# ---- urv_divide ----
**urv_divide: metal 4**

Supply wires on this layer in gray.
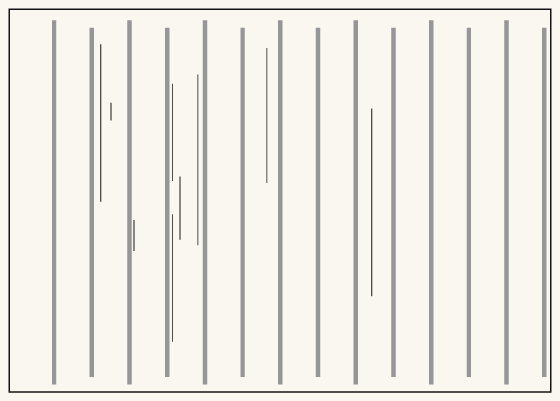

File: src/rtl/urv_divide.sv
// uRV iterative RV32M divider: restoring division on magnitudes,
// one step per cycle, then a sign-fix cycle.
module urv_divide #(
  parameter bit g_fast_special = 1'b1
) (
  input  logic        clk_i,
  input  logic        rst_n_i,
  input  logic        x_stall_i,
  input  logic        x_kill_i,
  output logic        x_stall_req_o,
  input  logic [31:0] d_rs1_i,
  input  logic [31:0] d_rs2_i,
  input  logic [2:0]  d_fun_i,
  input  logic        d_is_divide_i,
  output logic [31:0] x_rd_o
);

  typedef enum logic [1:0] {
    IDLE,
    CALC,
    FIX,
    DONE
  } state_t;

  state_t      state_q, state_d;
  logic [32:0] rem_q, rem_d;
  logic [31:0] quo_q, quo_d;
  logic [31:0] div_q, div_d;
  logic [4:0]  cnt_q, cnt_d;
  logic        neg_q_q, neg_q_d;
  logic        neg_r_q, neg_r_d;
  logic        is_rem_q, is_rem_d;
  logic [31:0] rd_q, rd_d;

  logic        is_signed;
  logic        is_rem_in;
  logic        accept;
  logic        div0;
  logic        ovf;
  logic        special;
  logic [31:0] special_res;
  logic [31:0] rs1_mag;
  logic [31:0] rs2_mag;
  logic [32:0] shifted;
  logic [32:0] diff;
  logic        no_borrow;
  logic [31:0] fix_res;

  always_comb begin
    is_signed = ~d_fun_i[0];
    is_rem_in = d_fun_i[1];
    accept    = (state_q == IDLE) && d_is_divide_i
              && d_fun_i[2] && !x_kill_i;
    div0      = (d_rs2_i == 32'h0);
    ovf       = is_signed && (d_rs1_i == 32'h8000_0000)
              && (d_rs2_i == 32'hffff_ffff);
    special   = g_fast_special && (div0 || ovf);
    if (div0)
      special_res = is_rem_in ? d_rs1_i : 32'hffff_ffff;
    else
      special_res = is_rem_in ? 32'h0 : 32'h8000_0000;
    rs1_mag = (is_signed && d_rs1_i[31]) ? -d_rs1_i : d_rs1_i;
    rs2_mag = (is_signed && d_rs2_i[31]) ? -d_rs2_i : d_rs2_i;
    // a set top bit means the shifted value dwarfs any 32-bit divisor
    shifted   = {rem_q[31:0], quo_q[31]};
    diff      = shifted - {1'b0, div_q};
    no_borrow = rem_q[32] || (shifted >= {1'b0, div_q});
    if (is_rem_q)
      fix_res = neg_r_q ? -rem_q[31:0] : rem_q[31:0];
    else
      fix_res = neg_q_q ? -quo_q : quo_q;
  end

  always_comb begin
    state_d  = state_q;
    rem_d    = rem_q;
    quo_d    = quo_q;
    div_d    = div_q;
    cnt_d    = cnt_q;
    neg_q_d  = neg_q_q;
    neg_r_d  = neg_r_q;
    is_rem_d = is_rem_q;
    rd_d     = rd_q;
    unique case (state_q)
      IDLE: begin
        if (accept) begin
          rem_d    = 33'h0;
          quo_d    = rs1_mag;
          div_d    = rs2_mag;
          cnt_d    = 5'd31;
          // zero divisor keeps quotient all-ones for any dividend sign
          neg_q_d  = is_signed && !div0
                   && (d_rs1_i[31] != d_rs2_i[31]);
          neg_r_d  = is_signed && d_rs1_i[31];
          is_rem_d = is_rem_in;
          if (special) begin
            rd_d    = special_res;
            state_d = DONE;
          end else begin
            state_d = CALC;
          end
        end
      end
      CALC: begin
        if (x_kill_i) begin
          state_d = IDLE;
        end else begin
          rem_d = no_borrow ? diff : shifted;
          quo_d = {quo_q[30:0], no_borrow};
          cnt_d = cnt_q - 5'd1;
          if (cnt_q == 5'd0)
            state_d = FIX;
        end
      end
      FIX: begin
        if (x_kill_i) begin
          state_d = IDLE;
        end else begin
          rd_d    = fix_res;
          state_d = DONE;
        end
      end
      DONE: begin
        if (x_kill_i || !x_stall_i)
          state_d = IDLE;
      end
      default: state_d = IDLE;
    endcase
  end

  always_ff @(posedge clk_i or negedge rst_n_i) begin
    if (!rst_n_i) begin
      state_q  <= IDLE;
      rem_q    <= 33'h0;
      quo_q    <= 32'h0;
      div_q    <= 32'h0;
      cnt_q    <= 5'd0;
      neg_q_q  <= 1'b0;
      neg_r_q  <= 1'b0;
      is_rem_q <= 1'b0;
      rd_q     <= 32'h0;
    end else begin
      state_q  <= state_d;
      rem_q    <= rem_d;
      quo_q    <= quo_d;
      div_q    <= div_d;
      cnt_q    <= cnt_d;
      neg_q_q  <= neg_q_d;
      neg_r_q  <= neg_r_d;
      is_rem_q <= is_rem_d;
      rd_q     <= rd_d;
    end
  end

  assign x_stall_req_o = rst_n_i && !x_kill_i
                       && (accept || (state_q == CALC)
                           || (state_q == FIX));
  assign x_rd_o = rd_q;

endmodule

File: config.mk
export PLATFORM = sky130hd
export DESIGN_NAME = urv_divide
export DESIGN_NICKNAME = d
export VERILOG_FILES = /design/src/rtl/urv_divide.sv
export SDC_FILE = /design/constraint.sdc
export NUM_CORES = 1
export LEC_CHECK = 0
export CAP_MARGIN = 20
export CORE_ASPECT_RATIO = 0.7
export CORE_MARGIN = 2
export CORE_UTILIZATION = 43
export CTS_BUF_LIST = sky130_fd_sc_hd__clkbuf_4
export CTS_CLUSTER_DIAMETER = 100
export CTS_CLUSTER_SIZE = 24
export DETAILED_ROUTE_END_ITERATION = 10
export PLACE_DENSITY_LB_ADDON = 0.08
export REMOVE_ABC_BUFFERS = 1
export SYNTH_ARGS = -nofsm -noshare
export SYNTH_HDL_FRONTEND = slang
export SYNTH_SLANG_ARGS = --single-unit
File: constraint.sdc
create_clock -name clk_i -period 3.65 [get_ports clk_i]
set_clock_uncertainty 0.2 [all_clocks]
set_input_delay 1.095 -clock clk_i [delete_from_list [all_inputs] [get_ports clk_i]]
set_output_delay 1.095 -clock clk_i [all_outputs]
set_load 0.01 [all_outputs]
# ---- tx_interface ----
### src/rtl/tx_interface.sv
// UART transmit interface: host bytes are queued in a small FIFO and shifted
// out as 8N1 frames, LSB first, with back-to-back frames sent without a gap.
module tx_interface #(
   parameter int BAUD_DIV = 434,
   parameter int FIFO_AW  = 4
) (
   input  logic       CLK,
   input  logic       RST,
   input  logic       Write_Req_Sig,
   input  logic [7:0] FIFO_Write_Data,
   output logic       Full_Sig,
   output logic       Empty_Sig,
   output logic       TX_Busy_Sig,
   output logic       TX_Pin_Out
);

   // state  | meaning
   // IDLE   | line high, waiting for a queued byte
   // START  | start bit (low) on the line
   // DATA   | eight data bits, LSB first
   // STOP   | stop bit (high); may chain straight into the next START

   localparam int DEPTH = 1 << FIFO_AW;
   localparam logic [FIFO_AW:0] CNT_FULL  = (FIFO_AW+1)'(DEPTH);
   localparam logic [15:0]      BAUD_LAST = 16'(BAUD_DIV - 1);

   typedef enum logic [1:0] {
      ST_IDLE,
      ST_START,
      ST_DATA,
      ST_STOP
   } state_t;

   state_t state;
   state_t state_nxt;

   logic [7:0]         mem [DEPTH];
   logic [FIFO_AW-1:0] wr_ptr;
   logic [FIFO_AW-1:0] rd_ptr;
   logic [FIFO_AW:0]   fifo_cnt;
   logic [7:0]         head_byte;
   logic               push;
   logic               pop;
   logic               cnt_nz;

   logic [15:0] baud_cnt;
   logic        baud_done;
   logic [2:0]  bit_idx;
   logic [7:0]  shift_reg;
   logic        pin_q;
   logic        pin_nxt;
   logic        load;

   assign cnt_nz    = (fifo_cnt != '0);
   assign push      = Write_Req_Sig && (fifo_cnt != CNT_FULL);
   assign head_byte = mem[rd_ptr];
   assign baud_done = (baud_cnt == BAUD_LAST);

   assign Full_Sig   = (fifo_cnt == CNT_FULL);
   assign Empty_Sig  = !cnt_nz;
   assign TX_Pin_Out = pin_q;

   // FIFO storage carries no reset; only pointers and count define validity.
   always_ff @(posedge CLK) begin
      if (push) begin
         mem[wr_ptr] <= FIFO_Write_Data;
      end
   end

   always_ff @(posedge CLK) begin
      if (RST) begin
         wr_ptr   <= '0;
         rd_ptr   <= '0;
         fifo_cnt <= '0;
      end else begin
         if (push) begin
            wr_ptr <= wr_ptr + 1'b1;
         end
         if (pop) begin
            rd_ptr <= rd_ptr + 1'b1;
         end
         case ({push, pop})
            2'b10:   fifo_cnt <= fifo_cnt + 1'b1;
            2'b01:   fifo_cnt <= fifo_cnt - 1'b1;
            default: fifo_cnt <= fifo_cnt;
         endcase
      end
   end

   always_ff @(posedge CLK) begin
      if (RST) begin
         state <= ST_IDLE;
      end else begin
         state <= state_nxt;
      end
   end

   always_comb begin
      state_nxt = state;
      case (state)
         ST_IDLE: begin
            if (cnt_nz) begin
               state_nxt = ST_START;
            end
         end
         ST_START: begin
            if (baud_done) begin
               state_nxt = ST_DATA;
            end
         end
         ST_DATA: begin
            if (baud_done && (bit_idx == 3'd7)) begin
               state_nxt = ST_STOP;
            end
         end
         ST_STOP: begin
            if (baud_done) begin
               state_nxt = cnt_nz ? ST_START : ST_IDLE;
            end
         end
         default: state_nxt = ST_IDLE;
      endcase
   end

   always_comb begin
      load        = 1'b0;
      pin_nxt     = 1'b1;
      TX_Busy_Sig = 1'b0;
      case (state)
         ST_IDLE: begin
            load = cnt_nz;
         end
         ST_START: begin
            pin_nxt     = 1'b0;
            TX_Busy_Sig = 1'b1;
         end
         ST_DATA: begin
            pin_nxt     = shift_reg[0];
            TX_Busy_Sig = 1'b1;
         end
         ST_STOP: begin
            load        = baud_done && cnt_nz;
            TX_Busy_Sig = 1'b1;
         end
         default: begin
            load = 1'b0;
         end
      endcase
      pop = load;
   end

   // The pin is registered from the current state, so it trails the state by one cycle.
   always_ff @(posedge CLK) begin
      if (RST) begin
         baud_cnt  <= '0;
         bit_idx   <= '0;
         shift_reg <= '0;
         pin_q     <= 1'b1;
      end else begin
         pin_q <= pin_nxt;

         if (load || (state == ST_IDLE) || baud_done) begin
            baud_cnt <= '0;
         end else begin
            baud_cnt <= baud_cnt + 16'd1;
         end

         if (state == ST_START) begin
            bit_idx <= '0;
         end else if ((state == ST_DATA) && baud_done) begin
            bit_idx <= bit_idx + 3'd1;
         end

         if (load) begin
            shift_reg <= head_byte;
         end else if ((state == ST_DATA) && baud_done) begin
            shift_reg <= {1'b0, shift_reg[7:1]};
         end
      end
   end

endmodule
### config.mk
export PLATFORM = sky130hd
export DESIGN_NAME = tx_interface
export DESIGN_NICKNAME = d
export VERILOG_FILES = /design/src/rtl/tx_interface.sv
export SDC_FILE = /design/constraint.sdc
export NUM_CORES = 1
export LEC_CHECK = 0
export CAP_MARGIN = 20
export CORE_MARGIN = 5
export CORE_UTILIZATION = 50
export CTS_BUF_LIST = sky130_fd_sc_hd__clkbuf_16
export DETAILED_ROUTE_END_ITERATION = 6
export HOLD_SLACK_MARGIN = 0.1
export PLACE_DENSITY = 0.67
export RECOVER_POWER = 50
export SYNTH_ARGS = -nofsm -noshare
export SYNTH_HDL_FRONTEND = slang
export SYNTH_SLANG_ARGS = --single-unit
### constraint.sdc
create_clock -name CLK -period 9.01 [get_ports CLK]
set_input_delay 1.3515 -clock CLK [delete_from_list [all_inputs] [get_ports CLK]]
set_output_delay 1.3515 -clock CLK [all_outputs]
set_load 0.03 [all_outputs]
# ---- bram32_arbiter ----
**config.mk**
```make
export PLATFORM = sky130hd
export DESIGN_NAME = bram32_arbiter
export DESIGN_NICKNAME = d
export VERILOG_FILES = /design/src/rtl/bram32_arbiter.sv
export SDC_FILE = /design/constraint.sdc
export NUM_CORES = 1
export LEC_CHECK = 0
export CORE_AREA = 2 2 95 97
export CTS_BUF_LIST = sky130_fd_sc_hd__clkbuf_16
export CTS_CLUSTER_DIAMETER = 200
export DETAILED_ROUTE_END_ITERATION = 6
export DIE_AREA = 0 0 97 99
export DONT_BUFFER_PORTS = 1
export SYNTH_ARGS = -nofsm -noshare
export SYNTH_HDL_FRONTEND = slang
export SYNTH_SLANG_ARGS = --single-unit
```
**constraint.sdc**
```tcl
create_clock -name i_clk -period 2.4 [get_ports i_clk]
set_clock_uncertainty 0.15 [all_clocks]
set_input_delay 0.24 -clock i_clk [delete_from_list [all_inputs] [get_ports i_clk]]
set_output_delay 0.24 -clock i_clk [all_outputs]
set_load 0.02 [all_outputs]
```
**src/rtl/bram32_arbiter.sv**
```systemverilog
// Two-port valid/ready front end that shares one bram32 with single-cycle response latency.
// Define BRAM32_ARB_RR_EN for round-robin arbitration on contention; the default is fixed priority with port 0 winning.
module bram32_arbiter #(
    parameter  int DEPTH = 512,
    localparam int AW    = $clog2(DEPTH),
    localparam int BA    = AW + 2
) (
    input  logic          i_clk,
    input  logic          i_rst,

    input  logic          i_p0_req_valid,
    output logic          o_p0_req_ready,
    input  logic [BA-1:0] i_p0_req_addr,
    input  logic          i_p0_req_we,
    input  logic [1:0]    i_p0_req_size,
    input  logic [31:0]   i_p0_req_wdata,
    output logic          o_p0_resp_valid,
    output logic [31:0]   o_p0_resp_rdata,
    output logic          o_p0_resp_err,

    input  logic          i_p1_req_valid,
    output logic          o_p1_req_ready,
    input  logic [BA-1:0] i_p1_req_addr,
    input  logic          i_p1_req_we,
    input  logic [1:0]    i_p1_req_size,
    input  logic [31:0]   i_p1_req_wdata,
    output logic          o_p1_resp_valid,
    output logic [31:0]   o_p1_resp_rdata,
    output logic          o_p1_resp_err,

    output logic [AW-1:0] o_mem_addr,
    output logic [31:0]   o_mem_data,
    output logic          o_mem_we,
    output logic [2:0]    o_mem_subaddr,
    input  logic [31:0]   i_mem_data
);

    typedef enum logic [1:0] {
        SIZE_BYTE = 2'd0,
        SIZE_HALF = 2'd1,
        SIZE_WORD = 2'd2,
        SIZE_RSVD = 2'd3
    } size_e;

    function automatic logic isMisaligned(input logic [1:0] size, input logic [1:0] off);
        logic bad;
        case (size_e'(size))
            SIZE_BYTE: bad = 1'b0;
            SIZE_HALF: bad = off[0];
            SIZE_WORD: bad = (off != 2'd0);
            default:   bad = 1'b1;
        endcase
        return bad;
    endfunction

    function automatic logic [2:0] subaddrOf(input logic [1:0] size, input logic [1:0] off);
        logic [2:0] code;
        case (size_e'(size))
            SIZE_WORD: code = 3'd1;
            SIZE_HALF: code = {2'b01, off[1]};
            SIZE_BYTE: code = {1'b1, off};
            default:   code = 3'd0;
        endcase
        return code;
    endfunction

    logic gnt0;
    logic gnt1;
    logic anyGnt;

`ifdef BRAM32_ARB_RR_EN
    // lastGnt_q holds the port granted most recently; the other port wins a tie.
    logic lastGnt_q;
    logic lastGnt_d;

    always_comb begin
        gnt0 = 1'b0;
        gnt1 = 1'b0;
        if (!i_rst) begin
            if (i_p0_req_valid && i_p1_req_valid) begin
                gnt0 = lastGnt_q;
                gnt1 = !lastGnt_q;
            end else begin
                gnt0 = i_p0_req_valid;
                gnt1 = i_p1_req_valid;
            end
        end
    end

    always_comb begin
        lastGnt_d = lastGnt_q;
        if (anyGnt) begin
            lastGnt_d = gnt1;
        end
    end

    always_ff @(posedge i_clk) begin
        if (i_rst) begin
            lastGnt_q <= 1'b1;
        end else begin
            lastGnt_q <= lastGnt_d;
        end
    end
`else
    always_comb begin
        gnt0 = !i_rst && i_p0_req_valid;
        gnt1 = !i_rst && i_p1_req_valid && !i_p0_req_valid;
    end
`endif

    assign anyGnt         = gnt0 || gnt1;
    assign o_p0_req_ready = gnt0;
    assign o_p1_req_ready = gnt1;

    logic [BA-1:0] selAddr;
    logic          selWe;
    logic [1:0]    selSize;
    logic [31:0]   selWdata;
    logic          selErr;

    always_comb begin
        selAddr  = gnt1 ? i_p1_req_addr  : i_p0_req_addr;
        selWe    = gnt1 ? i_p1_req_we    : i_p0_req_we;
        selSize  = gnt1 ? i_p1_req_size  : i_p0_req_size;
        selWdata = gnt1 ? i_p1_req_wdata : i_p0_req_wdata;
        selErr   = isMisaligned(selSize, selAddr[1:0]);
    end

    // Misaligned or ungranted cycles leave the memory bus fully idle so nothing is written.
    always_comb begin
        o_mem_addr    = '0;
        o_mem_data    = '0;
        o_mem_we      = 1'b0;
        o_mem_subaddr = 3'd0;
        if (anyGnt && !selErr) begin
            o_mem_addr    = selAddr[BA-1:2];
            o_mem_data    = selWdata;
            o_mem_we      = selWe;
            o_mem_subaddr = subaddrOf(selSize, selAddr[1:0]);
        end
    end

    logic       respValid_q, respValid_d;
    logic       respPort_q,  respPort_d;
    logic       respWe_q,    respWe_d;
    logic [1:0] respSize_q,  respSize_d;
    logic [1:0] respOff_q,   respOff_d;
    logic       respErr_q,   respErr_d;

    always_comb begin
        respValid_d = anyGnt;
        respPort_d  = gnt1;
        respWe_d    = selWe;
        respSize_d  = selSize;
        respOff_d   = selAddr[1:0];
        respErr_d   = selErr;
    end

    always_ff @(posedge i_clk) begin
        if (i_rst) begin
            respValid_q <= 1'b0;
            respPort_q  <= 1'b0;
            respWe_q    <= 1'b0;
            respSize_q  <= 2'd0;
            respOff_q   <= 2'd0;
            respErr_q   <= 1'b0;
        end else begin
            respValid_q <= respValid_d;
            respPort_q  <= respPort_d;
            respWe_q    <= respWe_d;
            respSize_q  <= respSize_d;
            respOff_q   <= respOff_d;
            respErr_q   <= respErr_d;
        end
    end

    logic [31:0] laneData;
    logic [31:0] respData;
    logic        respLive;

    // Gating with i_rst drops a response whose grant happened just before reset rose.
    assign respLive = respValid_q && !i_rst;

    always_comb begin
        laneData = 32'd0;
        case (size_e'(respSize_q))
            SIZE_WORD: laneData = i_mem_data;
            SIZE_HALF: laneData = {16'd0, respOff_q[1] ? i_mem_data[31:16] : i_mem_data[15:0]};
            SIZE_BYTE: begin
                case (respOff_q)
                    2'd0:    laneData = {24'd0, i_mem_data[7:0]};
                    2'd1:    laneData = {24'd0, i_mem_data[15:8]};
                    2'd2:    laneData = {24'd0, i_mem_data[23:16]};
                    default: laneData = {24'd0, i_mem_data[31:24]};
                endcase
            end
            default:   laneData = 32'd0;
        endcase
    end

    assign respData = (respLive && !respWe_q && !respErr_q) ? laneData : 32'd0;

    assign o_p0_resp_valid = respLive && !respPort_q;
    assign o_p1_resp_valid = respLive &&  respPort_q;
    assign o_p0_resp_err   = o_p0_resp_valid && respErr_q;
    assign o_p1_resp_err   = o_p1_resp_valid && respErr_q;
    assign o_p0_resp_rdata = o_p0_resp_valid ? respData : 32'd0;
    assign o_p1_resp_rdata = o_p1_resp_valid ? respData : 32'd0;

endmodule

```
# ---- y86_instr_writer ----
--- src/rtl/y86_pkg.sv ---
// Shared Y86-64 definitions: icode constants, register sentinel, instruction length rules.
// Latency: n/a (constants and pure functions only).
// Backpressure: n/a.
package y86_pkg;

  // Instruction codes (upper nibble of byte0)
  localparam logic [3:0] I_HALT   = 4'h0;
  localparam logic [3:0] I_NOP    = 4'h1;
  localparam logic [3:0] I_RRMOVQ = 4'h2;
  localparam logic [3:0] I_IRMOVQ = 4'h3;
  localparam logic [3:0] I_RMMOVQ = 4'h4;
  localparam logic [3:0] I_MRMOVQ = 4'h5;
  localparam logic [3:0] I_OPQ    = 4'h6;
  localparam logic [3:0] I_JXX    = 4'h7;
  localparam logic [3:0] I_CALL   = 4'h8;
  localparam logic [3:0] I_RET    = 4'h9;
  localparam logic [3:0] I_PUSHQ  = 4'hA;
  localparam logic [3:0] I_POPQ   = 4'hB;

  // Register field value meaning "no register"
  localparam logic [3:0] REG_NONE = 4'hF;

  // Longest encoding: byte0 + byte1 + 8 bytes of valC
  localparam int MAX_LEN  = 10;
  localparam int BUF_W    = MAX_LEN * 8;

  typedef enum logic [0:0] {
    S_IDLE  = 1'b0,
    S_WRITE = 1'b1
  } wr_state_t;

  // One decoded instruction as it arrives on the input side
  typedef struct packed {
    logic [3:0]  icode;
    logic [3:0]  ifun;
    logic [3:0]  ra;
    logic [3:0]  rb;
    logic [63:0] valc;
  } instr_t;

  typedef struct packed {
    logic [3:0] len;
    logic       valid;
  } len_info_t;

  // icodes that carry the {rA,rB} byte
  function automatic logic need_regids(input logic [3:0] icode);
    case (icode)
      I_RRMOVQ, I_IRMOVQ, I_RMMOVQ, I_MRMOVQ,
      I_OPQ, I_PUSHQ, I_POPQ: need_regids = 1'b1;
      default:                need_regids = 1'b0;
    endcase
  endfunction

  // icodes that carry an 8-byte constant
  function automatic logic need_valc(input logic [3:0] icode);
    case (icode)
      I_IRMOVQ, I_RMMOVQ, I_MRMOVQ,
      I_JXX, I_CALL: need_valc = 1'b1;
      default:       need_valc = 1'b0;
    endcase
  endfunction

  // Encoded length in bytes; same rules fetch uses to compute valP
  function automatic len_info_t instr_len(input logic [3:0] icode);
    len_info_t r;
    r.valid = (icode <= I_POPQ);
    r.len   = 4'd1;
    if (need_regids(icode)) r.len = r.len + 4'd1;
    if (need_valc(icode))   r.len = r.len + 4'd8;
    if (!r.valid)           r.len = 4'd0;
    instr_len = r;
  endfunction

endpackage

--- src/rtl/y86_instr_len.sv ---
// Combinational icode -> encoded byte length plus validity flag.
// Latency: zero cycles, purely combinational.
// Backpressure: none; output follows icode.
module y86_instr_len
  import y86_pkg::*;
(
  input  logic [3:0] icode,
  output logic [3:0] len,
  output logic       valid
);

  len_info_t info;

  // Length lookup shared with the fetch-side decoder rules
  always_comb begin
    info  = instr_len(icode);
    len   = info.len;
    valid = info.valid;
  end

endmodule

--- src/rtl/y86_instr_writer.sv ---
// Serialises one decoded Y86-64 instruction into its byte stream and writes it to memory.
// Latency: accept cycle + len write cycles with mem_ready high; done pulses the cycle after the last byte.
// Backpressure: in_ready low while writing; mem_ready low freezes the current byte/address.
module y86_instr_writer
  import y86_pkg::*;
#(
  parameter int                  ADDR_W     = 64,
  parameter logic [ADDR_W-1:0]   RESET_ADDR = '0
) (
  input  logic              clk,
  input  logic              rst,
  input  logic              in_valid,
  output logic              in_ready,
  input  logic [3:0]        icode,
  input  logic [3:0]        ifun,
  input  logic [3:0]        rA,
  input  logic [3:0]        rB,
  input  logic [63:0]       valC,
  input  logic              addr_load,
  input  logic [ADDR_W-1:0] base_addr,
  output logic              mem_we,
  output logic [ADDR_W-1:0] mem_addr,
  output logic [7:0]        mem_wdata,
  input  logic              mem_ready,
  output logic [ADDR_W-1:0] wr_ptr,
  output logic              done,
  output logic              instr_error
);

  wr_state_t         state_q, state_d;
  logic [ADDR_W-1:0] wr_ptr_q;
  logic [3:0]        idx_q;
  logic [3:0]        len_q;
  logic [BUF_W-1:0]  buf_q;
  logic [BUF_W-1:0]  buf_d;
  logic              done_q;
  logic              err_q;

  instr_t            in_instr;
  logic [3:0]        in_len;
  logic              in_len_valid;
  logic              accept;
  logic              start;
  logic              step;
  logic              last;

  assign in_instr = '{icode: icode, ifun: ifun, ra: rA, rb: rB, valc: valC};

  y86_instr_len u_len (
    .icode (in_instr.icode),
    .len   (in_len),
    .valid (in_len_valid)
  );

  // Byte image of the incoming instruction: byte0, optional {rA,rB}, then valC LSB first.
  // Bytes beyond the instruction length are never written, so their contents are don't-care.
  always_comb begin
    buf_d = '0;
    if (need_regids(in_instr.icode)) begin
      buf_d = {in_instr.valc, in_instr.ra, in_instr.rb, in_instr.icode, in_instr.ifun};
    end else begin
      buf_d = {8'h00, in_instr.valc, in_instr.icode, in_instr.ifun};
    end
  end

  // Next-state and handshake decode; addr_load blocks acceptance only while idle
  always_comb begin
    state_d  = state_q;
    in_ready = 1'b0;
    mem_we   = 1'b0;
    accept   = 1'b0;
    start    = 1'b0;
    step     = 1'b0;
    last     = 1'b0;
    case (state_q)
      S_IDLE: begin
        in_ready = !addr_load;
        accept   = in_valid && !addr_load;
        start    = accept && in_len_valid;
        if (start) state_d = S_WRITE;
      end
      S_WRITE: begin
        mem_we = 1'b1;
        step   = mem_ready;
        last   = (idx_q == len_q - 4'd1);
        if (step && last) state_d = S_IDLE;
      end
      default: state_d = S_IDLE;
    endcase
  end

  // State register; reset abandons any instruction in flight
  always_ff @(posedge clk or posedge rst) begin
    if (rst) state_q <= S_IDLE;
    else     state_q <= state_d;
  end

  // Write pointer: explicit load while idle, otherwise advance once per accepted byte (wraps)
  always_ff @(posedge clk or posedge rst) begin
    if (rst) begin
      wr_ptr_q <= RESET_ADDR;
    end else if (state_q == S_IDLE && addr_load) begin
      wr_ptr_q <= base_addr;
    end else if (step) begin
      wr_ptr_q <= wr_ptr_q + ADDR_W'(1);
    end
  end

  // Byte index into the buffer; restarts on every accepted instruction
  always_ff @(posedge clk or posedge rst) begin
    if (rst) begin
      idx_q <= '0;
    end else if (start) begin
      idx_q <= '0;
    end else if (step) begin
      idx_q <= idx_q + 4'd1;
    end
  end

  // Capture the instruction image and length so inputs may change after acceptance
  always_ff @(posedge clk or posedge rst) begin
    if (rst) begin
      buf_q <= '0;
      len_q <= '0;
    end else if (start) begin
      buf_q <= buf_d;
      len_q <= in_len;
    end
  end

  // Registered single-cycle status pulses
  always_ff @(posedge clk or posedge rst) begin
    if (rst) begin
      done_q <= 1'b0;
      err_q  <= 1'b0;
    end else begin
      done_q <= step && last;
      err_q  <= accept && !in_len_valid;
    end
  end

  assign mem_addr    = wr_ptr_q;
  assign mem_wdata   = buf_q[{idx_q, 3'b000} +: 8];
  assign wr_ptr      = wr_ptr_q;
  assign done        = done_q;
  assign instr_error = err_q;

endmodule

--- config.mk ---
export PLATFORM = sky130hd
export DESIGN_NAME = y86_instr_writer
export DESIGN_NICKNAME = d
export VERILOG_FILES = /design/src/rtl/y86_pkg.sv /design/src/rtl/y86_instr_len.sv /design/src/rtl/y86_instr_writer.sv
export SDC_FILE = /design/constraint.sdc
export NUM_CORES = 1
export LEC_CHECK = 0
export ABC_CLOCK_PERIOD_IN_PS = 7400
export CAP_MARGIN = 10
export CORE_ASPECT_RATIO = 0.8
export CORE_UTILIZATION = 48
export CTS_BUF_LIST = sky130_fd_sc_hd__clkbuf_4
export DETAILED_ROUTE_END_ITERATION = 7
export PLACE_DENSITY = 0.82
export SYNTH_ARGS = -nofsm -noshare
export SYNTH_HDL_FRONTEND = slang
export SYNTH_SLANG_ARGS = --single-unit
--- constraint.sdc ---
create_clock -name clk -period 7.4 [get_ports clk]
set_clock_uncertainty 0.05 [all_clocks]
set_input_delay 1.48 -clock clk [delete_from_list [all_inputs] [get_ports clk]]
set_output_delay 1.48 -clock clk [all_outputs]
set_load 0.005 [all_outputs]
**bram32_arbiter: met1 routing**

The bar under the picture is 20 um long. Supply wires on this layer in gray.
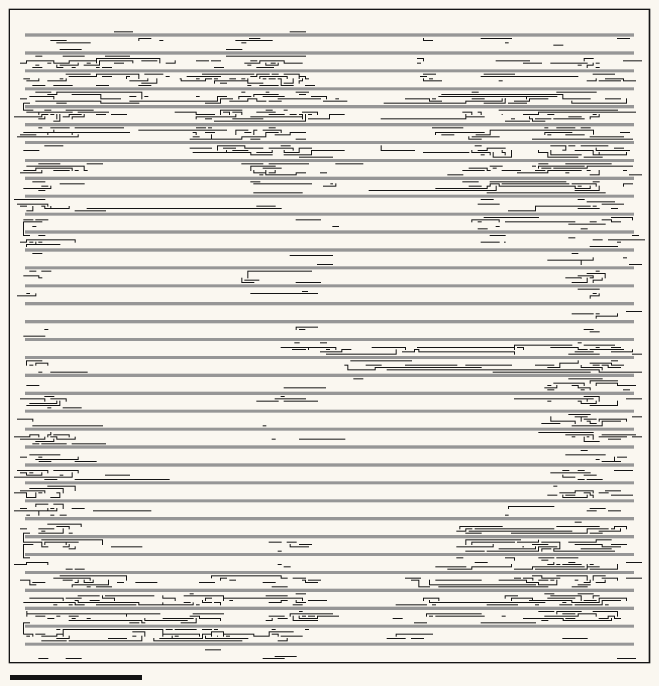
wire length on this layer: 3030 um
longest straight run: 32.2 um
nets with wire on the layer: 440
main direction: horizontal
met1 track demand over resource in global routing: 16.7%
total detailed-routing wirelength: 9.34 mm
via count of the routed design: 2723

==> flow_metrics.tcl, bram32_arbiter <==
# place-and-route summary
set metrics [dict create \
    result_of_the_run "finished clean" \
    start_kind "flip-flop" \
    worst_hold_path.endpoint "respSize_q[1]" \
    drt-vias-per-instance 5.31 \
    first_global_vias 2661 \
    die_height_um 99 \
    hold_viol 0 \
    area.share.sequential_pct 5.76 \
    grt_setup_unrepaired "false" \
    finalCoreUtilization_pct 32.5 \
    grtUsageMet3_pct 5.60 \
    leakage_uw 0.00124 \
    endpoint_kind "output pin" \
    layout.cells.most_common_list "94 x sky130_fd_sc_hd__nand2_1, 78 x sky130_fd_sc_hd__buf_4, 43 x sky130_fd_sc_hd__nor2_1" \
    seqPwrFrac_pct 18.3 \
    power.combinational.total_uw 404 \
]
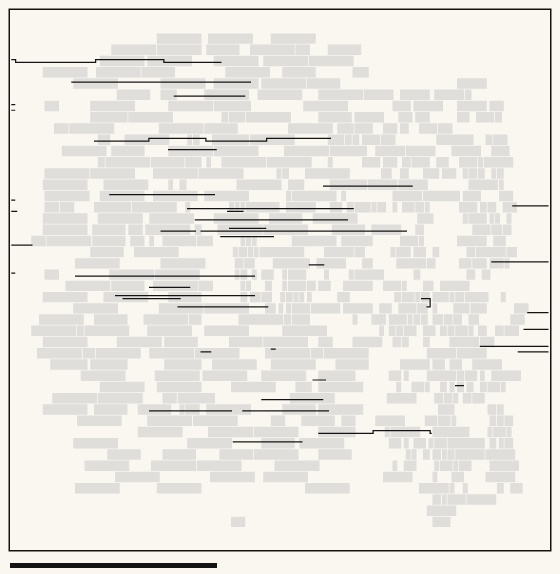
**Above:** tx_interface (the metal 3 layer).
The bar under the picture is 50 um long.
nets with wire on the layer: 30
main direction: horizontal
wire length on this layer: 693 um
longest straight run: 49.7 um
share of all routed wire: 5.3%
total detailed-routing wirelength: 13.1 mm
met3 usage: 5.08%
via count of the routed design: 3824

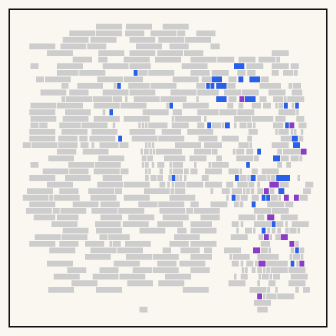
**Above:** tx_interface (logic cells by family).
legend:
  inverting AOI/OAI gates:
    color: blue
    cells: 37
    most_used: a21oi_1
  AND and OR gates:
    color: purple
    cells: 15
    most_used: or3_1
fraction of area in multi-input gates: 28.7%
non-filler instance count after layout: 689
most frequent standard cell in the layout excluding fill and tap cells: sky130_fd_sc_hd__edfxtp_1

==> flow_metrics.tcl, tx_interface <==
# place-and-route summary
set metrics [dict create \
    critPathMaxFanout 9 \
    floorplanUtilization_pct 50.5 \
    logic_gate_count 267 \
    place_hpwl_mm 8.40 \
    intPower_uw 1520 \
    simple_gate_share_pct 8.44 \
    proportion_of_synthesized_flip_flops_having_asynchronous_set_or_reset_pct 0 \
    layout.cell_area.non_filler_mm2 0.00816 \
    clk_latency_ns 0.42 \
    highest_layer "met4" \
    worst_hold_path.endpoint "baud_cnt[0]" \
    synth.cellmix.compoundShare_pct 4.12 \
    yosys-stat-cells 476 \
    ant_nets 0 \
    filler_cell_count 1159 \
    power.share.clock_pct 33.5 \
    path_length_in_cells_of_the_critical_path 11 \
    p_seq_uw 976 \
    tap_cells 184 \
    timing.max_cap.violations 0 \
    crit-reg2reg-capture "fifo_cnt[4]" \
    timing.final.crit_period_ns 3.86 \
    synth.cellmix.xorXnorShare_pct 2.53 \
    wl_met1_mm 5.65 \
    final-seq-area_mm2 0.00479 \
    layout_setup_ws_ns 5.15 \
    clk_share_pct 7.05 \
    power.combinational.total_uw 441 \
    post-route-period-util_pct 42.8 \
    largest_reg_flops 128 \
    timing.critical_path.buf_inv 3 \
    result_of_the_run "finished clean" \
    cts_tree "built" \
    worstPathRequired_ns 9.32 \
    die_height_um 131 \
    area.share.sequential_pct 58.6 \
    synth_cell_types 48 \
    synthTopLogicFamily "multiplexers" \
    cts.path.max_buffers 2 \
    cts.repair_timing.setup_buffer_count 0 \
    finalHoldWorstSlack_ns 0.477 \
    tightestPinTransition_ns 1.16 \
    cts.hold.buffers_added 0 \
    die_x_size_um 131 \
    logic_area_mm2 0.00234 \
    top_cell_type_s_share_of_synthesized_area_pct 52.8 \
    postSynthSeqShare_pct 65.7 \
    layout-area-overhead-vs-synth_pct 12.1 \
    largest_contributor_to_cell_area_by_class "sequential cells" \
    leakage_uw 0.00273 \
    total_routing_usage_reported_by_global_routing_pct 17.1 \
    grt.overflow.total 0 \
    use_met2_pct 28.0 \
    post-route-drc-count 0 \
    seqPwrFrac_pct 45.8 \
    drt-initial-drc-count 296 \
    port_buffers 14 \
    arrival_ns 4.16 \
    route.met3.wl_um 692 \
    post_synth.cell_area_avg_um2 15.3 \
    grt_max_degree 30 \
    grt_setup_unrepaired "false" \
    switching_share_pct 28.7 \
    dpl-instance-area_mm2 0.00759 \
    warning_count 35 \
]
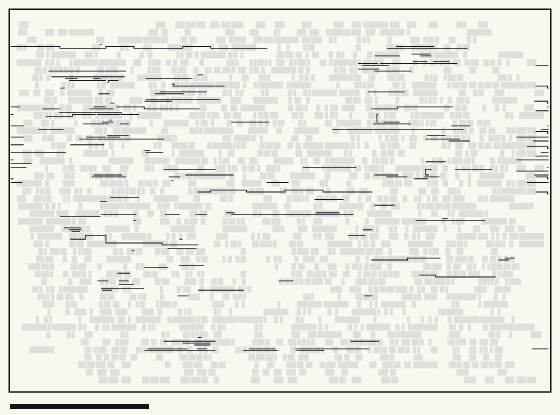
**Above:** urv_divide (the metal 3 layer).
The bar under the picture is 50 um long.
share of all routed wire: 4.8%
nets with wire on the layer: 135
met3 usage: 4.26%
via count of the routed design: 10778
total detailed-routing wirelength: 34.7 mm

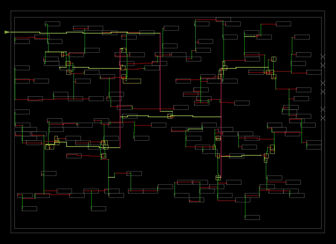
**Above:** urv_divide (the clock network).
flip-flop and latch count: 139
clock-net power: 955 uW
clock buffer count in the final layout: 20

## Picture notes: 'metal 4' of urv_divide
main direction: vertical
nets with wire on the layer: 8
longest straight run: 67.3 um

==> flow_metrics.tcl, urv_divide <==
# place-and-route summary
set metrics [dict create \
    clk_latency_ns 0.60 \
    post-route-drc-count 6 \
    synth_top_cell_by_count "sky130_fd_sc_hd__nand2_1" \
    synth.yosys.warnings 0 \
    dpl-instance-area_mm2 0.0133 \
    simple_gate_share_pct 20.1 \
    warning_count 29 \
    met1_usage_pct 41.3 \
    highest_layer "met4" \
    tightestPinTransition_ns 0.822 \
    nNonClkInverters 60 \
    first_global_vias 10284 \
    drt-initial-drc-count 735 \
    synth.cellmix.compoundShare_pct 24.8 \
    grt_setup_unrepaired "false" \
    non_clock_buffer_count 255 \
    result_of_the_run "finished with violations" \
    rrSetupSlack_ns 0.26 \
    combPwrFrac_pct 62.0 \
    core_area_mm2 0.0248 \
    largest_reg_flops 33 \
    holdCritPathClass "reg2reg" \
    seqPwrFrac_pct 28.3 \
    synthTopLogicFamily "AND-OR/OR-AND gates" \
    chip_area_mm2 0.0267 \
    synthesis.area_mm2 0.0109 \
    power.share.clock_pct 9.8 \
    failed_checks "design-rule violations" \
    synth_adder_area_share_pct 4.66 \
    setup_viol 0 \
    layout.cells.most_common_list "212 x sky130_fd_sc_hd__nand2_1, 198 x sky130_fd_sc_hd__o21ai_0, 144 x sky130_fd_sc_hd__buf_4" \
    worstPathRequired_ns 2.35 \
    count_of_antenna_diodes_in_the_layout 0 \
    irDropWorstVdd_uv 473 \
    slew_headroom_pct 45.2 \
    lay_top_count "sky130_fd_sc_hd__nand2_1" \
    yosysTopAreaCell "sky130_fd_sc_hd__dfrtp_1" \
    place_hpwl_mm 26.3 \
    port_buffers 104 \
    drt-wirelength-per-cell_um 18.1 \
    gp_congestion 0.877 \
    endpoint_kind "output pin" \
    layout_setup_ws_ns 0.153 \
    crit_chain "clkdlybuf4s50_1 > a21oi_2 > and3_4 > clkdlybuf4s15_2" \
    finalCoreUtilization_pct 54.7 \
    clk_pin_slew_worst_paths_ns 0.13 \
    busiest_layer "met1" \
    synth-main-ff-cell "sky130_fd_sc_hd__dfrtp_1" \
    top_cell_type_s_share_of_synthesized_area_pct 31.9 \
    tap_cells 325 \
    p_seq_uw 2760 \
    timing.max_cap.violations 0 \
    crit_path_max_incr_delay_ns 0.48 \
    net_switching_power_figure_uw 4630 \
    synth_cell_types 72 \
    path_delay_family "buffers and inverters" \
]
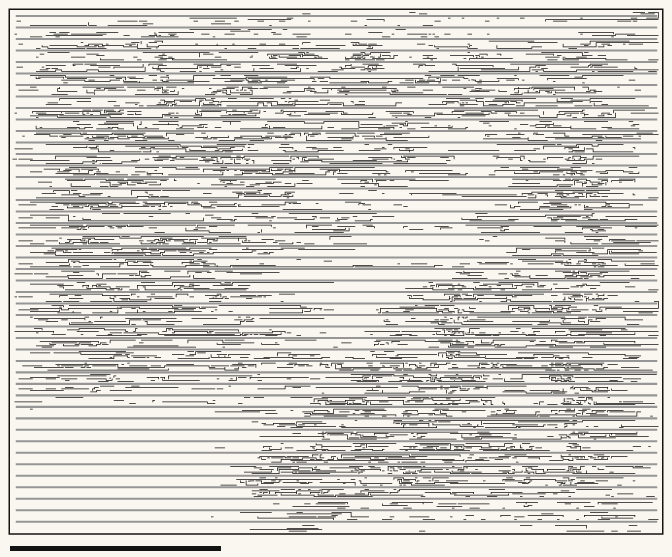
**Above:** y86_instr_writer (met1 routing).
The bar under the picture is 50 um long. Supply wires on this layer in gray.
main direction: horizontal
longest straight run: 45.5 um
share of all routed wire: 44%
nets with wire on the layer: 1144
wire length on this layer: 11400 um
total detailed-routing wirelength: 26.0 mm
via count of the routed design: 8027

==> flow_metrics.tcl, y86_instr_writer <==
# place-and-route summary
set metrics [dict create \
    result_of_the_run "finished clean" \
    timing.max_cap.violations 0 \
    postSynthSeqShare_pct 43.3 \
    crit-reg2reg-capture "mem_addr[54]" \
    simple_gate_share_pct 20.2 \
    power.combinational.total_uw 2040 \
    grt_antenna_before_repair 2 \
    post_synth_main_area_contributors "sky130_fd_sc_hd__dfrtp_1 43%, sky130_fd_sc_hd__mux2i_1 8.8%, sky130_fd_sc_hd__nand2_1 7.0%" \
    logic_gate_count 682 \
    layout_setup_ws_ns 2.85 \
    worstPathRequired_ns 5.87 \
    drt_first_pass_iters 5 \
    cts_tree "built" \
    placementRows 44 \
    path_length_in_cells_of_the_critical_path 4 \
    endpoint_kind "output pin" \
    met1_usage_pct 37.9 \
    route.met3.wl_mm 1.87 \
    clk_latency_ns 0.59 \
    count_of_flip_flops_with_a_built_in_enable_after_synthesis 0 \
    r2r_start "mem_addr[19]" \
    finalHoldWorstSlack_ns 0.441 \
    numSynthFlops 154 \
    synth-main-ff-cell "sky130_fd_sc_hd__dfrtp_1" \
    numPlacedInstances 1372 \
    layout.cell_area.non_filler_mm2 0.0117 \
    holdCritPathClass "reg2reg" \
    grtUsageMet3_pct 5.92 \
    cts.path.max_buffers 2 \
    dr_wl_met2_mm 12.2 \
    grt_pass1_wl_mm 40.3 \
    leakage_uw 0.00489 \
]

# ---- ksa_engine ----
**ksa_engine: logic cells by family**

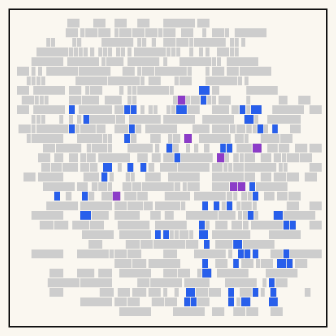

$ cat src/rtl/ksa_engine.sv
// ksa_engine: RC4 key-scheduling engine driving an external single-port
// S-box RAM with one-cycle read latency. A run first writes the identity
// permutation, then performs the key-dependent swap pass, six cycles per i.
module ksa_engine #(
    parameter int DATA_W    = 8,
    parameter int KEY_BYTES = 3
) (
    input  logic                          clk,
    input  logic                          reset_n,
    input  logic                          start,
    input  logic [KEY_BYTES*DATA_W-1:0]   secret_key,
    output logic [DATA_W-1:0]             mem_addr,
    output logic [DATA_W-1:0]             mem_wdata,
    output logic                          mem_wren,
    input  logic [DATA_W-1:0]             mem_rdata,
    output logic                          busy,
    output logic                          done
);

    // Key index width; at least one bit so a single-symbol key still has a counter.
    localparam int KW = (KEY_BYTES > 1) ? $clog2(KEY_BYTES) : 1;
    localparam logic [DATA_W-1:0] I_LAST = {DATA_W{1'b1}};
    localparam logic [KW-1:0]     K_LAST = KW'(KEY_BYTES - 1);

    localparam logic [2:0] ST_IDLE  = 3'd0;
    localparam logic [2:0] ST_INIT  = 3'd1;
    localparam logic [2:0] ST_RD_I  = 3'd2;
    localparam logic [2:0] ST_GET_I = 3'd3;
    localparam logic [2:0] ST_RD_J  = 3'd4;
    localparam logic [2:0] ST_GET_J = 3'd5;
    localparam logic [2:0] ST_WR_I  = 3'd6;
    localparam logic [2:0] ST_WR_J  = 3'd7;

    logic [2:0]                      state_reg;
    logic [DATA_W-1:0]               i_reg;
    logic [DATA_W-1:0]               j_reg;
    logic [DATA_W-1:0]               si_reg;
    logic [DATA_W-1:0]               sj_reg;
    logic [DATA_W-1:0]               wdata_hold_reg;
    logic [KW-1:0]                   k_reg;
    logic                            done_reg;
    logic [KEY_BYTES*DATA_W-1:0]     key_reg;

    logic [DATA_W-1:0]               key_sym [KEY_BYTES];
    logic [DATA_W-1:0]               key_cur;
    logic [DATA_W-1:0]               j_next;
    logic [KW-1:0]                   k_next;

    // Split the captured key into symbols; symbol 0 sits in the top bits.
    generate
        for (genvar gi = 0; gi < KEY_BYTES; gi++) begin : g_key_sym
            assign key_sym[gi] = key_reg[(KEY_BYTES-1-gi)*DATA_W +: DATA_W];
        end
    endgenerate

    // Select the key symbol for the current k without relying on index width.
    always_comb begin
        key_cur = '0;
        for (int n = 0; n < KEY_BYTES; n++) begin
            if (k_reg == KW'(n)) begin
                key_cur = key_sym[n];
            end
        end
    end

    assign j_next = j_reg + mem_rdata + key_cur;
    assign k_next = (k_reg == K_LAST) ? '0 : k_reg + 1'b1;

    // Decode the RAM port from the registered state; wdata holds when not writing.
    always_comb begin
        mem_addr  = '0;
        mem_wdata = wdata_hold_reg;
        mem_wren  = 1'b0;
        case (state_reg)
            ST_INIT: begin
                mem_addr  = i_reg;
                mem_wdata = i_reg;
                mem_wren  = 1'b1;
            end
            ST_RD_I, ST_GET_I: mem_addr = i_reg;
            ST_RD_J, ST_GET_J: mem_addr = j_reg;
            ST_WR_I: begin
                mem_addr  = i_reg;
                mem_wdata = sj_reg;
                mem_wren  = 1'b1;
            end
            ST_WR_J: begin
                mem_addr  = j_reg;
                mem_wdata = si_reg;
                mem_wren  = 1'b1;
            end
            default: mem_addr = '0;
        endcase
    end

    assign busy = (state_reg != ST_IDLE);
    assign done = done_reg;

    // Sequencer: identity fill, then read-i / read-j / write-both per index.
    always_ff @(posedge clk or negedge reset_n) begin
        if (!reset_n) begin
            state_reg      <= ST_IDLE;
            i_reg          <= '0;
            j_reg          <= '0;
            k_reg          <= '0;
            si_reg         <= '0;
            sj_reg         <= '0;
            wdata_hold_reg <= '0;
            done_reg       <= 1'b0;
            key_reg        <= '0;
        end else begin
            if (mem_wren) begin
                wdata_hold_reg <= mem_wdata;
            end
            case (state_reg)
                ST_IDLE: begin
                    if (start) begin
                        key_reg   <= secret_key;
                        i_reg     <= '0;
                        j_reg     <= '0;
                        k_reg     <= '0;
                        done_reg  <= 1'b0;
                        state_reg <= ST_INIT;
                    end
                end
                ST_INIT: begin
                    // i wraps to 0 naturally after the last identity write.
                    i_reg <= i_reg + 1'b1;
                    if (i_reg == I_LAST) begin
                        state_reg <= ST_RD_I;
                    end
                end
                ST_RD_I:  state_reg <= ST_GET_I;
                ST_GET_I: begin
                    si_reg    <= mem_rdata;
                    j_reg     <= j_next;
                    state_reg <= ST_RD_J;
                end
                ST_RD_J:  state_reg <= ST_GET_J;
                ST_GET_J: begin
                    sj_reg    <= mem_rdata;
                    state_reg <= ST_WR_I;
                end
                ST_WR_I:  state_reg <= ST_WR_J;
                ST_WR_J: begin
                    i_reg <= i_reg + 1'b1;
                    if (i_reg == I_LAST) begin
                        done_reg  <= 1'b1;
                        state_reg <= ST_IDLE;
                    end else begin
                        k_reg     <= k_next;
                        state_reg <= ST_RD_I;
                    end
                end
                default: state_reg <= ST_IDLE;
            endcase
        end
    end

endmodule

$ cat config.mk
export PLATFORM = sky130hd
export DESIGN_NAME = ksa_engine
export DESIGN_NICKNAME = d
export VERILOG_FILES = /design/src/rtl/ksa_engine.sv
export SDC_FILE = /design/constraint.sdc
export NUM_CORES = 1
export LEC_CHECK = 0
export CAP_MARGIN = 5
export CORE_UTILIZATION = 49
export DETAILED_ROUTE_END_ITERATION = 10
export PLACE_DENSITY = 0.76
export SLEW_MARGIN = 20
export SYNTH_ARGS = -nofsm -noshare
export SYNTH_HDL_FRONTEND = slang
export SYNTH_SLANG_ARGS = --single-unit
$ cat constraint.sdc
create_clock -name clk -period 2.8 [get_ports clk]
set_input_delay 0.56 -clock clk [delete_from_list [all_inputs] [get_ports clk]]
set_output_delay 0.56 -clock clk [all_outputs]
set_load 0.01 [all_outputs]
# ---- uart_tx_arbiter ----
### src/rtl/uart_pkg.sv
// Shared UART definitions: FSM encoding, 8N1 frame shape and default bit rate.
package uart_pkg;

    typedef enum logic [1:0] {
        ST_IDLE,
        ST_START,
        ST_DATA,
        ST_STOP
    } uart_state_t;

    localparam int DATA_BITS            = 8;
    localparam int STOP_BITS            = 1;
    localparam int DEFAULT_CLKS_PER_BIT = 10417;
    localparam int CNT_W                = 17;

endpackage

### src/rtl/uart_bit_timer.sv
// Free-running bit-time counter; tick marks the last cycle of each bit.
module uart_bit_timer
    import uart_pkg::*;
#(
    parameter int CLKS_PER_BIT = DEFAULT_CLKS_PER_BIT
) (
    input  logic clk,
    input  logic rst,
    input  logic clear,
    output logic tick
);

    localparam logic [CNT_W-1:0] LAST = CNT_W'(CLKS_PER_BIT - 1);

    logic [CNT_W-1:0] cnt;

    assign tick = (cnt == LAST);

    always_ff @(posedge clk or negedge rst) begin
        if (!rst) begin
            cnt <= '0;
        end else if (clear || tick) begin
            cnt <= '0;
        end else begin
            cnt <= cnt + 1'b1;
        end
    end

endmodule

### src/rtl/uart_tx_arbiter.sv
// Two-requester round-robin front end feeding a single 8N1 UART transmitter.
module uart_tx_arbiter
    import uart_pkg::*;
#(
    parameter int CLKS_PER_BIT = DEFAULT_CLKS_PER_BIT
) (
    input  logic       clk,
    input  logic       rst,
    input  logic       req0_valid,
    input  logic [7:0] req0_data,
    output logic       req0_ready,
    input  logic       req1_valid,
    input  logic [7:0] req1_data,
    output logic       req1_ready,
    output logic       txd,
    output logic       busy,
    output logic       grant_id
);

    localparam logic [2:0] DATA_LAST = 3'(DATA_BITS - 1);
    localparam logic [2:0] STOP_LAST = 3'(STOP_BITS - 1);

    uart_state_t state;
    uart_state_t next_state;

    logic       last_grant;
    logic [7:0] shreg;
    logic [2:0] bit_cnt;
    logic       sel;
    logic       idle;
    logic       hs;
    logic       tick;

    assign idle = (state == ST_IDLE);

    // On contention the requester not served last wins.
    assign sel = (req0_valid && req1_valid) ? ~last_grant : req1_valid;

    assign req0_ready = rst & idle & req0_valid & ~sel;
    assign req1_ready = rst & idle & req1_valid & sel;
    assign hs         = req0_ready | req1_ready;
    assign busy       = ~idle;

    uart_bit_timer #(
        .CLKS_PER_BIT(CLKS_PER_BIT)
    ) u_timer (
        .clk  (clk),
        .rst  (rst),
        .clear(hs),
        .tick (tick)
    );

    always_ff @(posedge clk or negedge rst) begin
        if (!rst) begin
            state <= ST_IDLE;
        end else begin
            state <= next_state;
        end
    end

    always_comb begin
        next_state = state;
        unique case (state)
            ST_IDLE: begin
                if (hs) next_state = ST_START;
            end
            ST_START: begin
                if (tick) next_state = ST_DATA;
            end
            ST_DATA: begin
                if (tick && bit_cnt == DATA_LAST) next_state = ST_STOP;
            end
            ST_STOP: begin
                if (tick && bit_cnt == STOP_LAST) next_state = ST_IDLE;
            end
        endcase
    end

    always_comb begin
        txd = 1'b1;
        unique case (state)
            ST_IDLE:  txd = 1'b1;
            ST_START: txd = 1'b0;
            ST_DATA:  txd = shreg[0];
            ST_STOP:  txd = 1'b1;
        endcase
    end

    always_ff @(posedge clk or negedge rst) begin
        if (!rst) begin
            shreg      <= '0;
            bit_cnt    <= '0;
            grant_id   <= 1'b0;
            last_grant <= 1'b1;
        end else if (hs) begin
            shreg      <= sel ? req1_data : req0_data;
            bit_cnt    <= '0;
            grant_id   <= sel;
            last_grant <= sel;
        end else if (tick) begin
            unique case (state)
                ST_IDLE: begin
                    bit_cnt <= '0;
                end
                ST_START: begin
                    bit_cnt <= '0;
                end
                ST_DATA: begin
                    shreg   <= shreg >> 1;
                    bit_cnt <= (bit_cnt == DATA_LAST) ? 3'd0 : bit_cnt + 3'd1;
                end
                ST_STOP: begin
                    bit_cnt <= bit_cnt + 3'd1;
                end
            endcase
        end
    end

endmodule

### config.mk
export PLATFORM = sky130hd
export DESIGN_NAME = uart_tx_arbiter
export DESIGN_NICKNAME = d
export VERILOG_FILES = /design/src/rtl/uart_pkg.sv /design/src/rtl/uart_bit_timer.sv /design/src/rtl/uart_tx_arbiter.sv
export SDC_FILE = /design/constraint.sdc
export NUM_CORES = 1
export LEC_CHECK = 0
export CORE_MARGIN = 8
export CORE_UTILIZATION = 54
export DETAILED_ROUTE_END_ITERATION = 8
export PLACE_DENSITY_LB_ADDON = 0.15
export RECOVER_POWER = 100
export REMOVE_ABC_BUFFERS = 1
export SKIP_CTS_REPAIR_TIMING = 1
export SKIP_LAST_GASP = 1
export SYNTH_ARGS = -nofsm -noshare
export SYNTH_HDL_FRONTEND = slang
export SYNTH_HIERARCHICAL = 1
export SYNTH_SLANG_ARGS = --single-unit
### constraint.sdc
create_clock -name clk -period 2.98 [get_ports clk]
set_input_delay 0.596 -clock clk [delete_from_list [all_inputs] [get_ports clk]]
set_output_delay 0.596 -clock clk [all_outputs]
set_load 0.005 [all_outputs]
# ---- mem_io_bridge ----
--- src/rtl/mem_io_bridge.sv ---
// mem_io_bridge: registered load/store access unit between the CPU
// execute/memory stage and the data memory plus NUM_IO memory-mapped I/O
// channels. Each accepted request produces exactly one resp_valid pulse.
//
// Ports
//   clk, rst                      clock, asynchronous active-high reset
//   req_valid/req_ready           request handshake (ready only in IDLE)
//   req_write, req_size,
//   req_unsigned, addr_in,
//   wdata_in                      request fields, captured on accept
//   resp_valid, resp_err, rdata   one-cycle completion with load result
//   mem_addr, mem_re, mem_we,
//   mem_be, mem_wdata, mem_rdata  data-memory side (word address, lanes)
//   io_re, io_we, io_wdata,
//   io_rdata                      one-hot I/O channel strobes and data
//
// Build option
//   MEMIO_ALIGN_CHECK_EN  defined: misaligned memory accesses respond with
//                         resp_err and issue no strobes. Undefined: the low
//                         address bits are truncated and the access proceeds.
module mem_io_bridge #(
  parameter int          DATA_W  = 32,
  parameter int          IO_W    = 16,
  parameter int          NUM_IO  = 4,
  parameter logic [31:0] IO_BASE = 32'hFFFF_FC00,
  parameter int          MEM_LAT = 1
) (
  input  logic                   clk,
  input  logic                   rst,
  input  logic                   req_valid,
  output logic                   req_ready,
  input  logic                   req_write,
  input  logic [1:0]             req_size,
  input  logic                   req_unsigned,
  input  logic [31:0]            addr_in,
  input  logic [DATA_W-1:0]      wdata_in,
  output logic                   resp_valid,
  output logic                   resp_err,
  output logic [DATA_W-1:0]      rdata,
  output logic [31:0]            mem_addr,
  output logic                   mem_re,
  output logic                   mem_we,
  output logic [3:0]             mem_be,
  output logic [DATA_W-1:0]      mem_wdata,
  input  logic [DATA_W-1:0]      mem_rdata,
  output logic [NUM_IO-1:0]      io_re,
  output logic [NUM_IO-1:0]      io_we,
  output logic [IO_W-1:0]        io_wdata,
  input  logic [NUM_IO*IO_W-1:0] io_rdata
);

  typedef enum logic [1:0] {IDLE, ISSUE, MEM_WAIT, RESP} state_t;

  state_t              state_q;
  logic [2:0]          cnt_q;
  logic                resp_valid_q, resp_err_q;
  logic [DATA_W-1:0]   rdata_q, res_q;
  logic [31:0]         mem_addr_q;
  logic                mem_re_q, mem_we_q;
  logic [3:0]          mem_be_q;
  logic [DATA_W-1:0]   mem_wdata_q;
  logic [NUM_IO-1:0]   io_re_q, io_we_q;
  logic [IO_W-1:0]     io_wdata_q;

  // captured request attributes
  logic                write_q, uns_q, io_q, err_q;
  logic [1:0]          size_q, off_q;
  logic [5:0]          ch_q;

  // decode of the request currently on the inputs
  logic                is_half_d, is_word_d, io_d, ch_bad_d, err_d;
  logic [5:0]          ch_d;
  logic [1:0]          off_d;
  logic [3:0]          be_d;
  logic [DATA_W-1:0]   wdata_d;
  logic [NUM_IO-1:0]   io_sel_d;
  logic [IO_W-1:0]     io_sel_data;

  // lane select and extension of a memory word for a load
  function automatic logic [DATA_W-1:0] load_extend(input logic [DATA_W-1:0] word,
                                                    input logic [1:0] off,
                                                    input logic [1:0] size,
                                                    input logic uns);
    logic [7:0]  b;
    logic [15:0] h;
    b = word[{off, 3'b000} +: 8];
    h = word[{off[1], 4'b0000} +: 16];
    case (size)
      2'b00:   load_extend = uns ? {24'b0, b} : {{24{b[7]}}, b};
      2'b01:   load_extend = uns ? {16'b0, h} : {{16{h[15]}}, h};
      default: load_extend = word;
    endcase
  endfunction

  always_comb begin
    is_word_d = req_size[1];
    is_half_d = (req_size == 2'b01);
    io_d      = (addr_in[31:10] == IO_BASE[31:10]);
    ch_d      = addr_in[9:4];
    ch_bad_d  = io_d && ({1'b0, ch_d} >= 7'(NUM_IO));
`ifdef MEMIO_ALIGN_CHECK_EN
    off_d = addr_in[1:0];
    // alignment only matters on the memory side; I/O ignores the size
    err_d = ch_bad_d | (~io_d & ((is_half_d & addr_in[0]) |
                                 (is_word_d & (addr_in[1:0] != 2'b00))));
`else
    // misaligned halves/words fall back to the naturally aligned offset
    off_d = is_word_d ? 2'b00 : (is_half_d ? {addr_in[1], 1'b0} : addr_in[1:0]);
    err_d = ch_bad_d;
`endif
    case (req_size)
      2'b00:   be_d = 4'b0001 << off_d;
      2'b01:   be_d = 4'b0011 << off_d;
      default: be_d = 4'hF;
    endcase
    case (req_size)
      2'b00:   wdata_d = {4{wdata_in[7:0]}};
      2'b01:   wdata_d = {2{wdata_in[15:0]}};
      default: wdata_d = wdata_in;
    endcase
    io_sel_d = NUM_IO'(1) << ch_d;
  end

  always_comb begin
    io_sel_data = '0;
    for (int k = 0; k < NUM_IO; k++)
      if (ch_q == 6'(k)) io_sel_data = io_rdata[k*IO_W +: IO_W];
  end

  // control FSM and all registered outputs; strobes are loaded on the
  // accept edge so they are visible for exactly the ISSUE cycle
  always_ff @(posedge clk or posedge rst) begin
    if (rst) begin
      state_q      <= IDLE;
      cnt_q        <= '0;
      resp_valid_q <= 1'b0;
      resp_err_q   <= 1'b0;
      rdata_q      <= '0;
      mem_addr_q   <= '0;
      mem_re_q     <= 1'b0;
      mem_we_q     <= 1'b0;
      mem_be_q     <= '0;
      mem_wdata_q  <= '0;
      io_re_q      <= '0;
      io_we_q      <= '0;
      io_wdata_q   <= '0;
    end else begin
      resp_valid_q <= 1'b0;
      resp_err_q   <= 1'b0;
      case (state_q)
        IDLE: begin
          if (req_valid) begin
            state_q <= ISSUE;
            if (!err_d && !io_d) begin
              mem_re_q    <= ~req_write;
              mem_we_q    <= req_write;
              mem_addr_q  <= {addr_in[31:2], 2'b00};
              mem_be_q    <= be_d;
              mem_wdata_q <= wdata_d;
            end
            if (!err_d && io_d) begin
              io_re_q    <= req_write ? '0 : io_sel_d;
              io_we_q    <= req_write ? io_sel_d : '0;
              io_wdata_q <= wdata_in[IO_W-1:0];
            end
          end
        end
        ISSUE: begin
          mem_re_q <= 1'b0;
          mem_we_q <= 1'b0;
          mem_be_q <= '0;
          io_re_q  <= '0;
          io_we_q  <= '0;
          if (!err_q && !io_q && !write_q) begin
            state_q <= MEM_WAIT;
            cnt_q   <= 3'(MEM_LAT - 1);
          end else begin
            state_q <= RESP;
          end
        end
        MEM_WAIT: begin
          if (cnt_q == 3'd0) state_q <= RESP;
          else               cnt_q   <= cnt_q - 3'd1;
        end
        RESP: begin
          state_q      <= IDLE;
          resp_valid_q <= 1'b1;
          resp_err_q   <= err_q;
          rdata_q      <= res_q;
        end
        default: state_q <= IDLE;
      endcase
    end
  end

  // request capture and load result; data only, no reset needed
  always_ff @(posedge clk) begin
    if (state_q == IDLE && req_valid) begin
      write_q <= req_write;
      size_q  <= req_size;
      uns_q   <= req_unsigned;
      off_q   <= off_d;
      io_q    <= io_d;
      ch_q    <= ch_d;
      err_q   <= err_d;
    end
    // I/O reads sample the channel during ISSUE; stores and errors return 0
    if (state_q == ISSUE)
      res_q <= (err_q || write_q || !io_q) ? '0 : DATA_W'(io_sel_data);
    if (state_q == MEM_WAIT && cnt_q == 3'd0)
      res_q <= load_extend(mem_rdata, off_q, size_q, uns_q);
  end

  assign req_ready  = (state_q == IDLE);
  assign resp_valid = resp_valid_q;
  assign resp_err   = resp_err_q;
  assign rdata      = rdata_q;
  assign mem_addr   = mem_addr_q;
  assign mem_re     = mem_re_q;
  assign mem_we     = mem_we_q;
  assign mem_be     = mem_be_q;
  assign mem_wdata  = mem_wdata_q;
  assign io_re      = io_re_q;
  assign io_we      = io_we_q;
  assign io_wdata   = io_wdata_q;

endmodule

--- config.mk ---
export PLATFORM = sky130hd
export DESIGN_NAME = mem_io_bridge
export DESIGN_NICKNAME = d
export VERILOG_FILES = /design/src/rtl/mem_io_bridge.sv
export SDC_FILE = /design/constraint.sdc
export NUM_CORES = 1
export LEC_CHECK = 0
export CELL_PAD_IN_SITES_DETAIL_PLACEMENT = 1
export CELL_PAD_IN_SITES_GLOBAL_PLACEMENT = 2
export CORE_MARGIN = 3
export CORE_UTILIZATION = 30
export DETAILED_ROUTE_END_ITERATION = 8
export GPL_ROUTABILITY_DRIVEN = 0
export PLACE_DENSITY = 0.91
export SLEW_MARGIN = 20
export SYNTH_ARGS = -nofsm -noshare
export SYNTH_HDL_FRONTEND = slang
export SYNTH_SLANG_ARGS = --single-unit
--- constraint.sdc ---
create_clock -name clk -period 7 [get_ports clk]
set_input_delay 1.75 -clock clk [delete_from_list [all_inputs] [get_ports clk]]
set_output_delay 1.75 -clock clk [all_outputs]
set_load 0.02 [all_outputs]
# ---- parse_ctrl_flat ----
**config.mk**
```make
export PLATFORM = sky130hd
export DESIGN_NAME = parse_ctrl_flat
export DESIGN_NICKNAME = d
export VERILOG_FILES = /design/src/rtl/kyber_pkg.sv /design/src/rtl/parse_ctrl_if.sv /design/src/rtl/parse_unpack.sv /design/src/rtl/parse_ctrl.sv /design/src/flat_wrapper.sv
export SDC_FILE = /design/constraint.sdc
export NUM_CORES = 1
export LEC_CHECK = 0
export CAP_MARGIN = 20
export CORE_UTILIZATION = 45
export DETAILED_ROUTE_END_ITERATION = 10
export PLACE_DENSITY_LB_ADDON = 0.05
export SYNTH_ARGS = -nofsm -noshare
export SYNTH_HDL_FRONTEND = slang
export SYNTH_SLANG_ARGS = --single-unit
```
**constraint.sdc**
```tcl
create_clock -name clk -period 2.5 [get_ports clk]
set_clock_uncertainty 0.1 [all_clocks]
set_input_delay 0.25 -clock clk [delete_from_list [all_inputs] [get_ports clk]]
set_output_delay 0.25 -clock clk [all_outputs]
set_load 0.03 [all_outputs]
```
**src/rtl/kyber_pkg.sv**
```systemverilog
// kyber_pkg: shared Kyber constants, coefficient type and parse FSM state encoding.
package kyber_pkg;

    localparam int unsigned KYBER_Q = 3329;
    localparam int unsigned KYBER_N = 256;

    typedef logic [11:0] coef_t;

    typedef enum logic [1:0] {
        IDLE,
        FETCH,
        EMIT2,
        DONE
    } parse_state_e;

endpackage

```
**src/rtl/parse_ctrl_if.sv**
```systemverilog
// parse_ctrl_if: XOF byte-stream valid/ready channel, three bytes per beat.
interface parse_ctrl_if;

    logic [23:0] xof_data;
    logic        xof_valid;
    logic        xof_ready;

    modport master (output xof_data, output xof_valid, input xof_ready);
    modport slave  (input xof_data, input xof_valid, output xof_ready);

endinterface

```
**src/rtl/parse_unpack.sv**
```systemverilog
// parse_unpack: splits one 3-byte group into two 12-bit candidates and flags
// those below Q. Purely combinational so any sampler can reuse it.
module parse_unpack
    import kyber_pkg::*;
(
    input  logic [23:0] grp,
    output coef_t       d1,
    output coef_t       d2,
    output logic        d1_ok,
    output logic        d2_ok
);

    // d1 = {b1[3:0], b0}, d2 = {b2, b1[7:4]}; plain 12-bit compare, no reduction
    always_comb begin
        d1    = {grp[11:8], grp[7:0]};
        d2    = {grp[23:16], grp[15:12]};
        d1_ok = (d1 < coef_t'(KYBER_Q));
        d2_ok = (d2 < coef_t'(KYBER_Q));
    end

endmodule

```
**src/rtl/parse_ctrl.sv**
```systemverilog
// parse_ctrl: rejection-sampling controller. Pulls 3-byte XOF groups, keeps
// candidates below Q and writes them one per cycle, ascending, into the
// polynomial RAM until 256 are stored or the group budget runs out.
module parse_ctrl
    import kyber_pkg::*;
#(
    parameter int unsigned MAX_GROUPS = 1024
) (
    input  logic        clk,
    input  logic        rst_n,
    input  logic        start,
    input  logic        abort,
    parse_ctrl_if.slave xof,
    output logic        coef_we,
    output logic [7:0]  coef_addr,
    output coef_t       coef_data,
    output logic        busy,
    output logic        done,
    output logic        err,
    output logic [10:0] groups_used
);

    parse_state_e state;
    logic [8:0]   count;
    coef_t        d2_q;

    coef_t        d1, d2;
    logic         d1_ok, d2_ok;

    logic         xfer;
    logic         any_ok;
    logic [8:0]   count_inc;
    logic [10:0]  groups_inc;
    logic         count_full;
    logic         groups_out_now;
    logic         groups_out;

    parse_unpack u_unpack (
        .grp   (xof.xof_data),
        .d1    (d1),
        .d2    (d2),
        .d1_ok (d1_ok),
        .d2_ok (d2_ok)
    );

    // Handshake and look-ahead of the counters for this cycle's decision
    always_comb begin
        xfer           = xof.xof_ready & xof.xof_valid;
        any_ok         = d1_ok | d2_ok;
        count_inc      = count + 9'd1;
        groups_inc     = groups_used + 11'd1;
        count_full     = (count_inc == 9'(KYBER_N));
        groups_out_now = (groups_inc >= 11'(MAX_GROUPS));
        groups_out     = (groups_used >= 11'(MAX_GROUPS));
    end

    // Control FSM with registered handshake, RAM-write and status outputs
    always_ff @(posedge clk or negedge rst_n) begin
        if (!rst_n) begin
            state         <= IDLE;
            count         <= '0;
            d2_q          <= '0;
            xof.xof_ready <= 1'b0;
            coef_we       <= 1'b0;
            coef_addr     <= '0;
            coef_data     <= '0;
            busy          <= 1'b0;
            done          <= 1'b0;
            err           <= 1'b0;
            groups_used   <= '0;
        end else if (abort) begin
            state         <= IDLE;
            xof.xof_ready <= 1'b0;
            coef_we       <= 1'b0;
            busy          <= 1'b0;
            done          <= 1'b0;
        end else begin
            coef_we <= 1'b0;
            done    <= 1'b0;
            unique case (state)
                IDLE: begin
                    if (start) begin
                        state         <= FETCH;
                        count         <= '0;
                        groups_used   <= '0;
                        err           <= 1'b0;
                        busy          <= 1'b1;
                        xof.xof_ready <= 1'b1;
                    end
                end
                FETCH: begin
                    if (xfer) begin
                        groups_used <= groups_inc;
                        if (any_ok) begin
                            coef_we   <= 1'b1;
                            coef_addr <= count[7:0];
                            coef_data <= d1_ok ? d1 : d2;
                            count     <= count_inc;
                        end
                        if (d1_ok && d2_ok && !count_full) begin
                            // d2 lands next cycle; the group limit is judged after it
                            d2_q          <= d2;
                            state         <= EMIT2;
                            xof.xof_ready <= 1'b0;
                        end else if (any_ok && count_full) begin
                            state         <= DONE;
                            xof.xof_ready <= 1'b0;
                        end else if (groups_out_now) begin
                            err           <= 1'b1;
                            state         <= DONE;
                            xof.xof_ready <= 1'b0;
                        end
                    end
                end
                EMIT2: begin
                    coef_we   <= 1'b1;
                    coef_addr <= count[7:0];
                    coef_data <= d2_q;
                    count     <= count_inc;
                    if (count_full) begin
                        state <= DONE;
                    end else if (groups_out) begin
                        err   <= 1'b1;
                        state <= DONE;
                    end else begin
                        state         <= FETCH;
                        xof.xof_ready <= 1'b1;
                    end
                end
                DONE: begin
                    done  <= 1'b1;
                    busy  <= 1'b0;
                    state <= IDLE;
                end
            endcase
        end
    end

endmodule

```
**src/flat_wrapper.sv**
```systemverilog
// flat-port wrapper written by rule: the top's interface ports become plain ports
module parse_ctrl_flat import kyber_pkg::*;
#(
    parameter int unsigned MAX_GROUPS = 1024
)
  (clk, rst_n, start, abort, coef_we, coef_addr, coef_data, busy, done, err, groups_used, xof_xof_data, xof_xof_valid, xof_xof_ready);
  parse_ctrl_if xof_i ();
  input  logic clk;
  input  logic rst_n;
  input  logic start;
  input  logic abort;
  output logic coef_we;
  output logic [7:0] coef_addr;
  output coef_t coef_data;
  output logic busy;
  output logic done;
  output logic err;
  output logic [10:0] groups_used;
  input wire logic [$bits(xof_i.xof_data)-1:0] xof_xof_data;
  input wire logic [$bits(xof_i.xof_valid)-1:0] xof_xof_valid;
  output wire logic [$bits(xof_i.xof_ready)-1:0] xof_xof_ready;
  assign xof_i.xof_data = xof_xof_data;
  assign xof_i.xof_valid = xof_xof_valid;
  assign xof_xof_ready = xof_i.xof_ready;
  parse_ctrl #(.MAX_GROUPS(MAX_GROUPS)) u_core (.clk(clk), .rst_n(rst_n), .start(start), .abort(abort), .xof(xof_i), .coef_we(coef_we), .coef_addr(coef_addr), .coef_data(coef_data), .busy(busy), .done(done), .err(err), .groups_used(groups_used));
endmodule
```

==> screenshots <==
The metal 2 layer.
picture 1
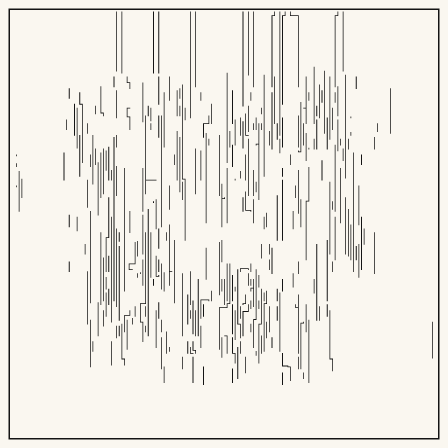
picture 2
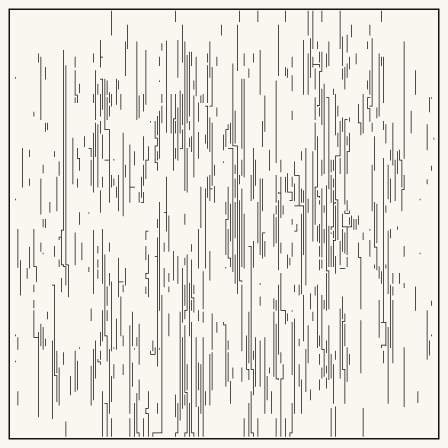
picture 3
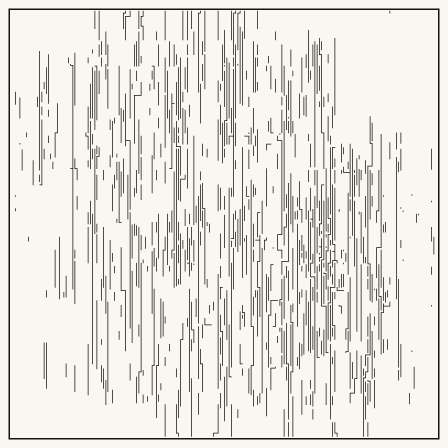
picture 4
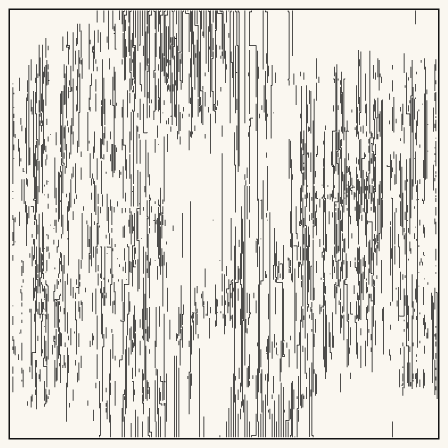
- picture 2 = parse_ctrl_flat
- picture 4 = mem_io_bridge
- picture 3 = ksa_engine
- picture 1 = uart_tx_arbiter

Key to picture 1:
main direction: vertical
longest straight run: 28.6 um

**uart_tx_arbiter: the metal 3 layer**

The bar under the picture is 20 um long.
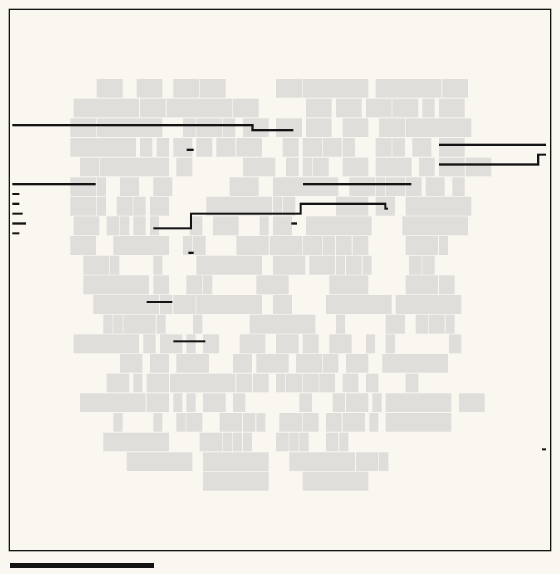
main direction: horizontal
longest straight run: 33.1 um
met3 usage: 4.39%
via count of the routed design: 1429
total detailed-routing wirelength: 3.78 mm

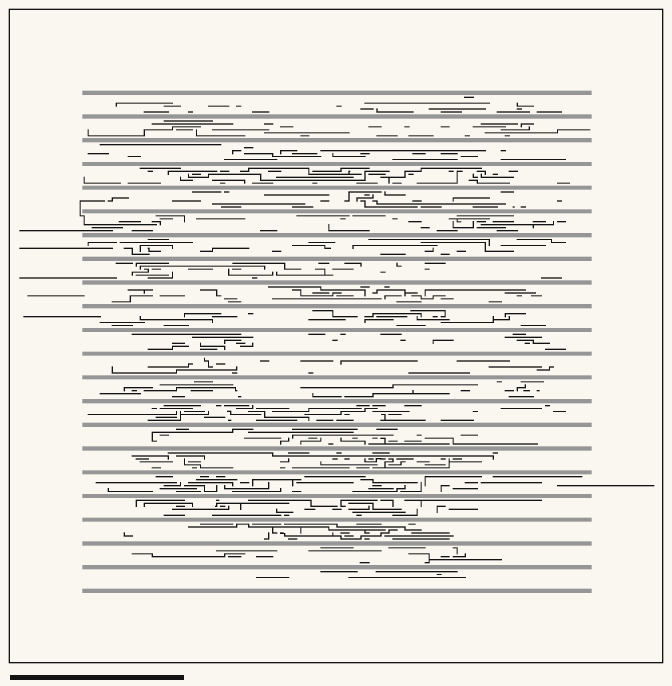
**Above:** uart_tx_arbiter (met1 routing).
The bar under the picture is 20 um long. Supply wires on this layer in gray.
wire length on this layer: 1840 um
longest straight run: 25.3 um
nets with wire on the layer: 222
met1 track demand over resource in global routing: 19.3%

==> flow_metrics.tcl, uart_tx_arbiter <==
# place-and-route summary
set metrics [dict create \
    result_of_the_run "finished clean" \
    layout.cells.most_common_list "31 x sky130_fd_sc_hd__dfrtp_1, 20 x sky130_fd_sc_hd__nor2_1, 19 x sky130_fd_sc_hd__clkdlybuf4s50_1" \
    post_synth.cell_area_avg_um2 10.0 \
    count_of_flip_flops_with_a_built_in_enable_after_synthesis 0 \
    final-seq-area_um2 802 \
    arrival_ns 2.21 \
    place_hpwl_mm 2.72 \
    core_area_mm2 0.00334 \
    synth.cellmix.xorXnorShare_pct 7.04 \
    drt-wirelength-per-cell_um 14.5 \
    layout_setup_ws_ns 0.179 \
    clock_power_uw 257 \
    clock_tree_root_buffer_cell "sky130_fd_sc_hd__clkbuf_4" \
    placementRows 21 \
    combPwrFrac_pct 38.1 \
    postSynthSeqShare_pct 43.0 \
    power.combinational.total_uw 569 \
    logic_gate_count 134 \
    nets 244 \
    most_numerous_cell_on_the_critical_path "sky130_fd_sc_hd__clkdlybuf4s50_1" \
    crit_path_max_incr_delay_ns 0.54 \
    num-clock-buffers 8 \
    grt_antenna_before_repair 0 \
    intPower_uw 948 \
    synth_top_cell_by_count "sky130_fd_sc_hd__dfrtp_1" \
    synthTopLogicFamily "simple AND/OR/NAND/NOR gates" \
    slowest_library_cell_on_the_worst_path "sky130_fd_sc_hd__clkdlybuf4s50_1" \
    yosysTopAreaCell "sky130_fd_sc_hd__dfrtp_1" \
    seqPwrFrac_pct 44.6 \
    route.met3.wl_um 145 \
    layout.cell_area.non_filler_mm2 0.00217 \
    synth.cellmix.compoundShare_pct 10.7 \
    die_height_um 74.8 \
    comb-cell-share_pct 43.1 \
    clk_latency_ns 0.32 \
    post_route_cells_drive_above_1_share_pct 7.91 \
    holdCritPathClass "reg2reg" \
    non_clock_buffer_count 28 \
    cp-endpoint "req1_ready" \
    tap_cells 46 \
    fmax_ghz 0.357 \
    filler_cell_count 295 \
    die_x_size_um 74.8 \
]
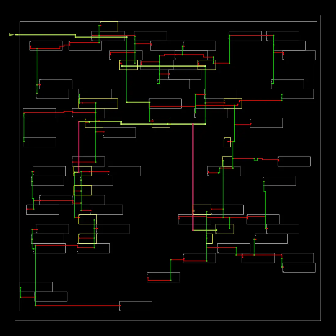
**Above:** parse_ctrl_flat (the clock network).
Inserted Clock Buffers: 9
flip-flop and latch count: 59
later-pin clock latency in the skew report: 0.33 ns
clock net sink count: 59
clock-net power: 915 uW

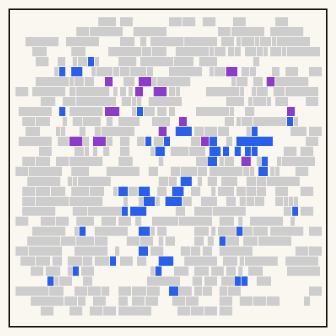
**Above:** parse_ctrl_flat (logic cells by family).
legend:
  AND and OR gates:
    color: purple
    cells: 14
    most_used: or4b_1
  inverting AOI/OAI gates:
    color: blue
    cells: 43
    most_used: o21ai_0
most frequent standard cell in the layout excluding fill and tap cells: sky130_fd_sc_hd__clkdlybuf4s50_1
fraction of area in multi-input gates: 36.6%
non-filler instance count after layout: 511

==> flow_metrics.tcl, parse_ctrl_flat <==
# place-and-route summary
set metrics [dict create \
    result_of_the_run "finished clean" \
    grt.overflow.total 0 \
    start_kind "flip-flop" \
    timing.final.crit_period_ns 2.30 \
    num_vias 2642 \
    hold_viol 0 \
    placementRows 30 \
    finalCoreUtilization_pct 65.2 \
    grtUsageMet3_pct 4.62 \
    yosys-stat-cells 302 \
    crit_chain "inv_1 > ha_1 > inv_1 > nor3_1 > nand4_1 > buf_4 > mux2_1" \
    post-route-drc-count 0 \
    finalHoldWorstSlack_ns 0.311 \
    ant_nets 0 \
    grt_antenna_before_repair 0 \
    slowest_library_cell_on_the_worst_path "sky130_fd_sc_hd__nor3_1" \
    rrSetupSlack_ns 0.20 \
    cts.path.max_buffers 2 \
]
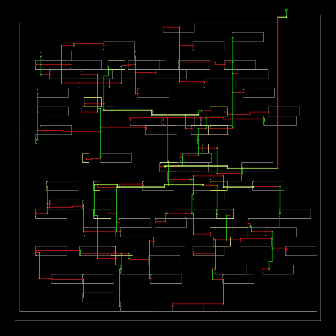
**Above:** ksa_engine (the clock network).
Max Clock Skew: 0.00756 ns
later-pin clock latency in the skew report: 0.34 ns
clock buffer count in the final layout: 12
clock net sink count: 70

Notes on 'logic cells by family' of ksa_engine above:
legend:
  AND and OR gates:
    color: purple
    cells: 7
    most_used: and3_1
  inverting AOI/OAI gates:
    color: blue
    cells: 60
    most_used: o21ai_0
fraction of area in multi-input gates: 40.1%
non-filler instance count after layout: 554

==> flow_metrics.tcl, ksa_engine <==
# place-and-route summary
set metrics [dict create \
    result_of_the_run "finished clean" \
    timing.final.max_slew_violations 0 \
    power.combinational.total_uw 755 \
    numSynthFlops 70 \
    synthesis.area_mm2 0.00374 \
    post_route_cells_drive_above_1_share_pct 13.4 \
    count_of_antenna_diodes_in_the_layout 0 \
    logic_area_mm2 0.00187 \
    p_seq_uw 1220 \
    ant_nets 0 \
    synth.yosys.warnings 0 \
    drt-vias-per-instance 5.28 \
    highest_layer "met4" \
    cts_tree "built" \
    post_synth_main_area_contributors "sky130_fd_sc_hd__dfrtp_1 47%, sky130_fd_sc_hd__nand2_1 11%, sky130_fd_sc_hd__mux2i_1 7.2%" \
    crit_path_max_incr_delay_ns 0.47 \
    grtUsageMet3_pct 4.99 \
    synth.cellmix.xorXnorShare_pct 2.11 \
    layout-area-overhead-vs-synth_pct 24.6 \
    cts.hold.buffers_added 0 \
    crit-reg2reg-capture "j_reg[6]" \
    core_area_mm2 0.00733 \
    flop-count 70 \
    die_x_size_um 89.4 \
    grt_setup_unrepaired "true" \
    num_vias 2926 \
    dpl-instance-area_mm2 0.00442 \
    tightestPinTransition_ns 0.636 \
    first_global_vias 2827 \
    nets 500 \
    drt_first_pass_iters 4 \
    most_used_standard_cells_in_the_synthesized_netlist "106 x sky130_fd_sc_hd__nand2_1, 70 x sky130_fd_sc_hd__dfrtp_1, 41 x sky130_fd_sc_hd__o21ai_0" \
    grt_antenna_before_repair 0 \
    rrSetupSlack_ns 0.11 \
    cp-endpoint "j_reg[6]" \
]
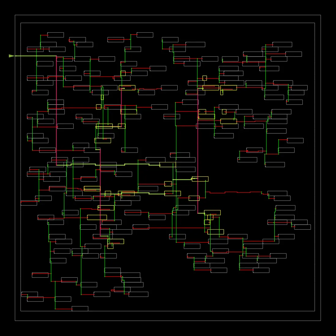
**Above:** mem_io_bridge (the clock network).
later-pin clock latency in the skew report: 0.43 ns
flip-flop and latch count: 177
Max Clock Skew: 0.0142 ns
clock-net power: 967 uW

==> flow_metrics.tcl, mem_io_bridge <==
# place-and-route summary
set metrics [dict create \
    non_clock_buffer_count 304 \
    power.share.clock_pct 21.0 \
    result_of_the_run "finished clean" \
    non_filler_instance_count_after_layout 1428 \
    simple_gate_share_pct 14.2 \
    total_routing_usage_reported_by_global_routing_pct 19.2 \
    switching_share_pct 37.4 \
    yosys-stat-area_mm2 0.00838 \
    slew_headroom_pct 29.6 \
    hp-start "res_q[3]" \
    fmax_ghz 0.249 \
    boundaryPins 296 \
    numSynthFlops 177 \
    count_of_antenna_diodes_in_the_layout 1 \
    drt_first_pass_iters 4 \
    busiest_layer "met2" \
    timing.final.crit_period_ns 4.02 \
    logic_gate_count 532 \
    nNonClkInverters 10 \
    die_height_um 173 \
    crit_chain "clkdlybuf4s50_1 > nand4_1 > or4_1 > o21ai_4 > buf_12 > nor3_1 > o31ai_1" \
    path_length_in_cells_of_the_critical_path 7 \
    synth.yosys.warnings 0 \
    timing.final.max_slew_violations 0 \
    post_synth_main_area_contributors "sky130_fd_sc_hd__dfrtp_1 39%, sky130_fd_sc_hd__edfxtp_1 16%, sky130_fd_sc_hd__nand2_1 7.7%" \
    filler_cell_count 2990 \
    holdPathStages 1 \
    post-route-drc-count 0 \
    slowest_library_cell_on_the_worst_path "sky130_fd_sc_hd__o21ai_4" \
    hold_viol 0 \
]

# ---- ulpi_rx_framer_flat ----
===== config.mk =====
export PLATFORM = sky130hd
export DESIGN_NAME = ulpi_rx_framer_flat
export DESIGN_NICKNAME = d
export VERILOG_FILES = /design/src/rtl/ulpi_pkg.sv /design/src/rtl/ulpi_rx_framer_if.sv /design/src/rtl/ulpi_rx_stats.sv /design/src/rtl/ulpi_rx_framer.sv /design/src/flat_wrapper.sv
export SDC_FILE = /design/constraint.sdc
export NUM_CORES = 1
export LEC_CHECK = 0
export CAP_MARGIN = 20
export CORE_MARGIN = 4
export CORE_UTILIZATION = 33
export DETAILED_ROUTE_END_ITERATION = 8
export GPL_ROUTABILITY_DRIVEN = 0
export SYNTH_ARGS = -nofsm -noshare
export SYNTH_HDL_FRONTEND = slang
export SYNTH_SLANG_ARGS = --single-unit

===== constraint.sdc =====
create_clock -name clk -period 5.7 [get_ports clk]
set_input_delay 1.425 -clock clk [delete_from_list [all_inputs] [get_ports clk]]
set_output_delay 1.425 -clock clk [all_outputs]
set_load 0.02 [all_outputs]

===== src/rtl/ulpi_pkg.sv =====
// Shared ULPI receive-side types: RxEvent encoding, rx_cmd field offsets, framer states.
// Used by ulpi_rx_framer; the optional ULPI_RX_STATS_EN build adds no package content.
package ulpi_pkg;

  typedef enum logic [1:0] {
    RX_INACTIVE = 2'b00,
    RX_ACTIVE   = 2'b01,
    RX_HOSTDISC = 2'b10,
    RX_ERROR    = 2'b11
  } rx_event_e;

  localparam int unsigned LS_OFF   = 0;
  localparam int unsigned VBUS_OFF = 2;
  localparam int unsigned EVT_OFF  = 4;

  typedef enum logic [1:0] {
    IDLE,
    ACTIVE,
    DRAIN
  } framer_state_e;

  function automatic rx_event_e rx_event(input logic [7:0] cmd);
    return rx_event_e'(cmd[EVT_OFF +: 2]);
  endfunction

endpackage


===== src/rtl/ulpi_rx_framer_if.sv =====
// Receive-side bundle between the ULPI link outputs and the packet framer.
// stat_pkts/stat_errs exist only when ULPI_RX_STATS_EN is defined.
interface ulpi_rx_framer_if #(
  parameter int LEN_W = 11
);
  logic [7:0]       rx_cmd;
  logic [7:0]       data;
  logic             data_valid;
  logic [7:0]       pkt_data;
  logic             pkt_valid;
  logic             pkt_sop;
  logic             pkt_eop;
  logic             pkt_err;
  logic [LEN_W-1:0] pkt_len;
  logic [1:0]       line_state;
  logic [1:0]       vbus_state;
  logic             host_disc;
`ifdef ULPI_RX_STATS_EN
  logic [15:0]      stat_pkts;
  logic [15:0]      stat_errs;
`endif

  modport slave (
    input  rx_cmd, data, data_valid,
    output pkt_data, pkt_valid, pkt_sop, pkt_eop, pkt_err, pkt_len,
    output line_state, vbus_state, host_disc
`ifdef ULPI_RX_STATS_EN
    , output stat_pkts, stat_errs
`endif
  );

  modport master (
    output rx_cmd, data, data_valid,
    input  pkt_data, pkt_valid, pkt_sop, pkt_eop, pkt_err, pkt_len,
    input  line_state, vbus_state, host_disc
`ifdef ULPI_RX_STATS_EN
    , input stat_pkts, stat_errs
`endif
  );

endinterface


===== src/rtl/ulpi_rx_stats.sv =====
// Saturating packet / errored-packet counters, instantiated under ULPI_RX_STATS_EN.
module ulpi_rx_stats (
  input  logic        clk,
  input  logic        reset_n,
  input  logic        eop_i,
  input  logic        err_i,
  output logic [15:0] stat_pkts_o,
  output logic [15:0] stat_errs_o
);

  logic [15:0] pkts_q, pkts_d;
  logic [15:0] errs_q, errs_d;

  always_comb begin
    pkts_d = pkts_q;
    errs_d = errs_q;
    if (eop_i && (pkts_q != '1)) pkts_d = pkts_q + 16'd1;
    if (eop_i && err_i && (errs_q != '1)) errs_d = errs_q + 16'd1;
  end

  always_ff @(posedge clk or negedge reset_n) begin
    if (!reset_n) begin
      pkts_q <= '0;
      errs_q <= '0;
    end else begin
      pkts_q <= pkts_d;
      errs_q <= errs_d;
    end
  end

  assign stat_pkts_o = pkts_q;
  assign stat_errs_o = errs_q;

endmodule


===== src/rtl/ulpi_rx_framer.sv =====
// Frames ULPI receive bytes into sop/eop-marked packets and registers RX CMD status.
// Define ULPI_RX_STATS_EN to add the stat_pkts/stat_errs counters.
module ulpi_rx_framer
  import ulpi_pkg::*;
#(
  parameter int MAX_LEN = 1027,
  parameter int LEN_W   = 11
) (
  input logic              clk,
  input logic              reset_n,
  ulpi_rx_framer_if.slave  rx
);

  localparam logic [LEN_W-1:0] MAX_LEN_V = LEN_W'(MAX_LEN);

  framer_state_e    state_q, state_d;
  logic             active_q;
  logic [7:0]       hold_q, hold_d;
  logic             hold_v_q, hold_v_d;
  logic             first_q, first_d;
  logic [LEN_W-1:0] len_q, len_d;
  logic             err_q, err_d;

  logic [7:0]       pkt_data_q, pkt_data_d;
  logic             pkt_valid_q, pkt_valid_d;
  logic             pkt_sop_q, pkt_sop_d;
  logic             pkt_eop_q, pkt_eop_d;
  logic             pkt_err_q, pkt_err_d;
  logic [LEN_W-1:0] pkt_len_q, pkt_len_d;

  logic [1:0]       line_state_q, vbus_state_q;
  logic             host_disc_q;

  rx_event_e evt;
  logic      active, rise, fall, at_max, accept, err_now;
  logic      unused_cmd_bits;

  assign evt     = rx_event(rx.rx_cmd);
  assign active  = rx.rx_cmd[EVT_OFF];
  assign rise    = active & ~active_q;
  assign fall    = ~active & active_q;
  assign at_max  = (len_q == MAX_LEN_V);
  assign accept  = rx.data_valid & ~at_max;
  assign unused_cmd_bits = &{1'b0, rx.rx_cmd[7:6]};

  always_comb begin
    state_d     = state_q;
    hold_d      = hold_q;
    hold_v_d    = hold_v_q;
    first_d     = first_q;
    len_d       = len_q;
    err_d       = err_q;
    pkt_valid_d = 1'b0;
    pkt_data_d  = pkt_data_q;
    pkt_sop_d   = pkt_sop_q;
    pkt_eop_d   = pkt_eop_q;
    pkt_err_d   = pkt_err_q;
    pkt_len_d   = pkt_len_q;
    err_now     = err_q | (evt == RX_ERROR) | (rx.data_valid & at_max);

    unique case (state_q)
      IDLE: begin
        if (rise) begin
          state_d  = ACTIVE;
          len_d    = '0;
          err_d    = 1'b0;
          first_d  = 1'b1;
          hold_v_d = 1'b0;
        end
      end

      ACTIVE: begin
        err_d = err_now;
        if (accept) begin
          if (hold_v_q) begin
            pkt_valid_d = 1'b1;
            pkt_data_d  = hold_q;
            pkt_sop_d   = first_q;
            pkt_eop_d   = 1'b0;
            first_d     = 1'b0;
          end
          hold_d   = rx.data;
          hold_v_d = 1'b1;
          len_d    = len_q + LEN_W'(1);
        end
        if (fall) begin
          // A byte accepted on the falling edge becomes the eop byte, emitted from DRAIN
          if (accept) begin
            state_d = DRAIN;
          end else begin
            if (hold_v_q) begin
              pkt_valid_d = 1'b1;
              pkt_data_d  = hold_q;
              pkt_sop_d   = first_q;
              pkt_eop_d   = 1'b1;
              pkt_err_d   = err_now;
              pkt_len_d   = len_q;
              first_d     = 1'b0;
            end
            hold_v_d = 1'b0;
            state_d  = IDLE;
          end
        end
      end

      DRAIN: begin
        pkt_valid_d = 1'b1;
        pkt_data_d  = hold_q;
        pkt_sop_d   = first_q;
        pkt_eop_d   = 1'b1;
        pkt_err_d   = err_q;
        pkt_len_d   = len_q;
        hold_v_d    = 1'b0;
        first_d     = 1'b0;
        state_d     = IDLE;
        // Emission above uses the old context; a new packet may start right now
        if (rise) begin
          state_d = ACTIVE;
          len_d   = '0;
          err_d   = 1'b0;
          first_d = 1'b1;
        end
      end

      default: state_d = IDLE;
    endcase
  end

  always_ff @(posedge clk or negedge reset_n) begin
    if (!reset_n) begin
      state_q      <= IDLE;
      active_q     <= 1'b0;
      hold_q       <= '0;
      hold_v_q     <= 1'b0;
      first_q      <= 1'b0;
      len_q        <= '0;
      err_q        <= 1'b0;
      pkt_data_q   <= '0;
      pkt_valid_q  <= 1'b0;
      pkt_sop_q    <= 1'b0;
      pkt_eop_q    <= 1'b0;
      pkt_err_q    <= 1'b0;
      pkt_len_q    <= '0;
      line_state_q <= '0;
      vbus_state_q <= '0;
      host_disc_q  <= 1'b0;
    end else begin
      state_q      <= state_d;
      active_q     <= active;
      hold_q       <= hold_d;
      hold_v_q     <= hold_v_d;
      first_q      <= first_d;
      len_q        <= len_d;
      err_q        <= err_d;
      pkt_data_q   <= pkt_data_d;
      pkt_valid_q  <= pkt_valid_d;
      pkt_sop_q    <= pkt_sop_d;
      pkt_eop_q    <= pkt_eop_d;
      pkt_err_q    <= pkt_err_d;
      pkt_len_q    <= pkt_len_d;
      line_state_q <= rx.rx_cmd[LS_OFF +: 2];
      vbus_state_q <= rx.rx_cmd[VBUS_OFF +: 2];
      host_disc_q  <= (evt == RX_HOSTDISC);
    end
  end

  assign rx.pkt_data   = pkt_data_q;
  assign rx.pkt_valid  = pkt_valid_q;
  assign rx.pkt_sop    = pkt_sop_q;
  assign rx.pkt_eop    = pkt_eop_q;
  assign rx.pkt_err    = pkt_err_q;
  assign rx.pkt_len    = pkt_len_q;
  assign rx.line_state = line_state_q;
  assign rx.vbus_state = vbus_state_q;
  assign rx.host_disc  = host_disc_q;

`ifdef ULPI_RX_STATS_EN
  ulpi_rx_stats u_stats (
    .clk         (clk),
    .reset_n     (reset_n),
    .eop_i       (pkt_valid_d & pkt_eop_d),
    .err_i       (pkt_err_d),
    .stat_pkts_o (rx.stat_pkts),
    .stat_errs_o (rx.stat_errs)
  );
`endif

endmodule


===== src/flat_wrapper.sv =====
// flat-port wrapper written by rule: the top's interface ports become plain ports
module ulpi_rx_framer_flat import ulpi_pkg::*;
#(
  parameter int MAX_LEN = 1027,
  parameter int LEN_W   = 11
)
  (clk, reset_n, rx_rx_cmd, rx_data, rx_data_valid, rx_pkt_data, rx_pkt_valid, rx_pkt_sop, rx_pkt_eop, rx_pkt_err, rx_pkt_len, rx_line_state, rx_vbus_state, rx_host_disc);
  ulpi_rx_framer_if #(.LEN_W(LEN_W)) rx_i ();
  input logic clk;
  input logic reset_n;
  input wire logic [$bits(rx_i.rx_cmd)-1:0] rx_rx_cmd;
  input wire logic [$bits(rx_i.data)-1:0] rx_data;
  input wire logic [$bits(rx_i.data_valid)-1:0] rx_data_valid;
  output wire logic [$bits(rx_i.pkt_data)-1:0] rx_pkt_data;
  output wire logic [$bits(rx_i.pkt_valid)-1:0] rx_pkt_valid;
  output wire logic [$bits(rx_i.pkt_sop)-1:0] rx_pkt_sop;
  output wire logic [$bits(rx_i.pkt_eop)-1:0] rx_pkt_eop;
  output wire logic [$bits(rx_i.pkt_err)-1:0] rx_pkt_err;
  output wire logic [$bits(rx_i.pkt_len)-1:0] rx_pkt_len;
  output wire logic [$bits(rx_i.line_state)-1:0] rx_line_state;
  output wire logic [$bits(rx_i.vbus_state)-1:0] rx_vbus_state;
  output wire logic [$bits(rx_i.host_disc)-1:0] rx_host_disc;
  assign rx_i.rx_cmd = rx_rx_cmd;
  assign rx_i.data = rx_data;
  assign rx_i.data_valid = rx_data_valid;
  assign rx_pkt_data = rx_i.pkt_data;
  assign rx_pkt_valid = rx_i.pkt_valid;
  assign rx_pkt_sop = rx_i.pkt_sop;
  assign rx_pkt_eop = rx_i.pkt_eop;
  assign rx_pkt_err = rx_i.pkt_err;
  assign rx_pkt_len = rx_i.pkt_len;
  assign rx_line_state = rx_i.line_state;
  assign rx_vbus_state = rx_i.vbus_state;
  assign rx_host_disc = rx_i.host_disc;
  ulpi_rx_framer #(.MAX_LEN(MAX_LEN), .LEN_W(LEN_W)) u_core (.clk(clk), .reset_n(reset_n), .rx(rx_i));
endmodule

# ---- median_arb ----
### config.mk
export PLATFORM = sky130hd
export DESIGN_NAME = median_arb
export DESIGN_NICKNAME = d
export VERILOG_FILES = /design/src/rtl/median_arb.sv
export SDC_FILE = /design/constraint.sdc
export NUM_CORES = 1
export LEC_CHECK = 0
export ABC_AREA = 1
export ABC_CLOCK_PERIOD_IN_PS = 2400
export CORE_MARGIN = 10
export CORE_UTILIZATION = 40
export DETAILED_ROUTE_END_ITERATION = 8
export GPL_ROUTABILITY_DRIVEN = 0
export HOLD_SLACK_MARGIN = 0.15
export PLACE_DENSITY = 0.75
export SLEW_MARGIN = 20
export SYNTH_ARGS = -nofsm -noshare
export SYNTH_HDL_FRONTEND = slang
export SYNTH_SLANG_ARGS = --single-unit
### constraint.sdc
create_clock -name clk -period 2.4 [get_ports clk]
set_input_delay 0.6 -clock clk [delete_from_list [all_inputs] [get_ports clk]]
set_output_delay 0.6 -clock clk [all_outputs]
set_load 0.005 [all_outputs]
### src/rtl/median_arb.sv
// Round-robin arbiter sharing one fixed-latency median pipe among NREQ window sources,
// with id tagging, result FIFO and credit flow control. Define MEDIAN_ARB_STATS_EN for grant/stall counters.
module median_arb #(
  parameter int NREQ     = 2,
  parameter int W        = 8,
  parameter int PIPE_LAT = 21,
  parameter int FIDW     = 5
) (
  input  logic                      clk,
  input  logic                      rst_n,
  input  logic [NREQ-1:0]           req_valid,
  output logic [NREQ-1:0]           req_ready,
  input  logic [NREQ*9*W-1:0]       req_data,
  output logic [9*W-1:0]            pipe_x,
  input  logic [W-1:0]              pipe_median,
  output logic                      out_valid,
  input  logic                      out_ready,
  output logic [W-1:0]              out_data,
  output logic [$clog2(NREQ)-1:0]   out_id
`ifdef MEDIAN_ARB_STATS_EN
  ,
  output logic [NREQ*16-1:0]        stat_grants,
  output logic [15:0]               stat_stall
`endif
);

  localparam int unsigned DEPTH = 1 << FIDW;
  localparam int IDW = $clog2(NREQ);
  localparam int INW = $clog2(PIPE_LAT + 2);
  localparam int CW  = FIDW + 1;

  logic [IDW-1:0]     last, win_id, cand;
  logic               found, credit_ok, accept, tail_v, pop;
  logic [INW-1:0]     inflight;
  logic [CW-1:0]      count;
  logic [FIDW-1:0]    wr_ptr, rd_ptr;
  logic [PIPE_LAT:0]  tag_v;
  logic [IDW-1:0]     tag_id [PIPE_LAT+1];
  logic [W+IDW-1:0]   mem [DEPTH];

  // Registered occupancy only: a pop in this cycle frees credit next cycle.
  assign credit_ok = (32'(inflight) + 32'(count)) < DEPTH;

  always_comb begin
    found  = 1'b0;
    win_id = '0;
    cand   = '0;
    for (int unsigned k = 1; k <= NREQ; k++) begin
      cand = IDW'((32'(last) + k) % NREQ);
      if (!found && req_valid[cand]) begin
        found  = 1'b1;
        win_id = cand;
      end
    end
  end

  always_comb begin
    req_ready = '0;
    if (rst_n && found && credit_ok) req_ready[win_id] = 1'b1;
  end

  assign accept    = |req_ready;
  assign tail_v    = tag_v[PIPE_LAT];
  assign out_valid = (count != '0);
  assign pop       = out_valid && out_ready;
  assign {out_id, out_data} = out_valid ? mem[rd_ptr] : '0;

  always_ff @(posedge clk) begin
    if (!rst_n) begin
      pipe_x   <= '0;
      last     <= IDW'(NREQ - 1);
      tag_v    <= '0;
      inflight <= '0;
      count    <= '0;
      wr_ptr   <= '0;
      rd_ptr   <= '0;
    end else begin
      tag_v <= {tag_v[PIPE_LAT-1:0], accept};
      if (accept) begin
        pipe_x <= req_data[win_id*(9*W) +: 9*W];
        last   <= win_id;
      end
      inflight <= inflight + INW'(accept) - INW'(tail_v);
      if (tail_v) wr_ptr <= wr_ptr + FIDW'(1);
      if (pop)    rd_ptr <= rd_ptr + FIDW'(1);
      count <= count + CW'(tail_v) - CW'(pop);
    end
  end

  // Tag ids and FIFO storage carry no reset; validity lives in tag_v and count.
  always_ff @(posedge clk) begin
    tag_id[0] <= win_id;
    for (int unsigned i = 1; i <= PIPE_LAT; i++) tag_id[i] <= tag_id[i-1];
    if (rst_n && tail_v) mem[wr_ptr] <= {tag_id[PIPE_LAT], pipe_median};
  end

  assert property (@(posedge clk) disable iff (!rst_n) tail_v |-> (count < CW'(DEPTH)));

`ifdef MEDIAN_ARB_STATS_EN
  always_ff @(posedge clk) begin
    if (!rst_n) begin
      stat_grants <= '0;
      stat_stall  <= '0;
    end else begin
      for (int unsigned i = 0; i < NREQ; i++) begin
        if (req_ready[i] && stat_grants[i*16 +: 16] != '1)
          stat_grants[i*16 +: 16] <= stat_grants[i*16 +: 16] + 16'd1;
      end
      if ((|req_valid) && !credit_ok && stat_stall != '1)
        stat_stall <= stat_stall + 16'd1;
    end
  end
`endif

endmodule

**ulpi_rx_framer_flat: the clock network**

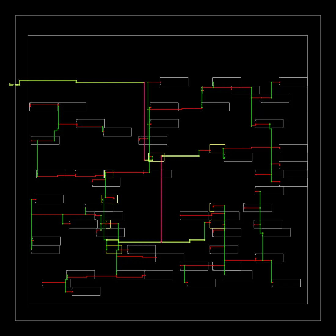
clock buffer count in the final layout: 7
clock-net power: 214 uW
flip-flop and latch count: 53
Max Clock Skew: 0.00933 ns
Inserted Clock Buffers: 5

==> flow_metrics.tcl, ulpi_rx_framer_flat <==
# place-and-route summary
set metrics [dict create \
    result_of_the_run "finished clean" \
    drt_first_pass_iters 5 \
    cts.repair_timing.setup_buffer_count 0 \
    clock_tree_root_buffer_cell "sky130_fd_sc_hd__clkbuf_8" \
    postSynthSeqShare_pct 48.5 \
    grtUsageMet3_pct 2.97 \
    clk_share_pct 2.52 \
    power.total_uw 1600 \
    highest_layer "met4" \
    synth.yosys.warnings 0 \
    layout.cell_area.non_filler_mm2 0.00332 \
    met1_usage_pct 16.3 \
    crit_path_max_incr_delay_ns 0.50 \
    logic_area_mm2 0.00131 \
    p_seq_uw 574 \
    placementRows 32 \
    drt-vias-per-instance 5.30 \
    post_route_cells_drive_above_1_share_pct 13.5 \
    slowest_library_cell_on_the_worst_path "sky130_fd_sc_hd__o22ai_4" \
    grt.overflow.total 0 \
    cells_resized_by_post_cts_repair 0 \
    net_switching_power_figure_uw 664 \
    yosys-stat-cells 248 \
    timing.final.max_slew_violations 0 \
    finalSetupTns_ns 0 \
    nNonClkInverters 6 \
    fmax_ghz 0.305 \
    place_hpwl_mm 4.15 \
    irDropWorstVdd_uv 208 \
    chip_area_mm2 0.00981 \
    post_synth_main_area_contributors "sky130_fd_sc_hd__dfrtp_1 48%, sky130_fd_sc_hd__mux2_4 5.5%, sky130_fd_sc_hd__mux2_2 4.1%" \
    dpl-instance-area_mm2 0.00322 \
    worst_hold_path.endpoint "u_core.rx.pkt_len[1]" \
    seqPwrFrac_pct 35.9 \
    route.met3.wl_um 280 \
    numSynthFlops 53 \
    filler_cell_count 751 \
    r2r_start "u_core.len_q[0]" \
    cts_tree "built" \
    nets 312 \
]
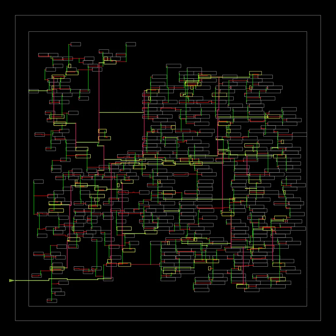
**Above:** median_arb (the clock network).
Max Clock Skew: 0.0308 ns
Inserted Clock Buffers: 44
clock-net power: 7240 uW
flip-flop and latch count: 431
clock buffer count in the final layout: 48

==> flow_metrics.tcl, median_arb <==
# place-and-route summary
set metrics [dict create \
    result_of_the_run "finished with violations" \
    failed_checks "negative setup slack" \
    slowest_library_cell_on_the_worst_path "sky130_fd_sc_hd__dfxtp_4" \
    layout_setup_ws_ns -0.465 \
    synth.cellmix.xorXnorShare_pct 0.0994 \
    post_synth_mux_area_share_pct 0 \
    clk_pin_slew_worst_paths_ns 0.06 \
    dpl_worst_slack_ns -0.540 \
    post-route-drc-count 0 \
    grt_antenna_before_repair 2 \
    cts.hold.buffers_added 0 \
    boundaryPins 241 \
    timing_worst_setup_path_type "reg2out" \
    drt-wirelength-per-cell_um 20.0 \
    hp-start "tag_id[2][2]" \
    cts_tree "built" \
    setup_viol 11 \
    worst_hold_path.endpoint "tag_id[2][3]" \
    layout.nonclk_buf_share_pct 17.5 \
    timing.critical_path.buf_inv 5 \
]

# ---- sat_counter8 ----
`src/rtl/counter_checker_sat_counter8.sv`:
```
// sat_counter8: 8-bit counter that increments on inc_i and holds at 255.
module sat_counter8 (
    input  logic       clk,
    input  logic       rst,
    input  logic       inc_i,
    output logic [7:0] count_o
);
    logic [7:0] count_q;
    always_ff @(posedge clk)
        if (rst) count_q <= '0;
        else if (inc_i && count_q != 8'hFF) count_q <= count_q + 8'd1;
    assign count_o = count_q;
endmodule

```
`config.mk`:
```
export PLATFORM = sky130hd
export DESIGN_NAME = sat_counter8
export DESIGN_NICKNAME = d
export VERILOG_FILES = /design/src/rtl/counter_checker_sat_counter8.sv
export SDC_FILE = /design/constraint.sdc
export NUM_CORES = 1
export LEC_CHECK = 0
export ABC_AREA = 1
export CAP_MARGIN = 20
export CORE_AREA = 2 2 39 41
export DETAILED_ROUTE_END_ITERATION = 10
export DIE_AREA = 0 0 41 43
export HOLD_SLACK_MARGIN = 0.1
export PLACE_DENSITY_LB_ADDON = 0.2
export SLEW_MARGIN = 20
export SYNTH_ARGS = -nofsm -noshare
export SYNTH_HDL_FRONTEND = slang
export SYNTH_SLANG_ARGS = --single-unit
```
`constraint.sdc`:
```
create_clock -name clk -period 4 [get_ports clk]
set_clock_uncertainty 0.15 [all_clocks]
set_input_delay 0.8 -clock clk [delete_from_list [all_inputs] [get_ports clk]]
set_output_delay 0.8 -clock clk [all_outputs]
set_load 0.05 [all_outputs]
```
# ---- data_mem_unit_flat ----
[src/rtl/data_mem_unit_pkg.sv]
// Shared definitions for the MEM-stage data memory: access-size codes, dump FSM states, alignment helper.
// Latency: n/a (definitions only).
// Backpressure: n/a.
package data_mem_unit_pkg;

   localparam int NB_DATA_DEF = 32;
   localparam int NB_ADDR_DEF = 5;
   localparam int NB_TYPE_DEF = 3;

   // Access-size codes as issued by the memory controller.
   localparam logic [NB_TYPE_DEF-1:0] BYTE_WORD     = 3'b000;
   localparam logic [NB_TYPE_DEF-1:0] HALF_WORD     = 3'b001;
   localparam logic [NB_TYPE_DEF-1:0] COMPLETE_WORD = 3'b010;

   // Debug dump engine states.
   typedef enum logic [1:0] {
      DMEM_IDLE = 2'd0,
      DMEM_SEND = 2'd1,
      DMEM_DONE = 2'd2
   } dmem_state_e;

   // Size/offset alignment rule, independent of whether an access is requested.
   // Undefined size codes are always treated as misaligned so they can never write.
   function automatic logic size_misaligned(input logic [NB_TYPE_DEF-1:0] size,
                                            input logic [1:0]             offset);
      logic bad;
      case (size)
         BYTE_WORD:     bad = 1'b0;
         HALF_WORD:     bad = offset[0];
         COMPLETE_WORD: bad = (offset != 2'b00);
         default:       bad = 1'b1;
      endcase
      return bad;
   endfunction

endpackage

[src/rtl/data_mem_unit_if.sv]
// Load/store and debug-dump bus between the memory controller / debug unit and the data memory.
// Latency: n/a (wires only).
// Backpressure: dump words are held by the memory side until i_dump_ready is seen with o_dump_valid.
interface data_mem_unit_if #(
   parameter int NB_DATA = 32,
   parameter int NB_ADDR = 5,
   parameter int NB_TYPE = 3
) ();

   logic               i_write;
   logic               i_read;
   logic [NB_TYPE-1:0] i_word_size;
   logic [NB_DATA-1:0] i_addr;
   logic [NB_DATA-1:0] i_write_data;
   logic [NB_DATA-1:0] o_read_data;
   logic               o_misaligned;

   logic               i_dump_start;
   logic               i_dump_ready;
   logic               o_dump_valid;
   logic [NB_DATA-1:0] o_dump_data;
   logic [NB_ADDR-1:0] o_dump_addr;
   logic               o_dump_busy;
   logic               o_dump_done;

   // Controller / debug-unit side.
   modport master (
      output i_write, i_read, i_word_size, i_addr, i_write_data,
      output i_dump_start, i_dump_ready,
      input  o_read_data, o_misaligned,
      input  o_dump_valid, o_dump_data, o_dump_addr, o_dump_busy, o_dump_done
   );

   // Memory side.
   modport slave (
      input  i_write, i_read, i_word_size, i_addr, i_write_data,
      input  i_dump_start, i_dump_ready,
      output o_read_data, o_misaligned,
      output o_dump_valid, o_dump_data, o_dump_addr, o_dump_busy, o_dump_done
   );

endinterface

[src/rtl/data_mem_unit_dump_fsm.sv]
// Dump engine: walks a word pointer over the whole memory, one word per valid/ready handshake.
// Latency: first word valid the cycle after start is sampled; done pulses one cycle after the last accept.
// Backpressure: holds SEND with a stable pointer while i_dump_ready is low.
module dmem_dump_fsm
   import data_mem_unit_pkg::*;
#(
   parameter int NB_ADDR = 5
) (
   input  logic               i_clock,
   input  logic               i_reset,
   input  logic               i_dump_start,
   input  logic               i_dump_ready,
   output logic               o_dump_valid,
   output logic               o_dump_busy,
   output logic               o_dump_done,
   output logic [NB_ADDR-1:0] o_dump_addr
);

   localparam logic [NB_ADDR-1:0] LAST_PTR = '1;

   dmem_state_e        state_q, state_d;
   logic [NB_ADDR-1:0] ptr_q, ptr_d;

   // State and pointer registers; reset parks the engine in IDLE at word 0.
   always_ff @(posedge i_clock or negedge i_reset) begin
      if (!i_reset) begin
         state_q <= DMEM_IDLE;
         ptr_q   <= '0;
      end else begin
         state_q <= state_d;
         ptr_q   <= ptr_d;
      end
   end

   // Next-state, pointer advance on accepted words, and status outputs.
   always_comb begin
      state_d      = state_q;
      ptr_d        = ptr_q;
      o_dump_valid = 1'b0;
      o_dump_busy  = 1'b0;
      o_dump_done  = 1'b0;
      case (state_q)
         DMEM_IDLE: begin
            if (i_dump_start) begin
               state_d = DMEM_SEND;
               ptr_d   = '0;
            end
         end
         DMEM_SEND: begin
            o_dump_valid = 1'b1;
            o_dump_busy  = 1'b1;
            if (i_dump_ready) begin
               if (ptr_q == LAST_PTR) begin
                  state_d = DMEM_DONE;
               end else begin
                  ptr_d = ptr_q + 1'b1;
               end
            end
         end
         DMEM_DONE: begin
            o_dump_busy = 1'b1;
            o_dump_done = 1'b1;
            state_d     = DMEM_IDLE;
         end
         default: begin
            state_d = DMEM_IDLE;
         end
      endcase
   end

   assign o_dump_addr = ptr_q;

endmodule

[src/rtl/data_mem_unit.sv]
// Word-organised data memory with byte-lane stores, lane-shifted loads, alignment check; dump engine under DMEM_DEBUG_DUMP_EN.
// Latency: loads combinational (0 cycles); stores visible the cycle after the edge.
// Backpressure: stores are dropped while the dump engine is busy; dump words wait for i_dump_ready.
module data_mem_unit
   import data_mem_unit_pkg::*;
#(
   parameter int NB_DATA = 32,
   parameter int NB_ADDR = 5,
   parameter int NB_TYPE = 3
) (
   input  logic            i_clock,
   input  logic            i_reset,
   data_mem_unit_if.slave  bus
);

   localparam int DEPTH    = 1 << NB_ADDR;
   localparam int NB_LANES = NB_DATA / 8;

   logic [NB_DATA-1:0]  mem_q [DEPTH];
   logic [NB_ADDR-1:0]  word_idx;
   logic [NB_DATA-1:0]  cur_word;
   logic [NB_DATA-1:0]  word_d;
   logic [NB_DATA-1:0]  wr_lanes;
   logic [NB_LANES-1:0] lane_we;
   logic [NB_DATA-1:0]  lane_shifted;
   logic [NB_DATA-1:0]  read_data;
   logic                misaligned;
   logic                wr_en;
   logic                dump_busy;
   logic                unused_addr_hi;

   // Byte address -> word index; higher address bits are dropped so accesses wrap.
   assign word_idx       = bus.i_addr[NB_ADDR+1:2];
   assign unused_addr_hi = ^bus.i_addr[NB_DATA-1:NB_ADDR+2];
   assign cur_word       = mem_q[word_idx];

   // Alignment is only reported for an actual load or store.
   always_comb begin
      misaligned = (bus.i_read | bus.i_write) &
                   size_misaligned(bus.i_word_size, bus.i_addr[1:0]);
   end

   // Lane enables and lane-replicated store data for the requested size.
   always_comb begin
      lane_we  = '0;
      wr_lanes = '0;
      case (bus.i_word_size)
         BYTE_WORD: begin
            lane_we[bus.i_addr[1:0]] = 1'b1;
            wr_lanes = {NB_LANES{bus.i_write_data[7:0]}};
         end
         HALF_WORD: begin
            lane_we[{bus.i_addr[1], 1'b0}] = 1'b1;
            lane_we[{bus.i_addr[1], 1'b1}] = 1'b1;
            wr_lanes = {(NB_LANES/2){bus.i_write_data[15:0]}};
         end
         COMPLETE_WORD: begin
            lane_we  = '1;
            wr_lanes = bus.i_write_data;
         end
         default: begin
            lane_we  = '0;
            wr_lanes = '0;
         end
      endcase
   end

   // Merge enabled lanes into the current word; untouched lanes keep their contents.
   always_comb begin
      word_d = cur_word;
      for (int l = 0; l < NB_LANES; l++) begin
         if (lane_we[l]) begin
            word_d[8*l +: 8] = wr_lanes[8*l +: 8];
         end
      end
   end

   assign wr_en = bus.i_write & ~misaligned & ~dump_busy;

   // Storage array: cleared by reset, one merged word written per accepted store.
   always_ff @(posedge i_clock or negedge i_reset) begin
      if (!i_reset) begin
         for (int w = 0; w < DEPTH; w++) begin
            mem_q[w] <= '0;
         end
      end else if (wr_en) begin
         mem_q[word_idx] <= word_d;
      end
   end

   // Right-justify the addressed lane(s) of the pre-edge word; zero on no-read or misalignment.
   assign lane_shifted = cur_word >> {bus.i_addr[1:0], 3'b000};
   always_comb begin
      read_data = '0;
      if (bus.i_read && !misaligned) begin
         case (bus.i_word_size)
            BYTE_WORD:     read_data[7:0]  = lane_shifted[7:0];
            HALF_WORD:     read_data[15:0] = lane_shifted[15:0];
            COMPLETE_WORD: read_data       = cur_word;
            default:       read_data       = '0;
         endcase
      end
   end

   assign bus.o_read_data  = read_data;
   assign bus.o_misaligned = misaligned;

`ifdef DMEM_DEBUG_DUMP_EN
   logic               dump_valid;
   logic               dump_done;
   logic [NB_ADDR-1:0] dump_ptr;

   dmem_dump_fsm #(
      .NB_ADDR (NB_ADDR)
   ) u_dump_fsm (
      .i_clock      (i_clock),
      .i_reset      (i_reset),
      .i_dump_start (bus.i_dump_start),
      .i_dump_ready (bus.i_dump_ready),
      .o_dump_valid (dump_valid),
      .o_dump_busy  (dump_busy),
      .o_dump_done  (dump_done),
      .o_dump_addr  (dump_ptr)
   );

   assign bus.o_dump_valid = dump_valid;
   assign bus.o_dump_busy  = dump_busy;
   assign bus.o_dump_done  = dump_done;
   assign bus.o_dump_addr  = dump_ptr;
   assign bus.o_dump_data  = mem_q[dump_ptr];
`else
   logic unused_dump_in;

   assign unused_dump_in   = bus.i_dump_start | bus.i_dump_ready;
   assign dump_busy        = 1'b0;
   assign bus.o_dump_valid = 1'b0;
   assign bus.o_dump_busy  = 1'b0;
   assign bus.o_dump_done  = 1'b0;
   assign bus.o_dump_addr  = '0;
   assign bus.o_dump_data  = '0;
`endif

endmodule

[src/flat_wrapper.sv]
// flat-port wrapper written by rule: the top's interface ports become plain ports
module data_mem_unit_flat import data_mem_unit_pkg::*;
#(
   parameter int NB_DATA = 32,
   parameter int NB_ADDR = 5,
   parameter int NB_TYPE = 3
)
  (i_clock, i_reset, bus_i_write, bus_i_read, bus_i_word_size, bus_i_addr, bus_i_write_data, bus_i_dump_start, bus_i_dump_ready, bus_o_read_data, bus_o_misaligned, bus_o_dump_valid, bus_o_dump_data, bus_o_dump_addr, bus_o_dump_busy, bus_o_dump_done);
  data_mem_unit_if #(.NB_DATA(NB_DATA), .NB_ADDR(NB_ADDR), .NB_TYPE(NB_TYPE)) bus_i ();
  input  logic i_clock;
  input  logic i_reset;
  input wire logic [$bits(bus_i.i_write)-1:0] bus_i_write;
  input wire logic [$bits(bus_i.i_read)-1:0] bus_i_read;
  input wire logic [$bits(bus_i.i_word_size)-1:0] bus_i_word_size;
  input wire logic [$bits(bus_i.i_addr)-1:0] bus_i_addr;
  input wire logic [$bits(bus_i.i_write_data)-1:0] bus_i_write_data;
  input wire logic [$bits(bus_i.i_dump_start)-1:0] bus_i_dump_start;
  input wire logic [$bits(bus_i.i_dump_ready)-1:0] bus_i_dump_ready;
  output wire logic [$bits(bus_i.o_read_data)-1:0] bus_o_read_data;
  output wire logic [$bits(bus_i.o_misaligned)-1:0] bus_o_misaligned;
  output wire logic [$bits(bus_i.o_dump_valid)-1:0] bus_o_dump_valid;
  output wire logic [$bits(bus_i.o_dump_data)-1:0] bus_o_dump_data;
  output wire logic [$bits(bus_i.o_dump_addr)-1:0] bus_o_dump_addr;
  output wire logic [$bits(bus_i.o_dump_busy)-1:0] bus_o_dump_busy;
  output wire logic [$bits(bus_i.o_dump_done)-1:0] bus_o_dump_done;
  assign bus_i.i_write = bus_i_write;
  assign bus_i.i_read = bus_i_read;
  assign bus_i.i_word_size = bus_i_word_size;
  assign bus_i.i_addr = bus_i_addr;
  assign bus_i.i_write_data = bus_i_write_data;
  assign bus_i.i_dump_start = bus_i_dump_start;
  assign bus_i.i_dump_ready = bus_i_dump_ready;
  assign bus_o_read_data = bus_i.o_read_data;
  assign bus_o_misaligned = bus_i.o_misaligned;
  assign bus_o_dump_valid = bus_i.o_dump_valid;
  assign bus_o_dump_data = bus_i.o_dump_data;
  assign bus_o_dump_addr = bus_i.o_dump_addr;
  assign bus_o_dump_busy = bus_i.o_dump_busy;
  assign bus_o_dump_done = bus_i.o_dump_done;
  data_mem_unit #(.NB_DATA(NB_DATA), .NB_ADDR(NB_ADDR), .NB_TYPE(NB_TYPE)) u_core (.i_clock(i_clock), .i_reset(i_reset), .bus(bus_i));
endmodule
[config.mk]
export PLATFORM = sky130hd
export DESIGN_NAME = data_mem_unit_flat
export DESIGN_NICKNAME = d
export VERILOG_FILES = /design/src/rtl/data_mem_unit_pkg.sv /design/src/rtl/data_mem_unit_if.sv /design/src/rtl/data_mem_unit_dump_fsm.sv /design/src/rtl/data_mem_unit.sv /design/src/flat_wrapper.sv
export SDC_FILE = /design/constraint.sdc
export NUM_CORES = 2
export LEC_CHECK = 0
export CORE_MARGIN = 1
export CORE_UTILIZATION = 35
export DETAILED_ROUTE_END_ITERATION = 16
export HOLD_SLACK_MARGIN = 0.12
export PLACE_DENSITY = 0.55
export RECOVER_POWER = 50
export SETUP_SLACK_MARGIN = 0.4
export SYNTH_ARGS = -nofsm -noshare
export SYNTH_HDL_FRONTEND = slang
export SYNTH_SLANG_ARGS = --single-unit
[constraint.sdc]
create_clock -name i_clock -period 12.56 [get_ports i_clock]
set_clock_uncertainty 0.2 [all_clocks]
set_input_delay 3.768 -clock i_clock [delete_from_list [all_inputs] [get_ports i_clock]]
set_output_delay 3.768 -clock i_clock [all_outputs]
set_load 0.02 [all_outputs]

==> notes/layouts.md <==
Pictures saved along the way, in no particular order.

Met1 routing.
image #1
The bar under the picture is 100 um long. Supply wires on this layer in gray.
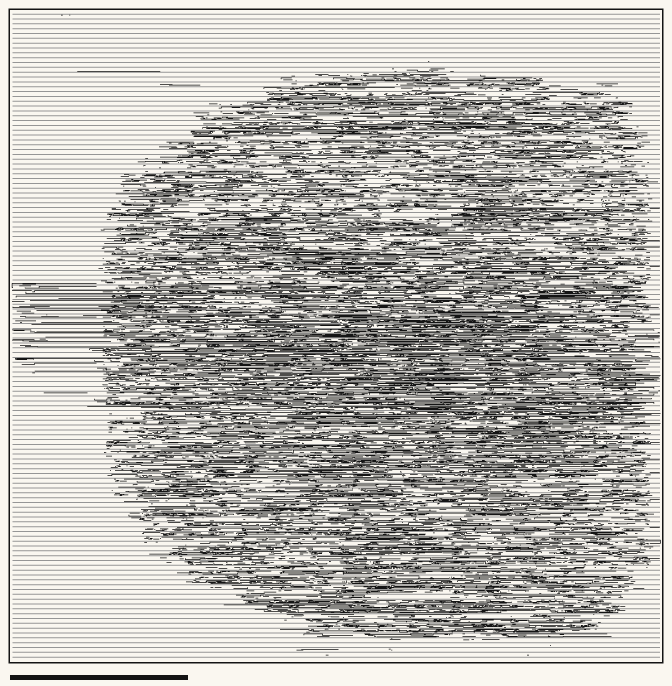
image #2
The bar under the picture is 10 um long. Supply wires on this layer in gray.
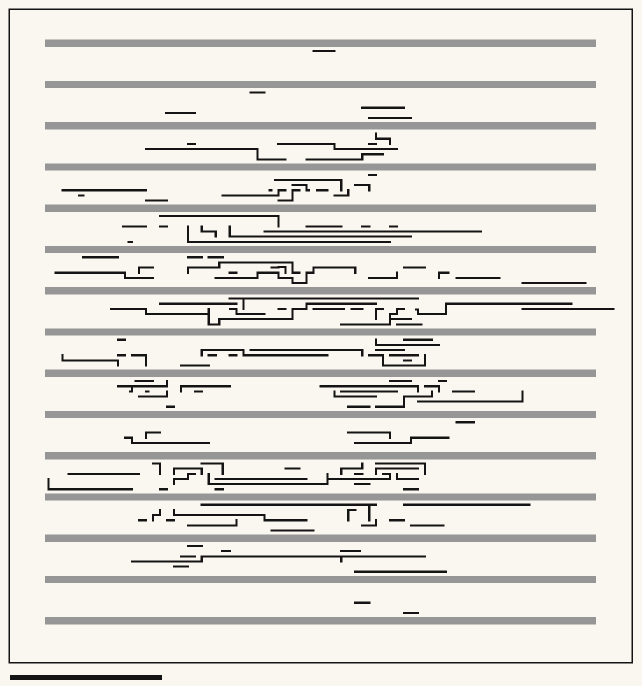
sat_counter8 -> image #2
data_mem_unit_flat -> image #1
The one with the largest die is image #1.

Key to image #2:
share of all routed wire: 49%
longest straight run: 14.7 um
main direction: horizontal

**data_mem_unit_flat: the clock network**

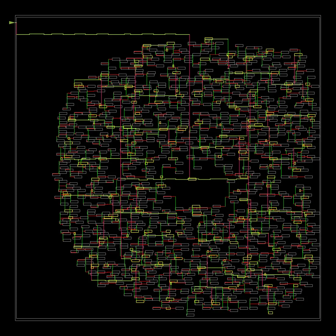
flip-flop and latch count: 1024
clock-net power: 3440 uW

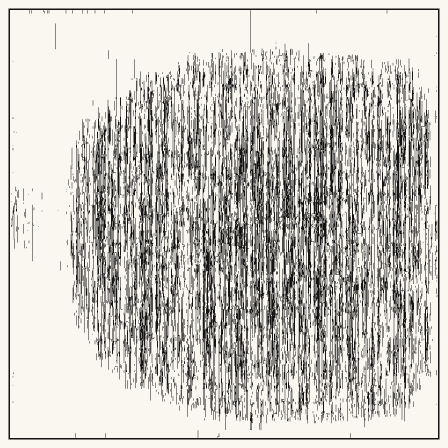
**Above:** data_mem_unit_flat (the metal 2 layer).
wire length on this layer: 70.6 mm
share of all routed wire: 43%
longest straight run: 130 um
main direction: vertical
nets with wire on the layer: 3450
via count of the routed design: 34922
total detailed-routing wirelength: 163 mm

==> flow_metrics.tcl, data_mem_unit_flat <==
# place-and-route summary
set metrics [dict create \
    result_of_the_run "finished with violations" \
    failed_checks "max-capacitance violations, max-slew violations" \
    top_register "u_core.mem_q" \
    layout.nonclk_buf_share_pct 3.66 \
    grt.overflow.total 0 \
    start_kind "input pin" \
    wl_met1_mm 74.5 \
    slew_headroom_pct -297 \
    nNonClkInverters 4 \
    seqPwrFrac_pct 46.5 \
    comb-cell-share_pct 36.9 \
    worstPathRequired_ns 8.59 \
    logic_area_mm2 0.0197 \
    grt_max_degree 189 \
    layout.cell_area.non_filler_mm2 0.0533 \
    combPwrFrac_pct 8.1 \
    busiest_layer "met2" \
    timing.max_cap.violations 7 \
    synthCells 4647 \
    logic_gate_count 3180 \
    timing.final.max_slew_violations 556 \
    tap_cells 1755 \
    switching_share_pct 24.8 \
    arrival_ns 8.11 \
    setup_viol 0 \
    proportion_of_synthesized_flip_flops_having_asynchronous_set_or_reset_pct 100 \
    layout.cells.most_common_list "1025 x sky130_fd_sc_hd__nand2_1, 1024 x sky130_fd_sc_hd__dfrtp_1, 962 x sky130_fd_sc_hd__o21ai_0" \
    floorplanUtilization_pct 35.3 \
    post-route-period-util_pct 96.1 \
]
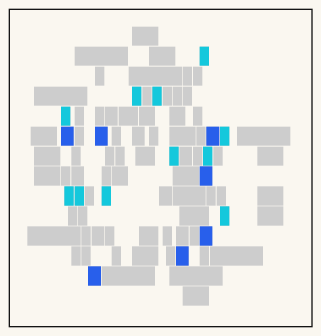
**Above:** sat_counter8 (logic cells by family).
legend:
  inverters:
    color: cyan
    cells: 11
    most_used: inv_1
  inverting AOI/OAI gates:
    color: blue
    cells: 7
    most_used: a21oi_1
non-filler instance count after layout: 104
fraction of area in multi-input gates: 43.4%

==> flow_metrics.tcl, sat_counter8 <==
# place-and-route summary
set metrics [dict create \
    result_of_the_run "finished clean" \
    grtUsageMet3_pct 3.14 \
    synth.yosys.warnings 0 \
    met1_usage_pct 17.9 \
    synthesis.area_um2 484 \
    combPwrFrac_pct 13.5 \
    critPathMaxFanout 7 \
    grt_setup_unrepaired "false" \
    cts_tree "built" \
    path_length_in_cells_of_the_critical_path 1 \
    timing.max_cap.violations 0 \
    port_buffers 10 \
    flop-count 8 \
    chip_area_mm2 0.00176 \
    finalCoreUtilization_pct 43.9 \
    tritoncts.num_buffers 3 \
    clk_share_pct 3.70 \
    ant_nets 0 \
    cts.path.max_buffers 2 \
    worstPathRequired_ns 3.05 \
]


==> gallery <==
The metal 3 layer.
Plate I
The bar under the picture is 20 um long.
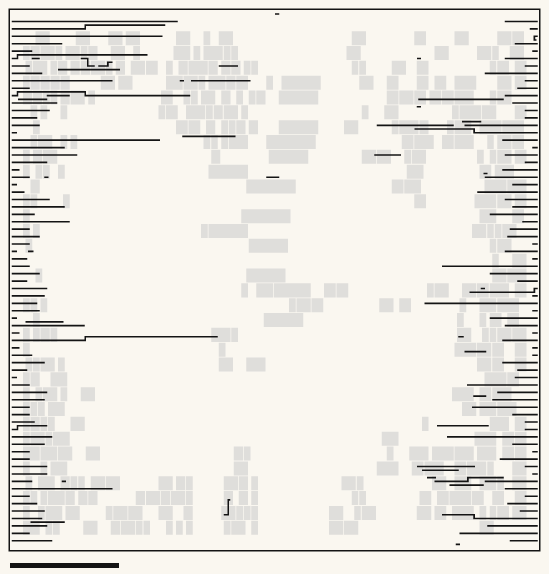
Plate II
The bar under the picture is 50 um long.
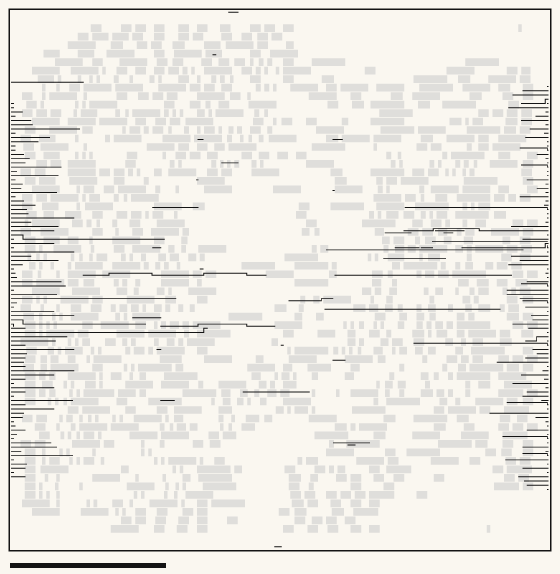
Plate III
The bar under the picture is 20 um long.
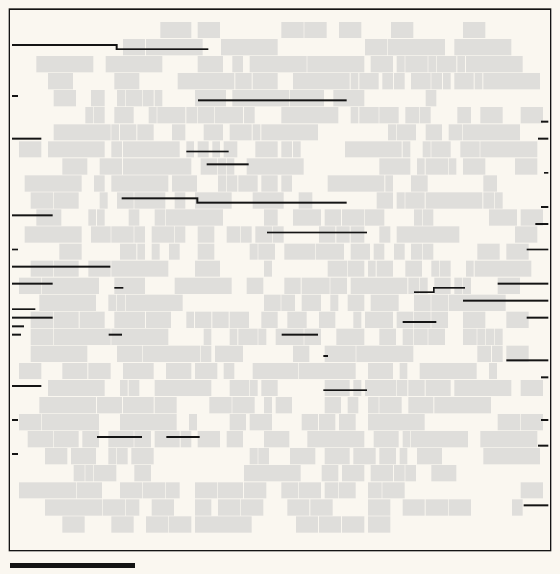
Plate IV
The bar under the picture is 100 um long.
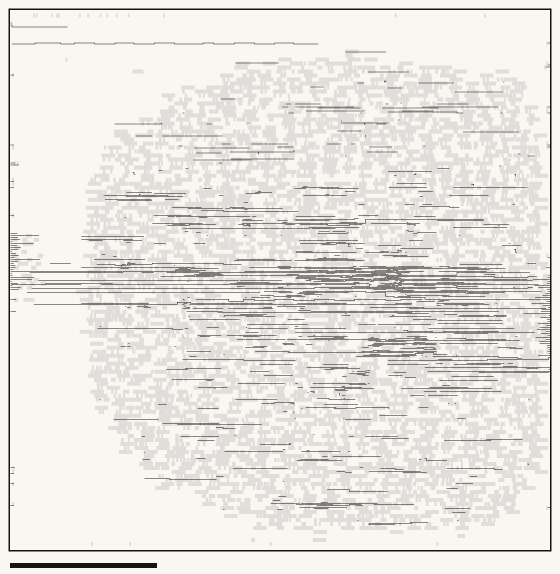
Plate V
The bar under the picture is 50 um long.
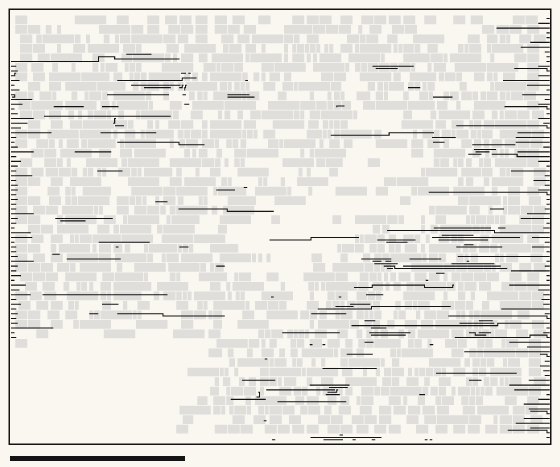
Plate VI
The bar under the picture is 20 um long.
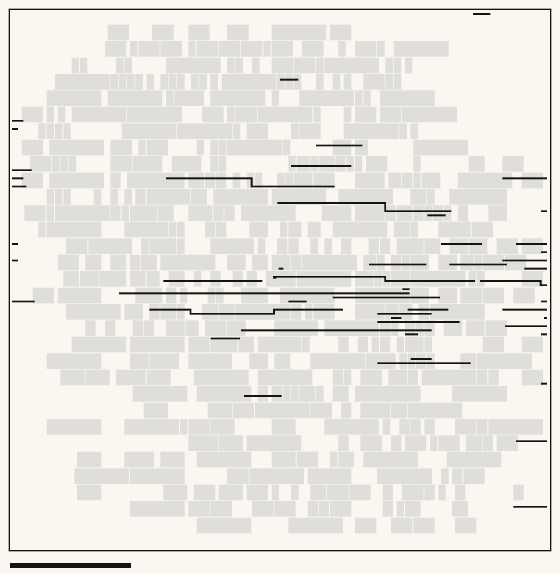
Plate II -> mem_io_bridge
Plate I -> bram32_arbiter
Plate III -> parse_ctrl_flat
Plate IV -> data_mem_unit_flat
Plate V -> y86_instr_writer
Plate VI -> ksa_engine
- largest die: Plate IV


==> layout pictures side by side <==
Met1 routing.
(a)
The bar under the picture is 50 um long. Supply wires on this layer in gray.
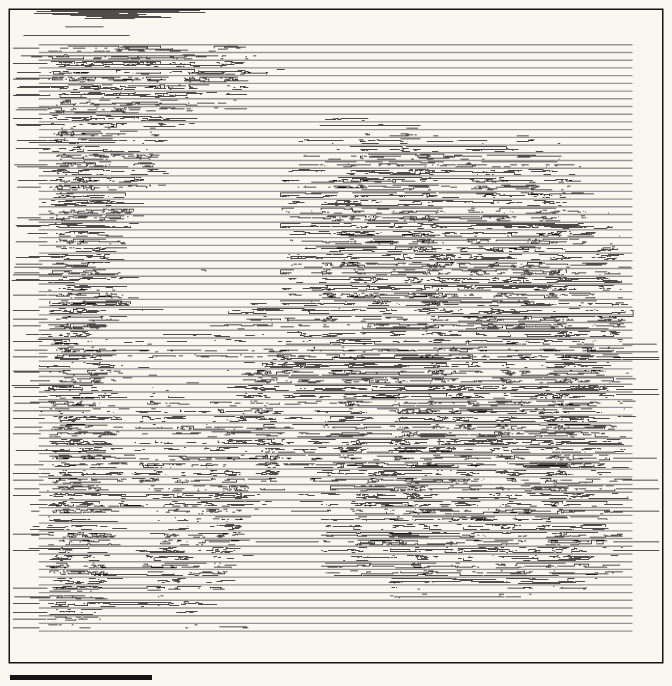
(b)
The bar under the picture is 20 um long. Supply wires on this layer in gray.
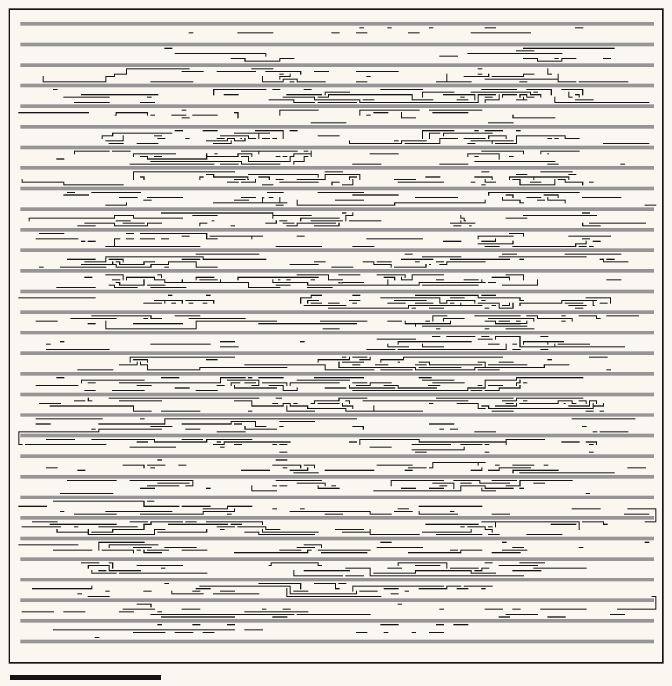
(c)
The bar under the picture is 50 um long. Supply wires on this layer in gray.
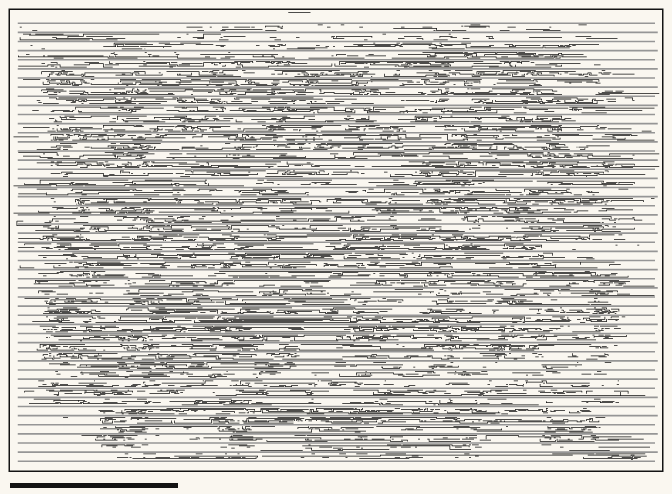
(d)
The bar under the picture is 20 um long. Supply wires on this layer in gray.
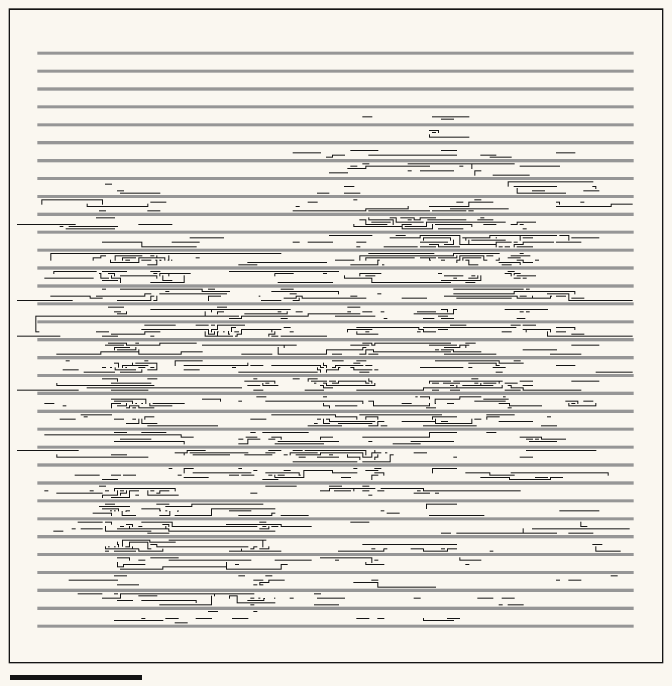
- ulpi_rx_framer_flat = (d)
- urv_divide = (c)
- median_arb = (a)
- parse_ctrl_flat = (b)

Key to (b):
main direction: horizontal
nets with wire on the layer: 398

Power and IR drop assume default switching activity.
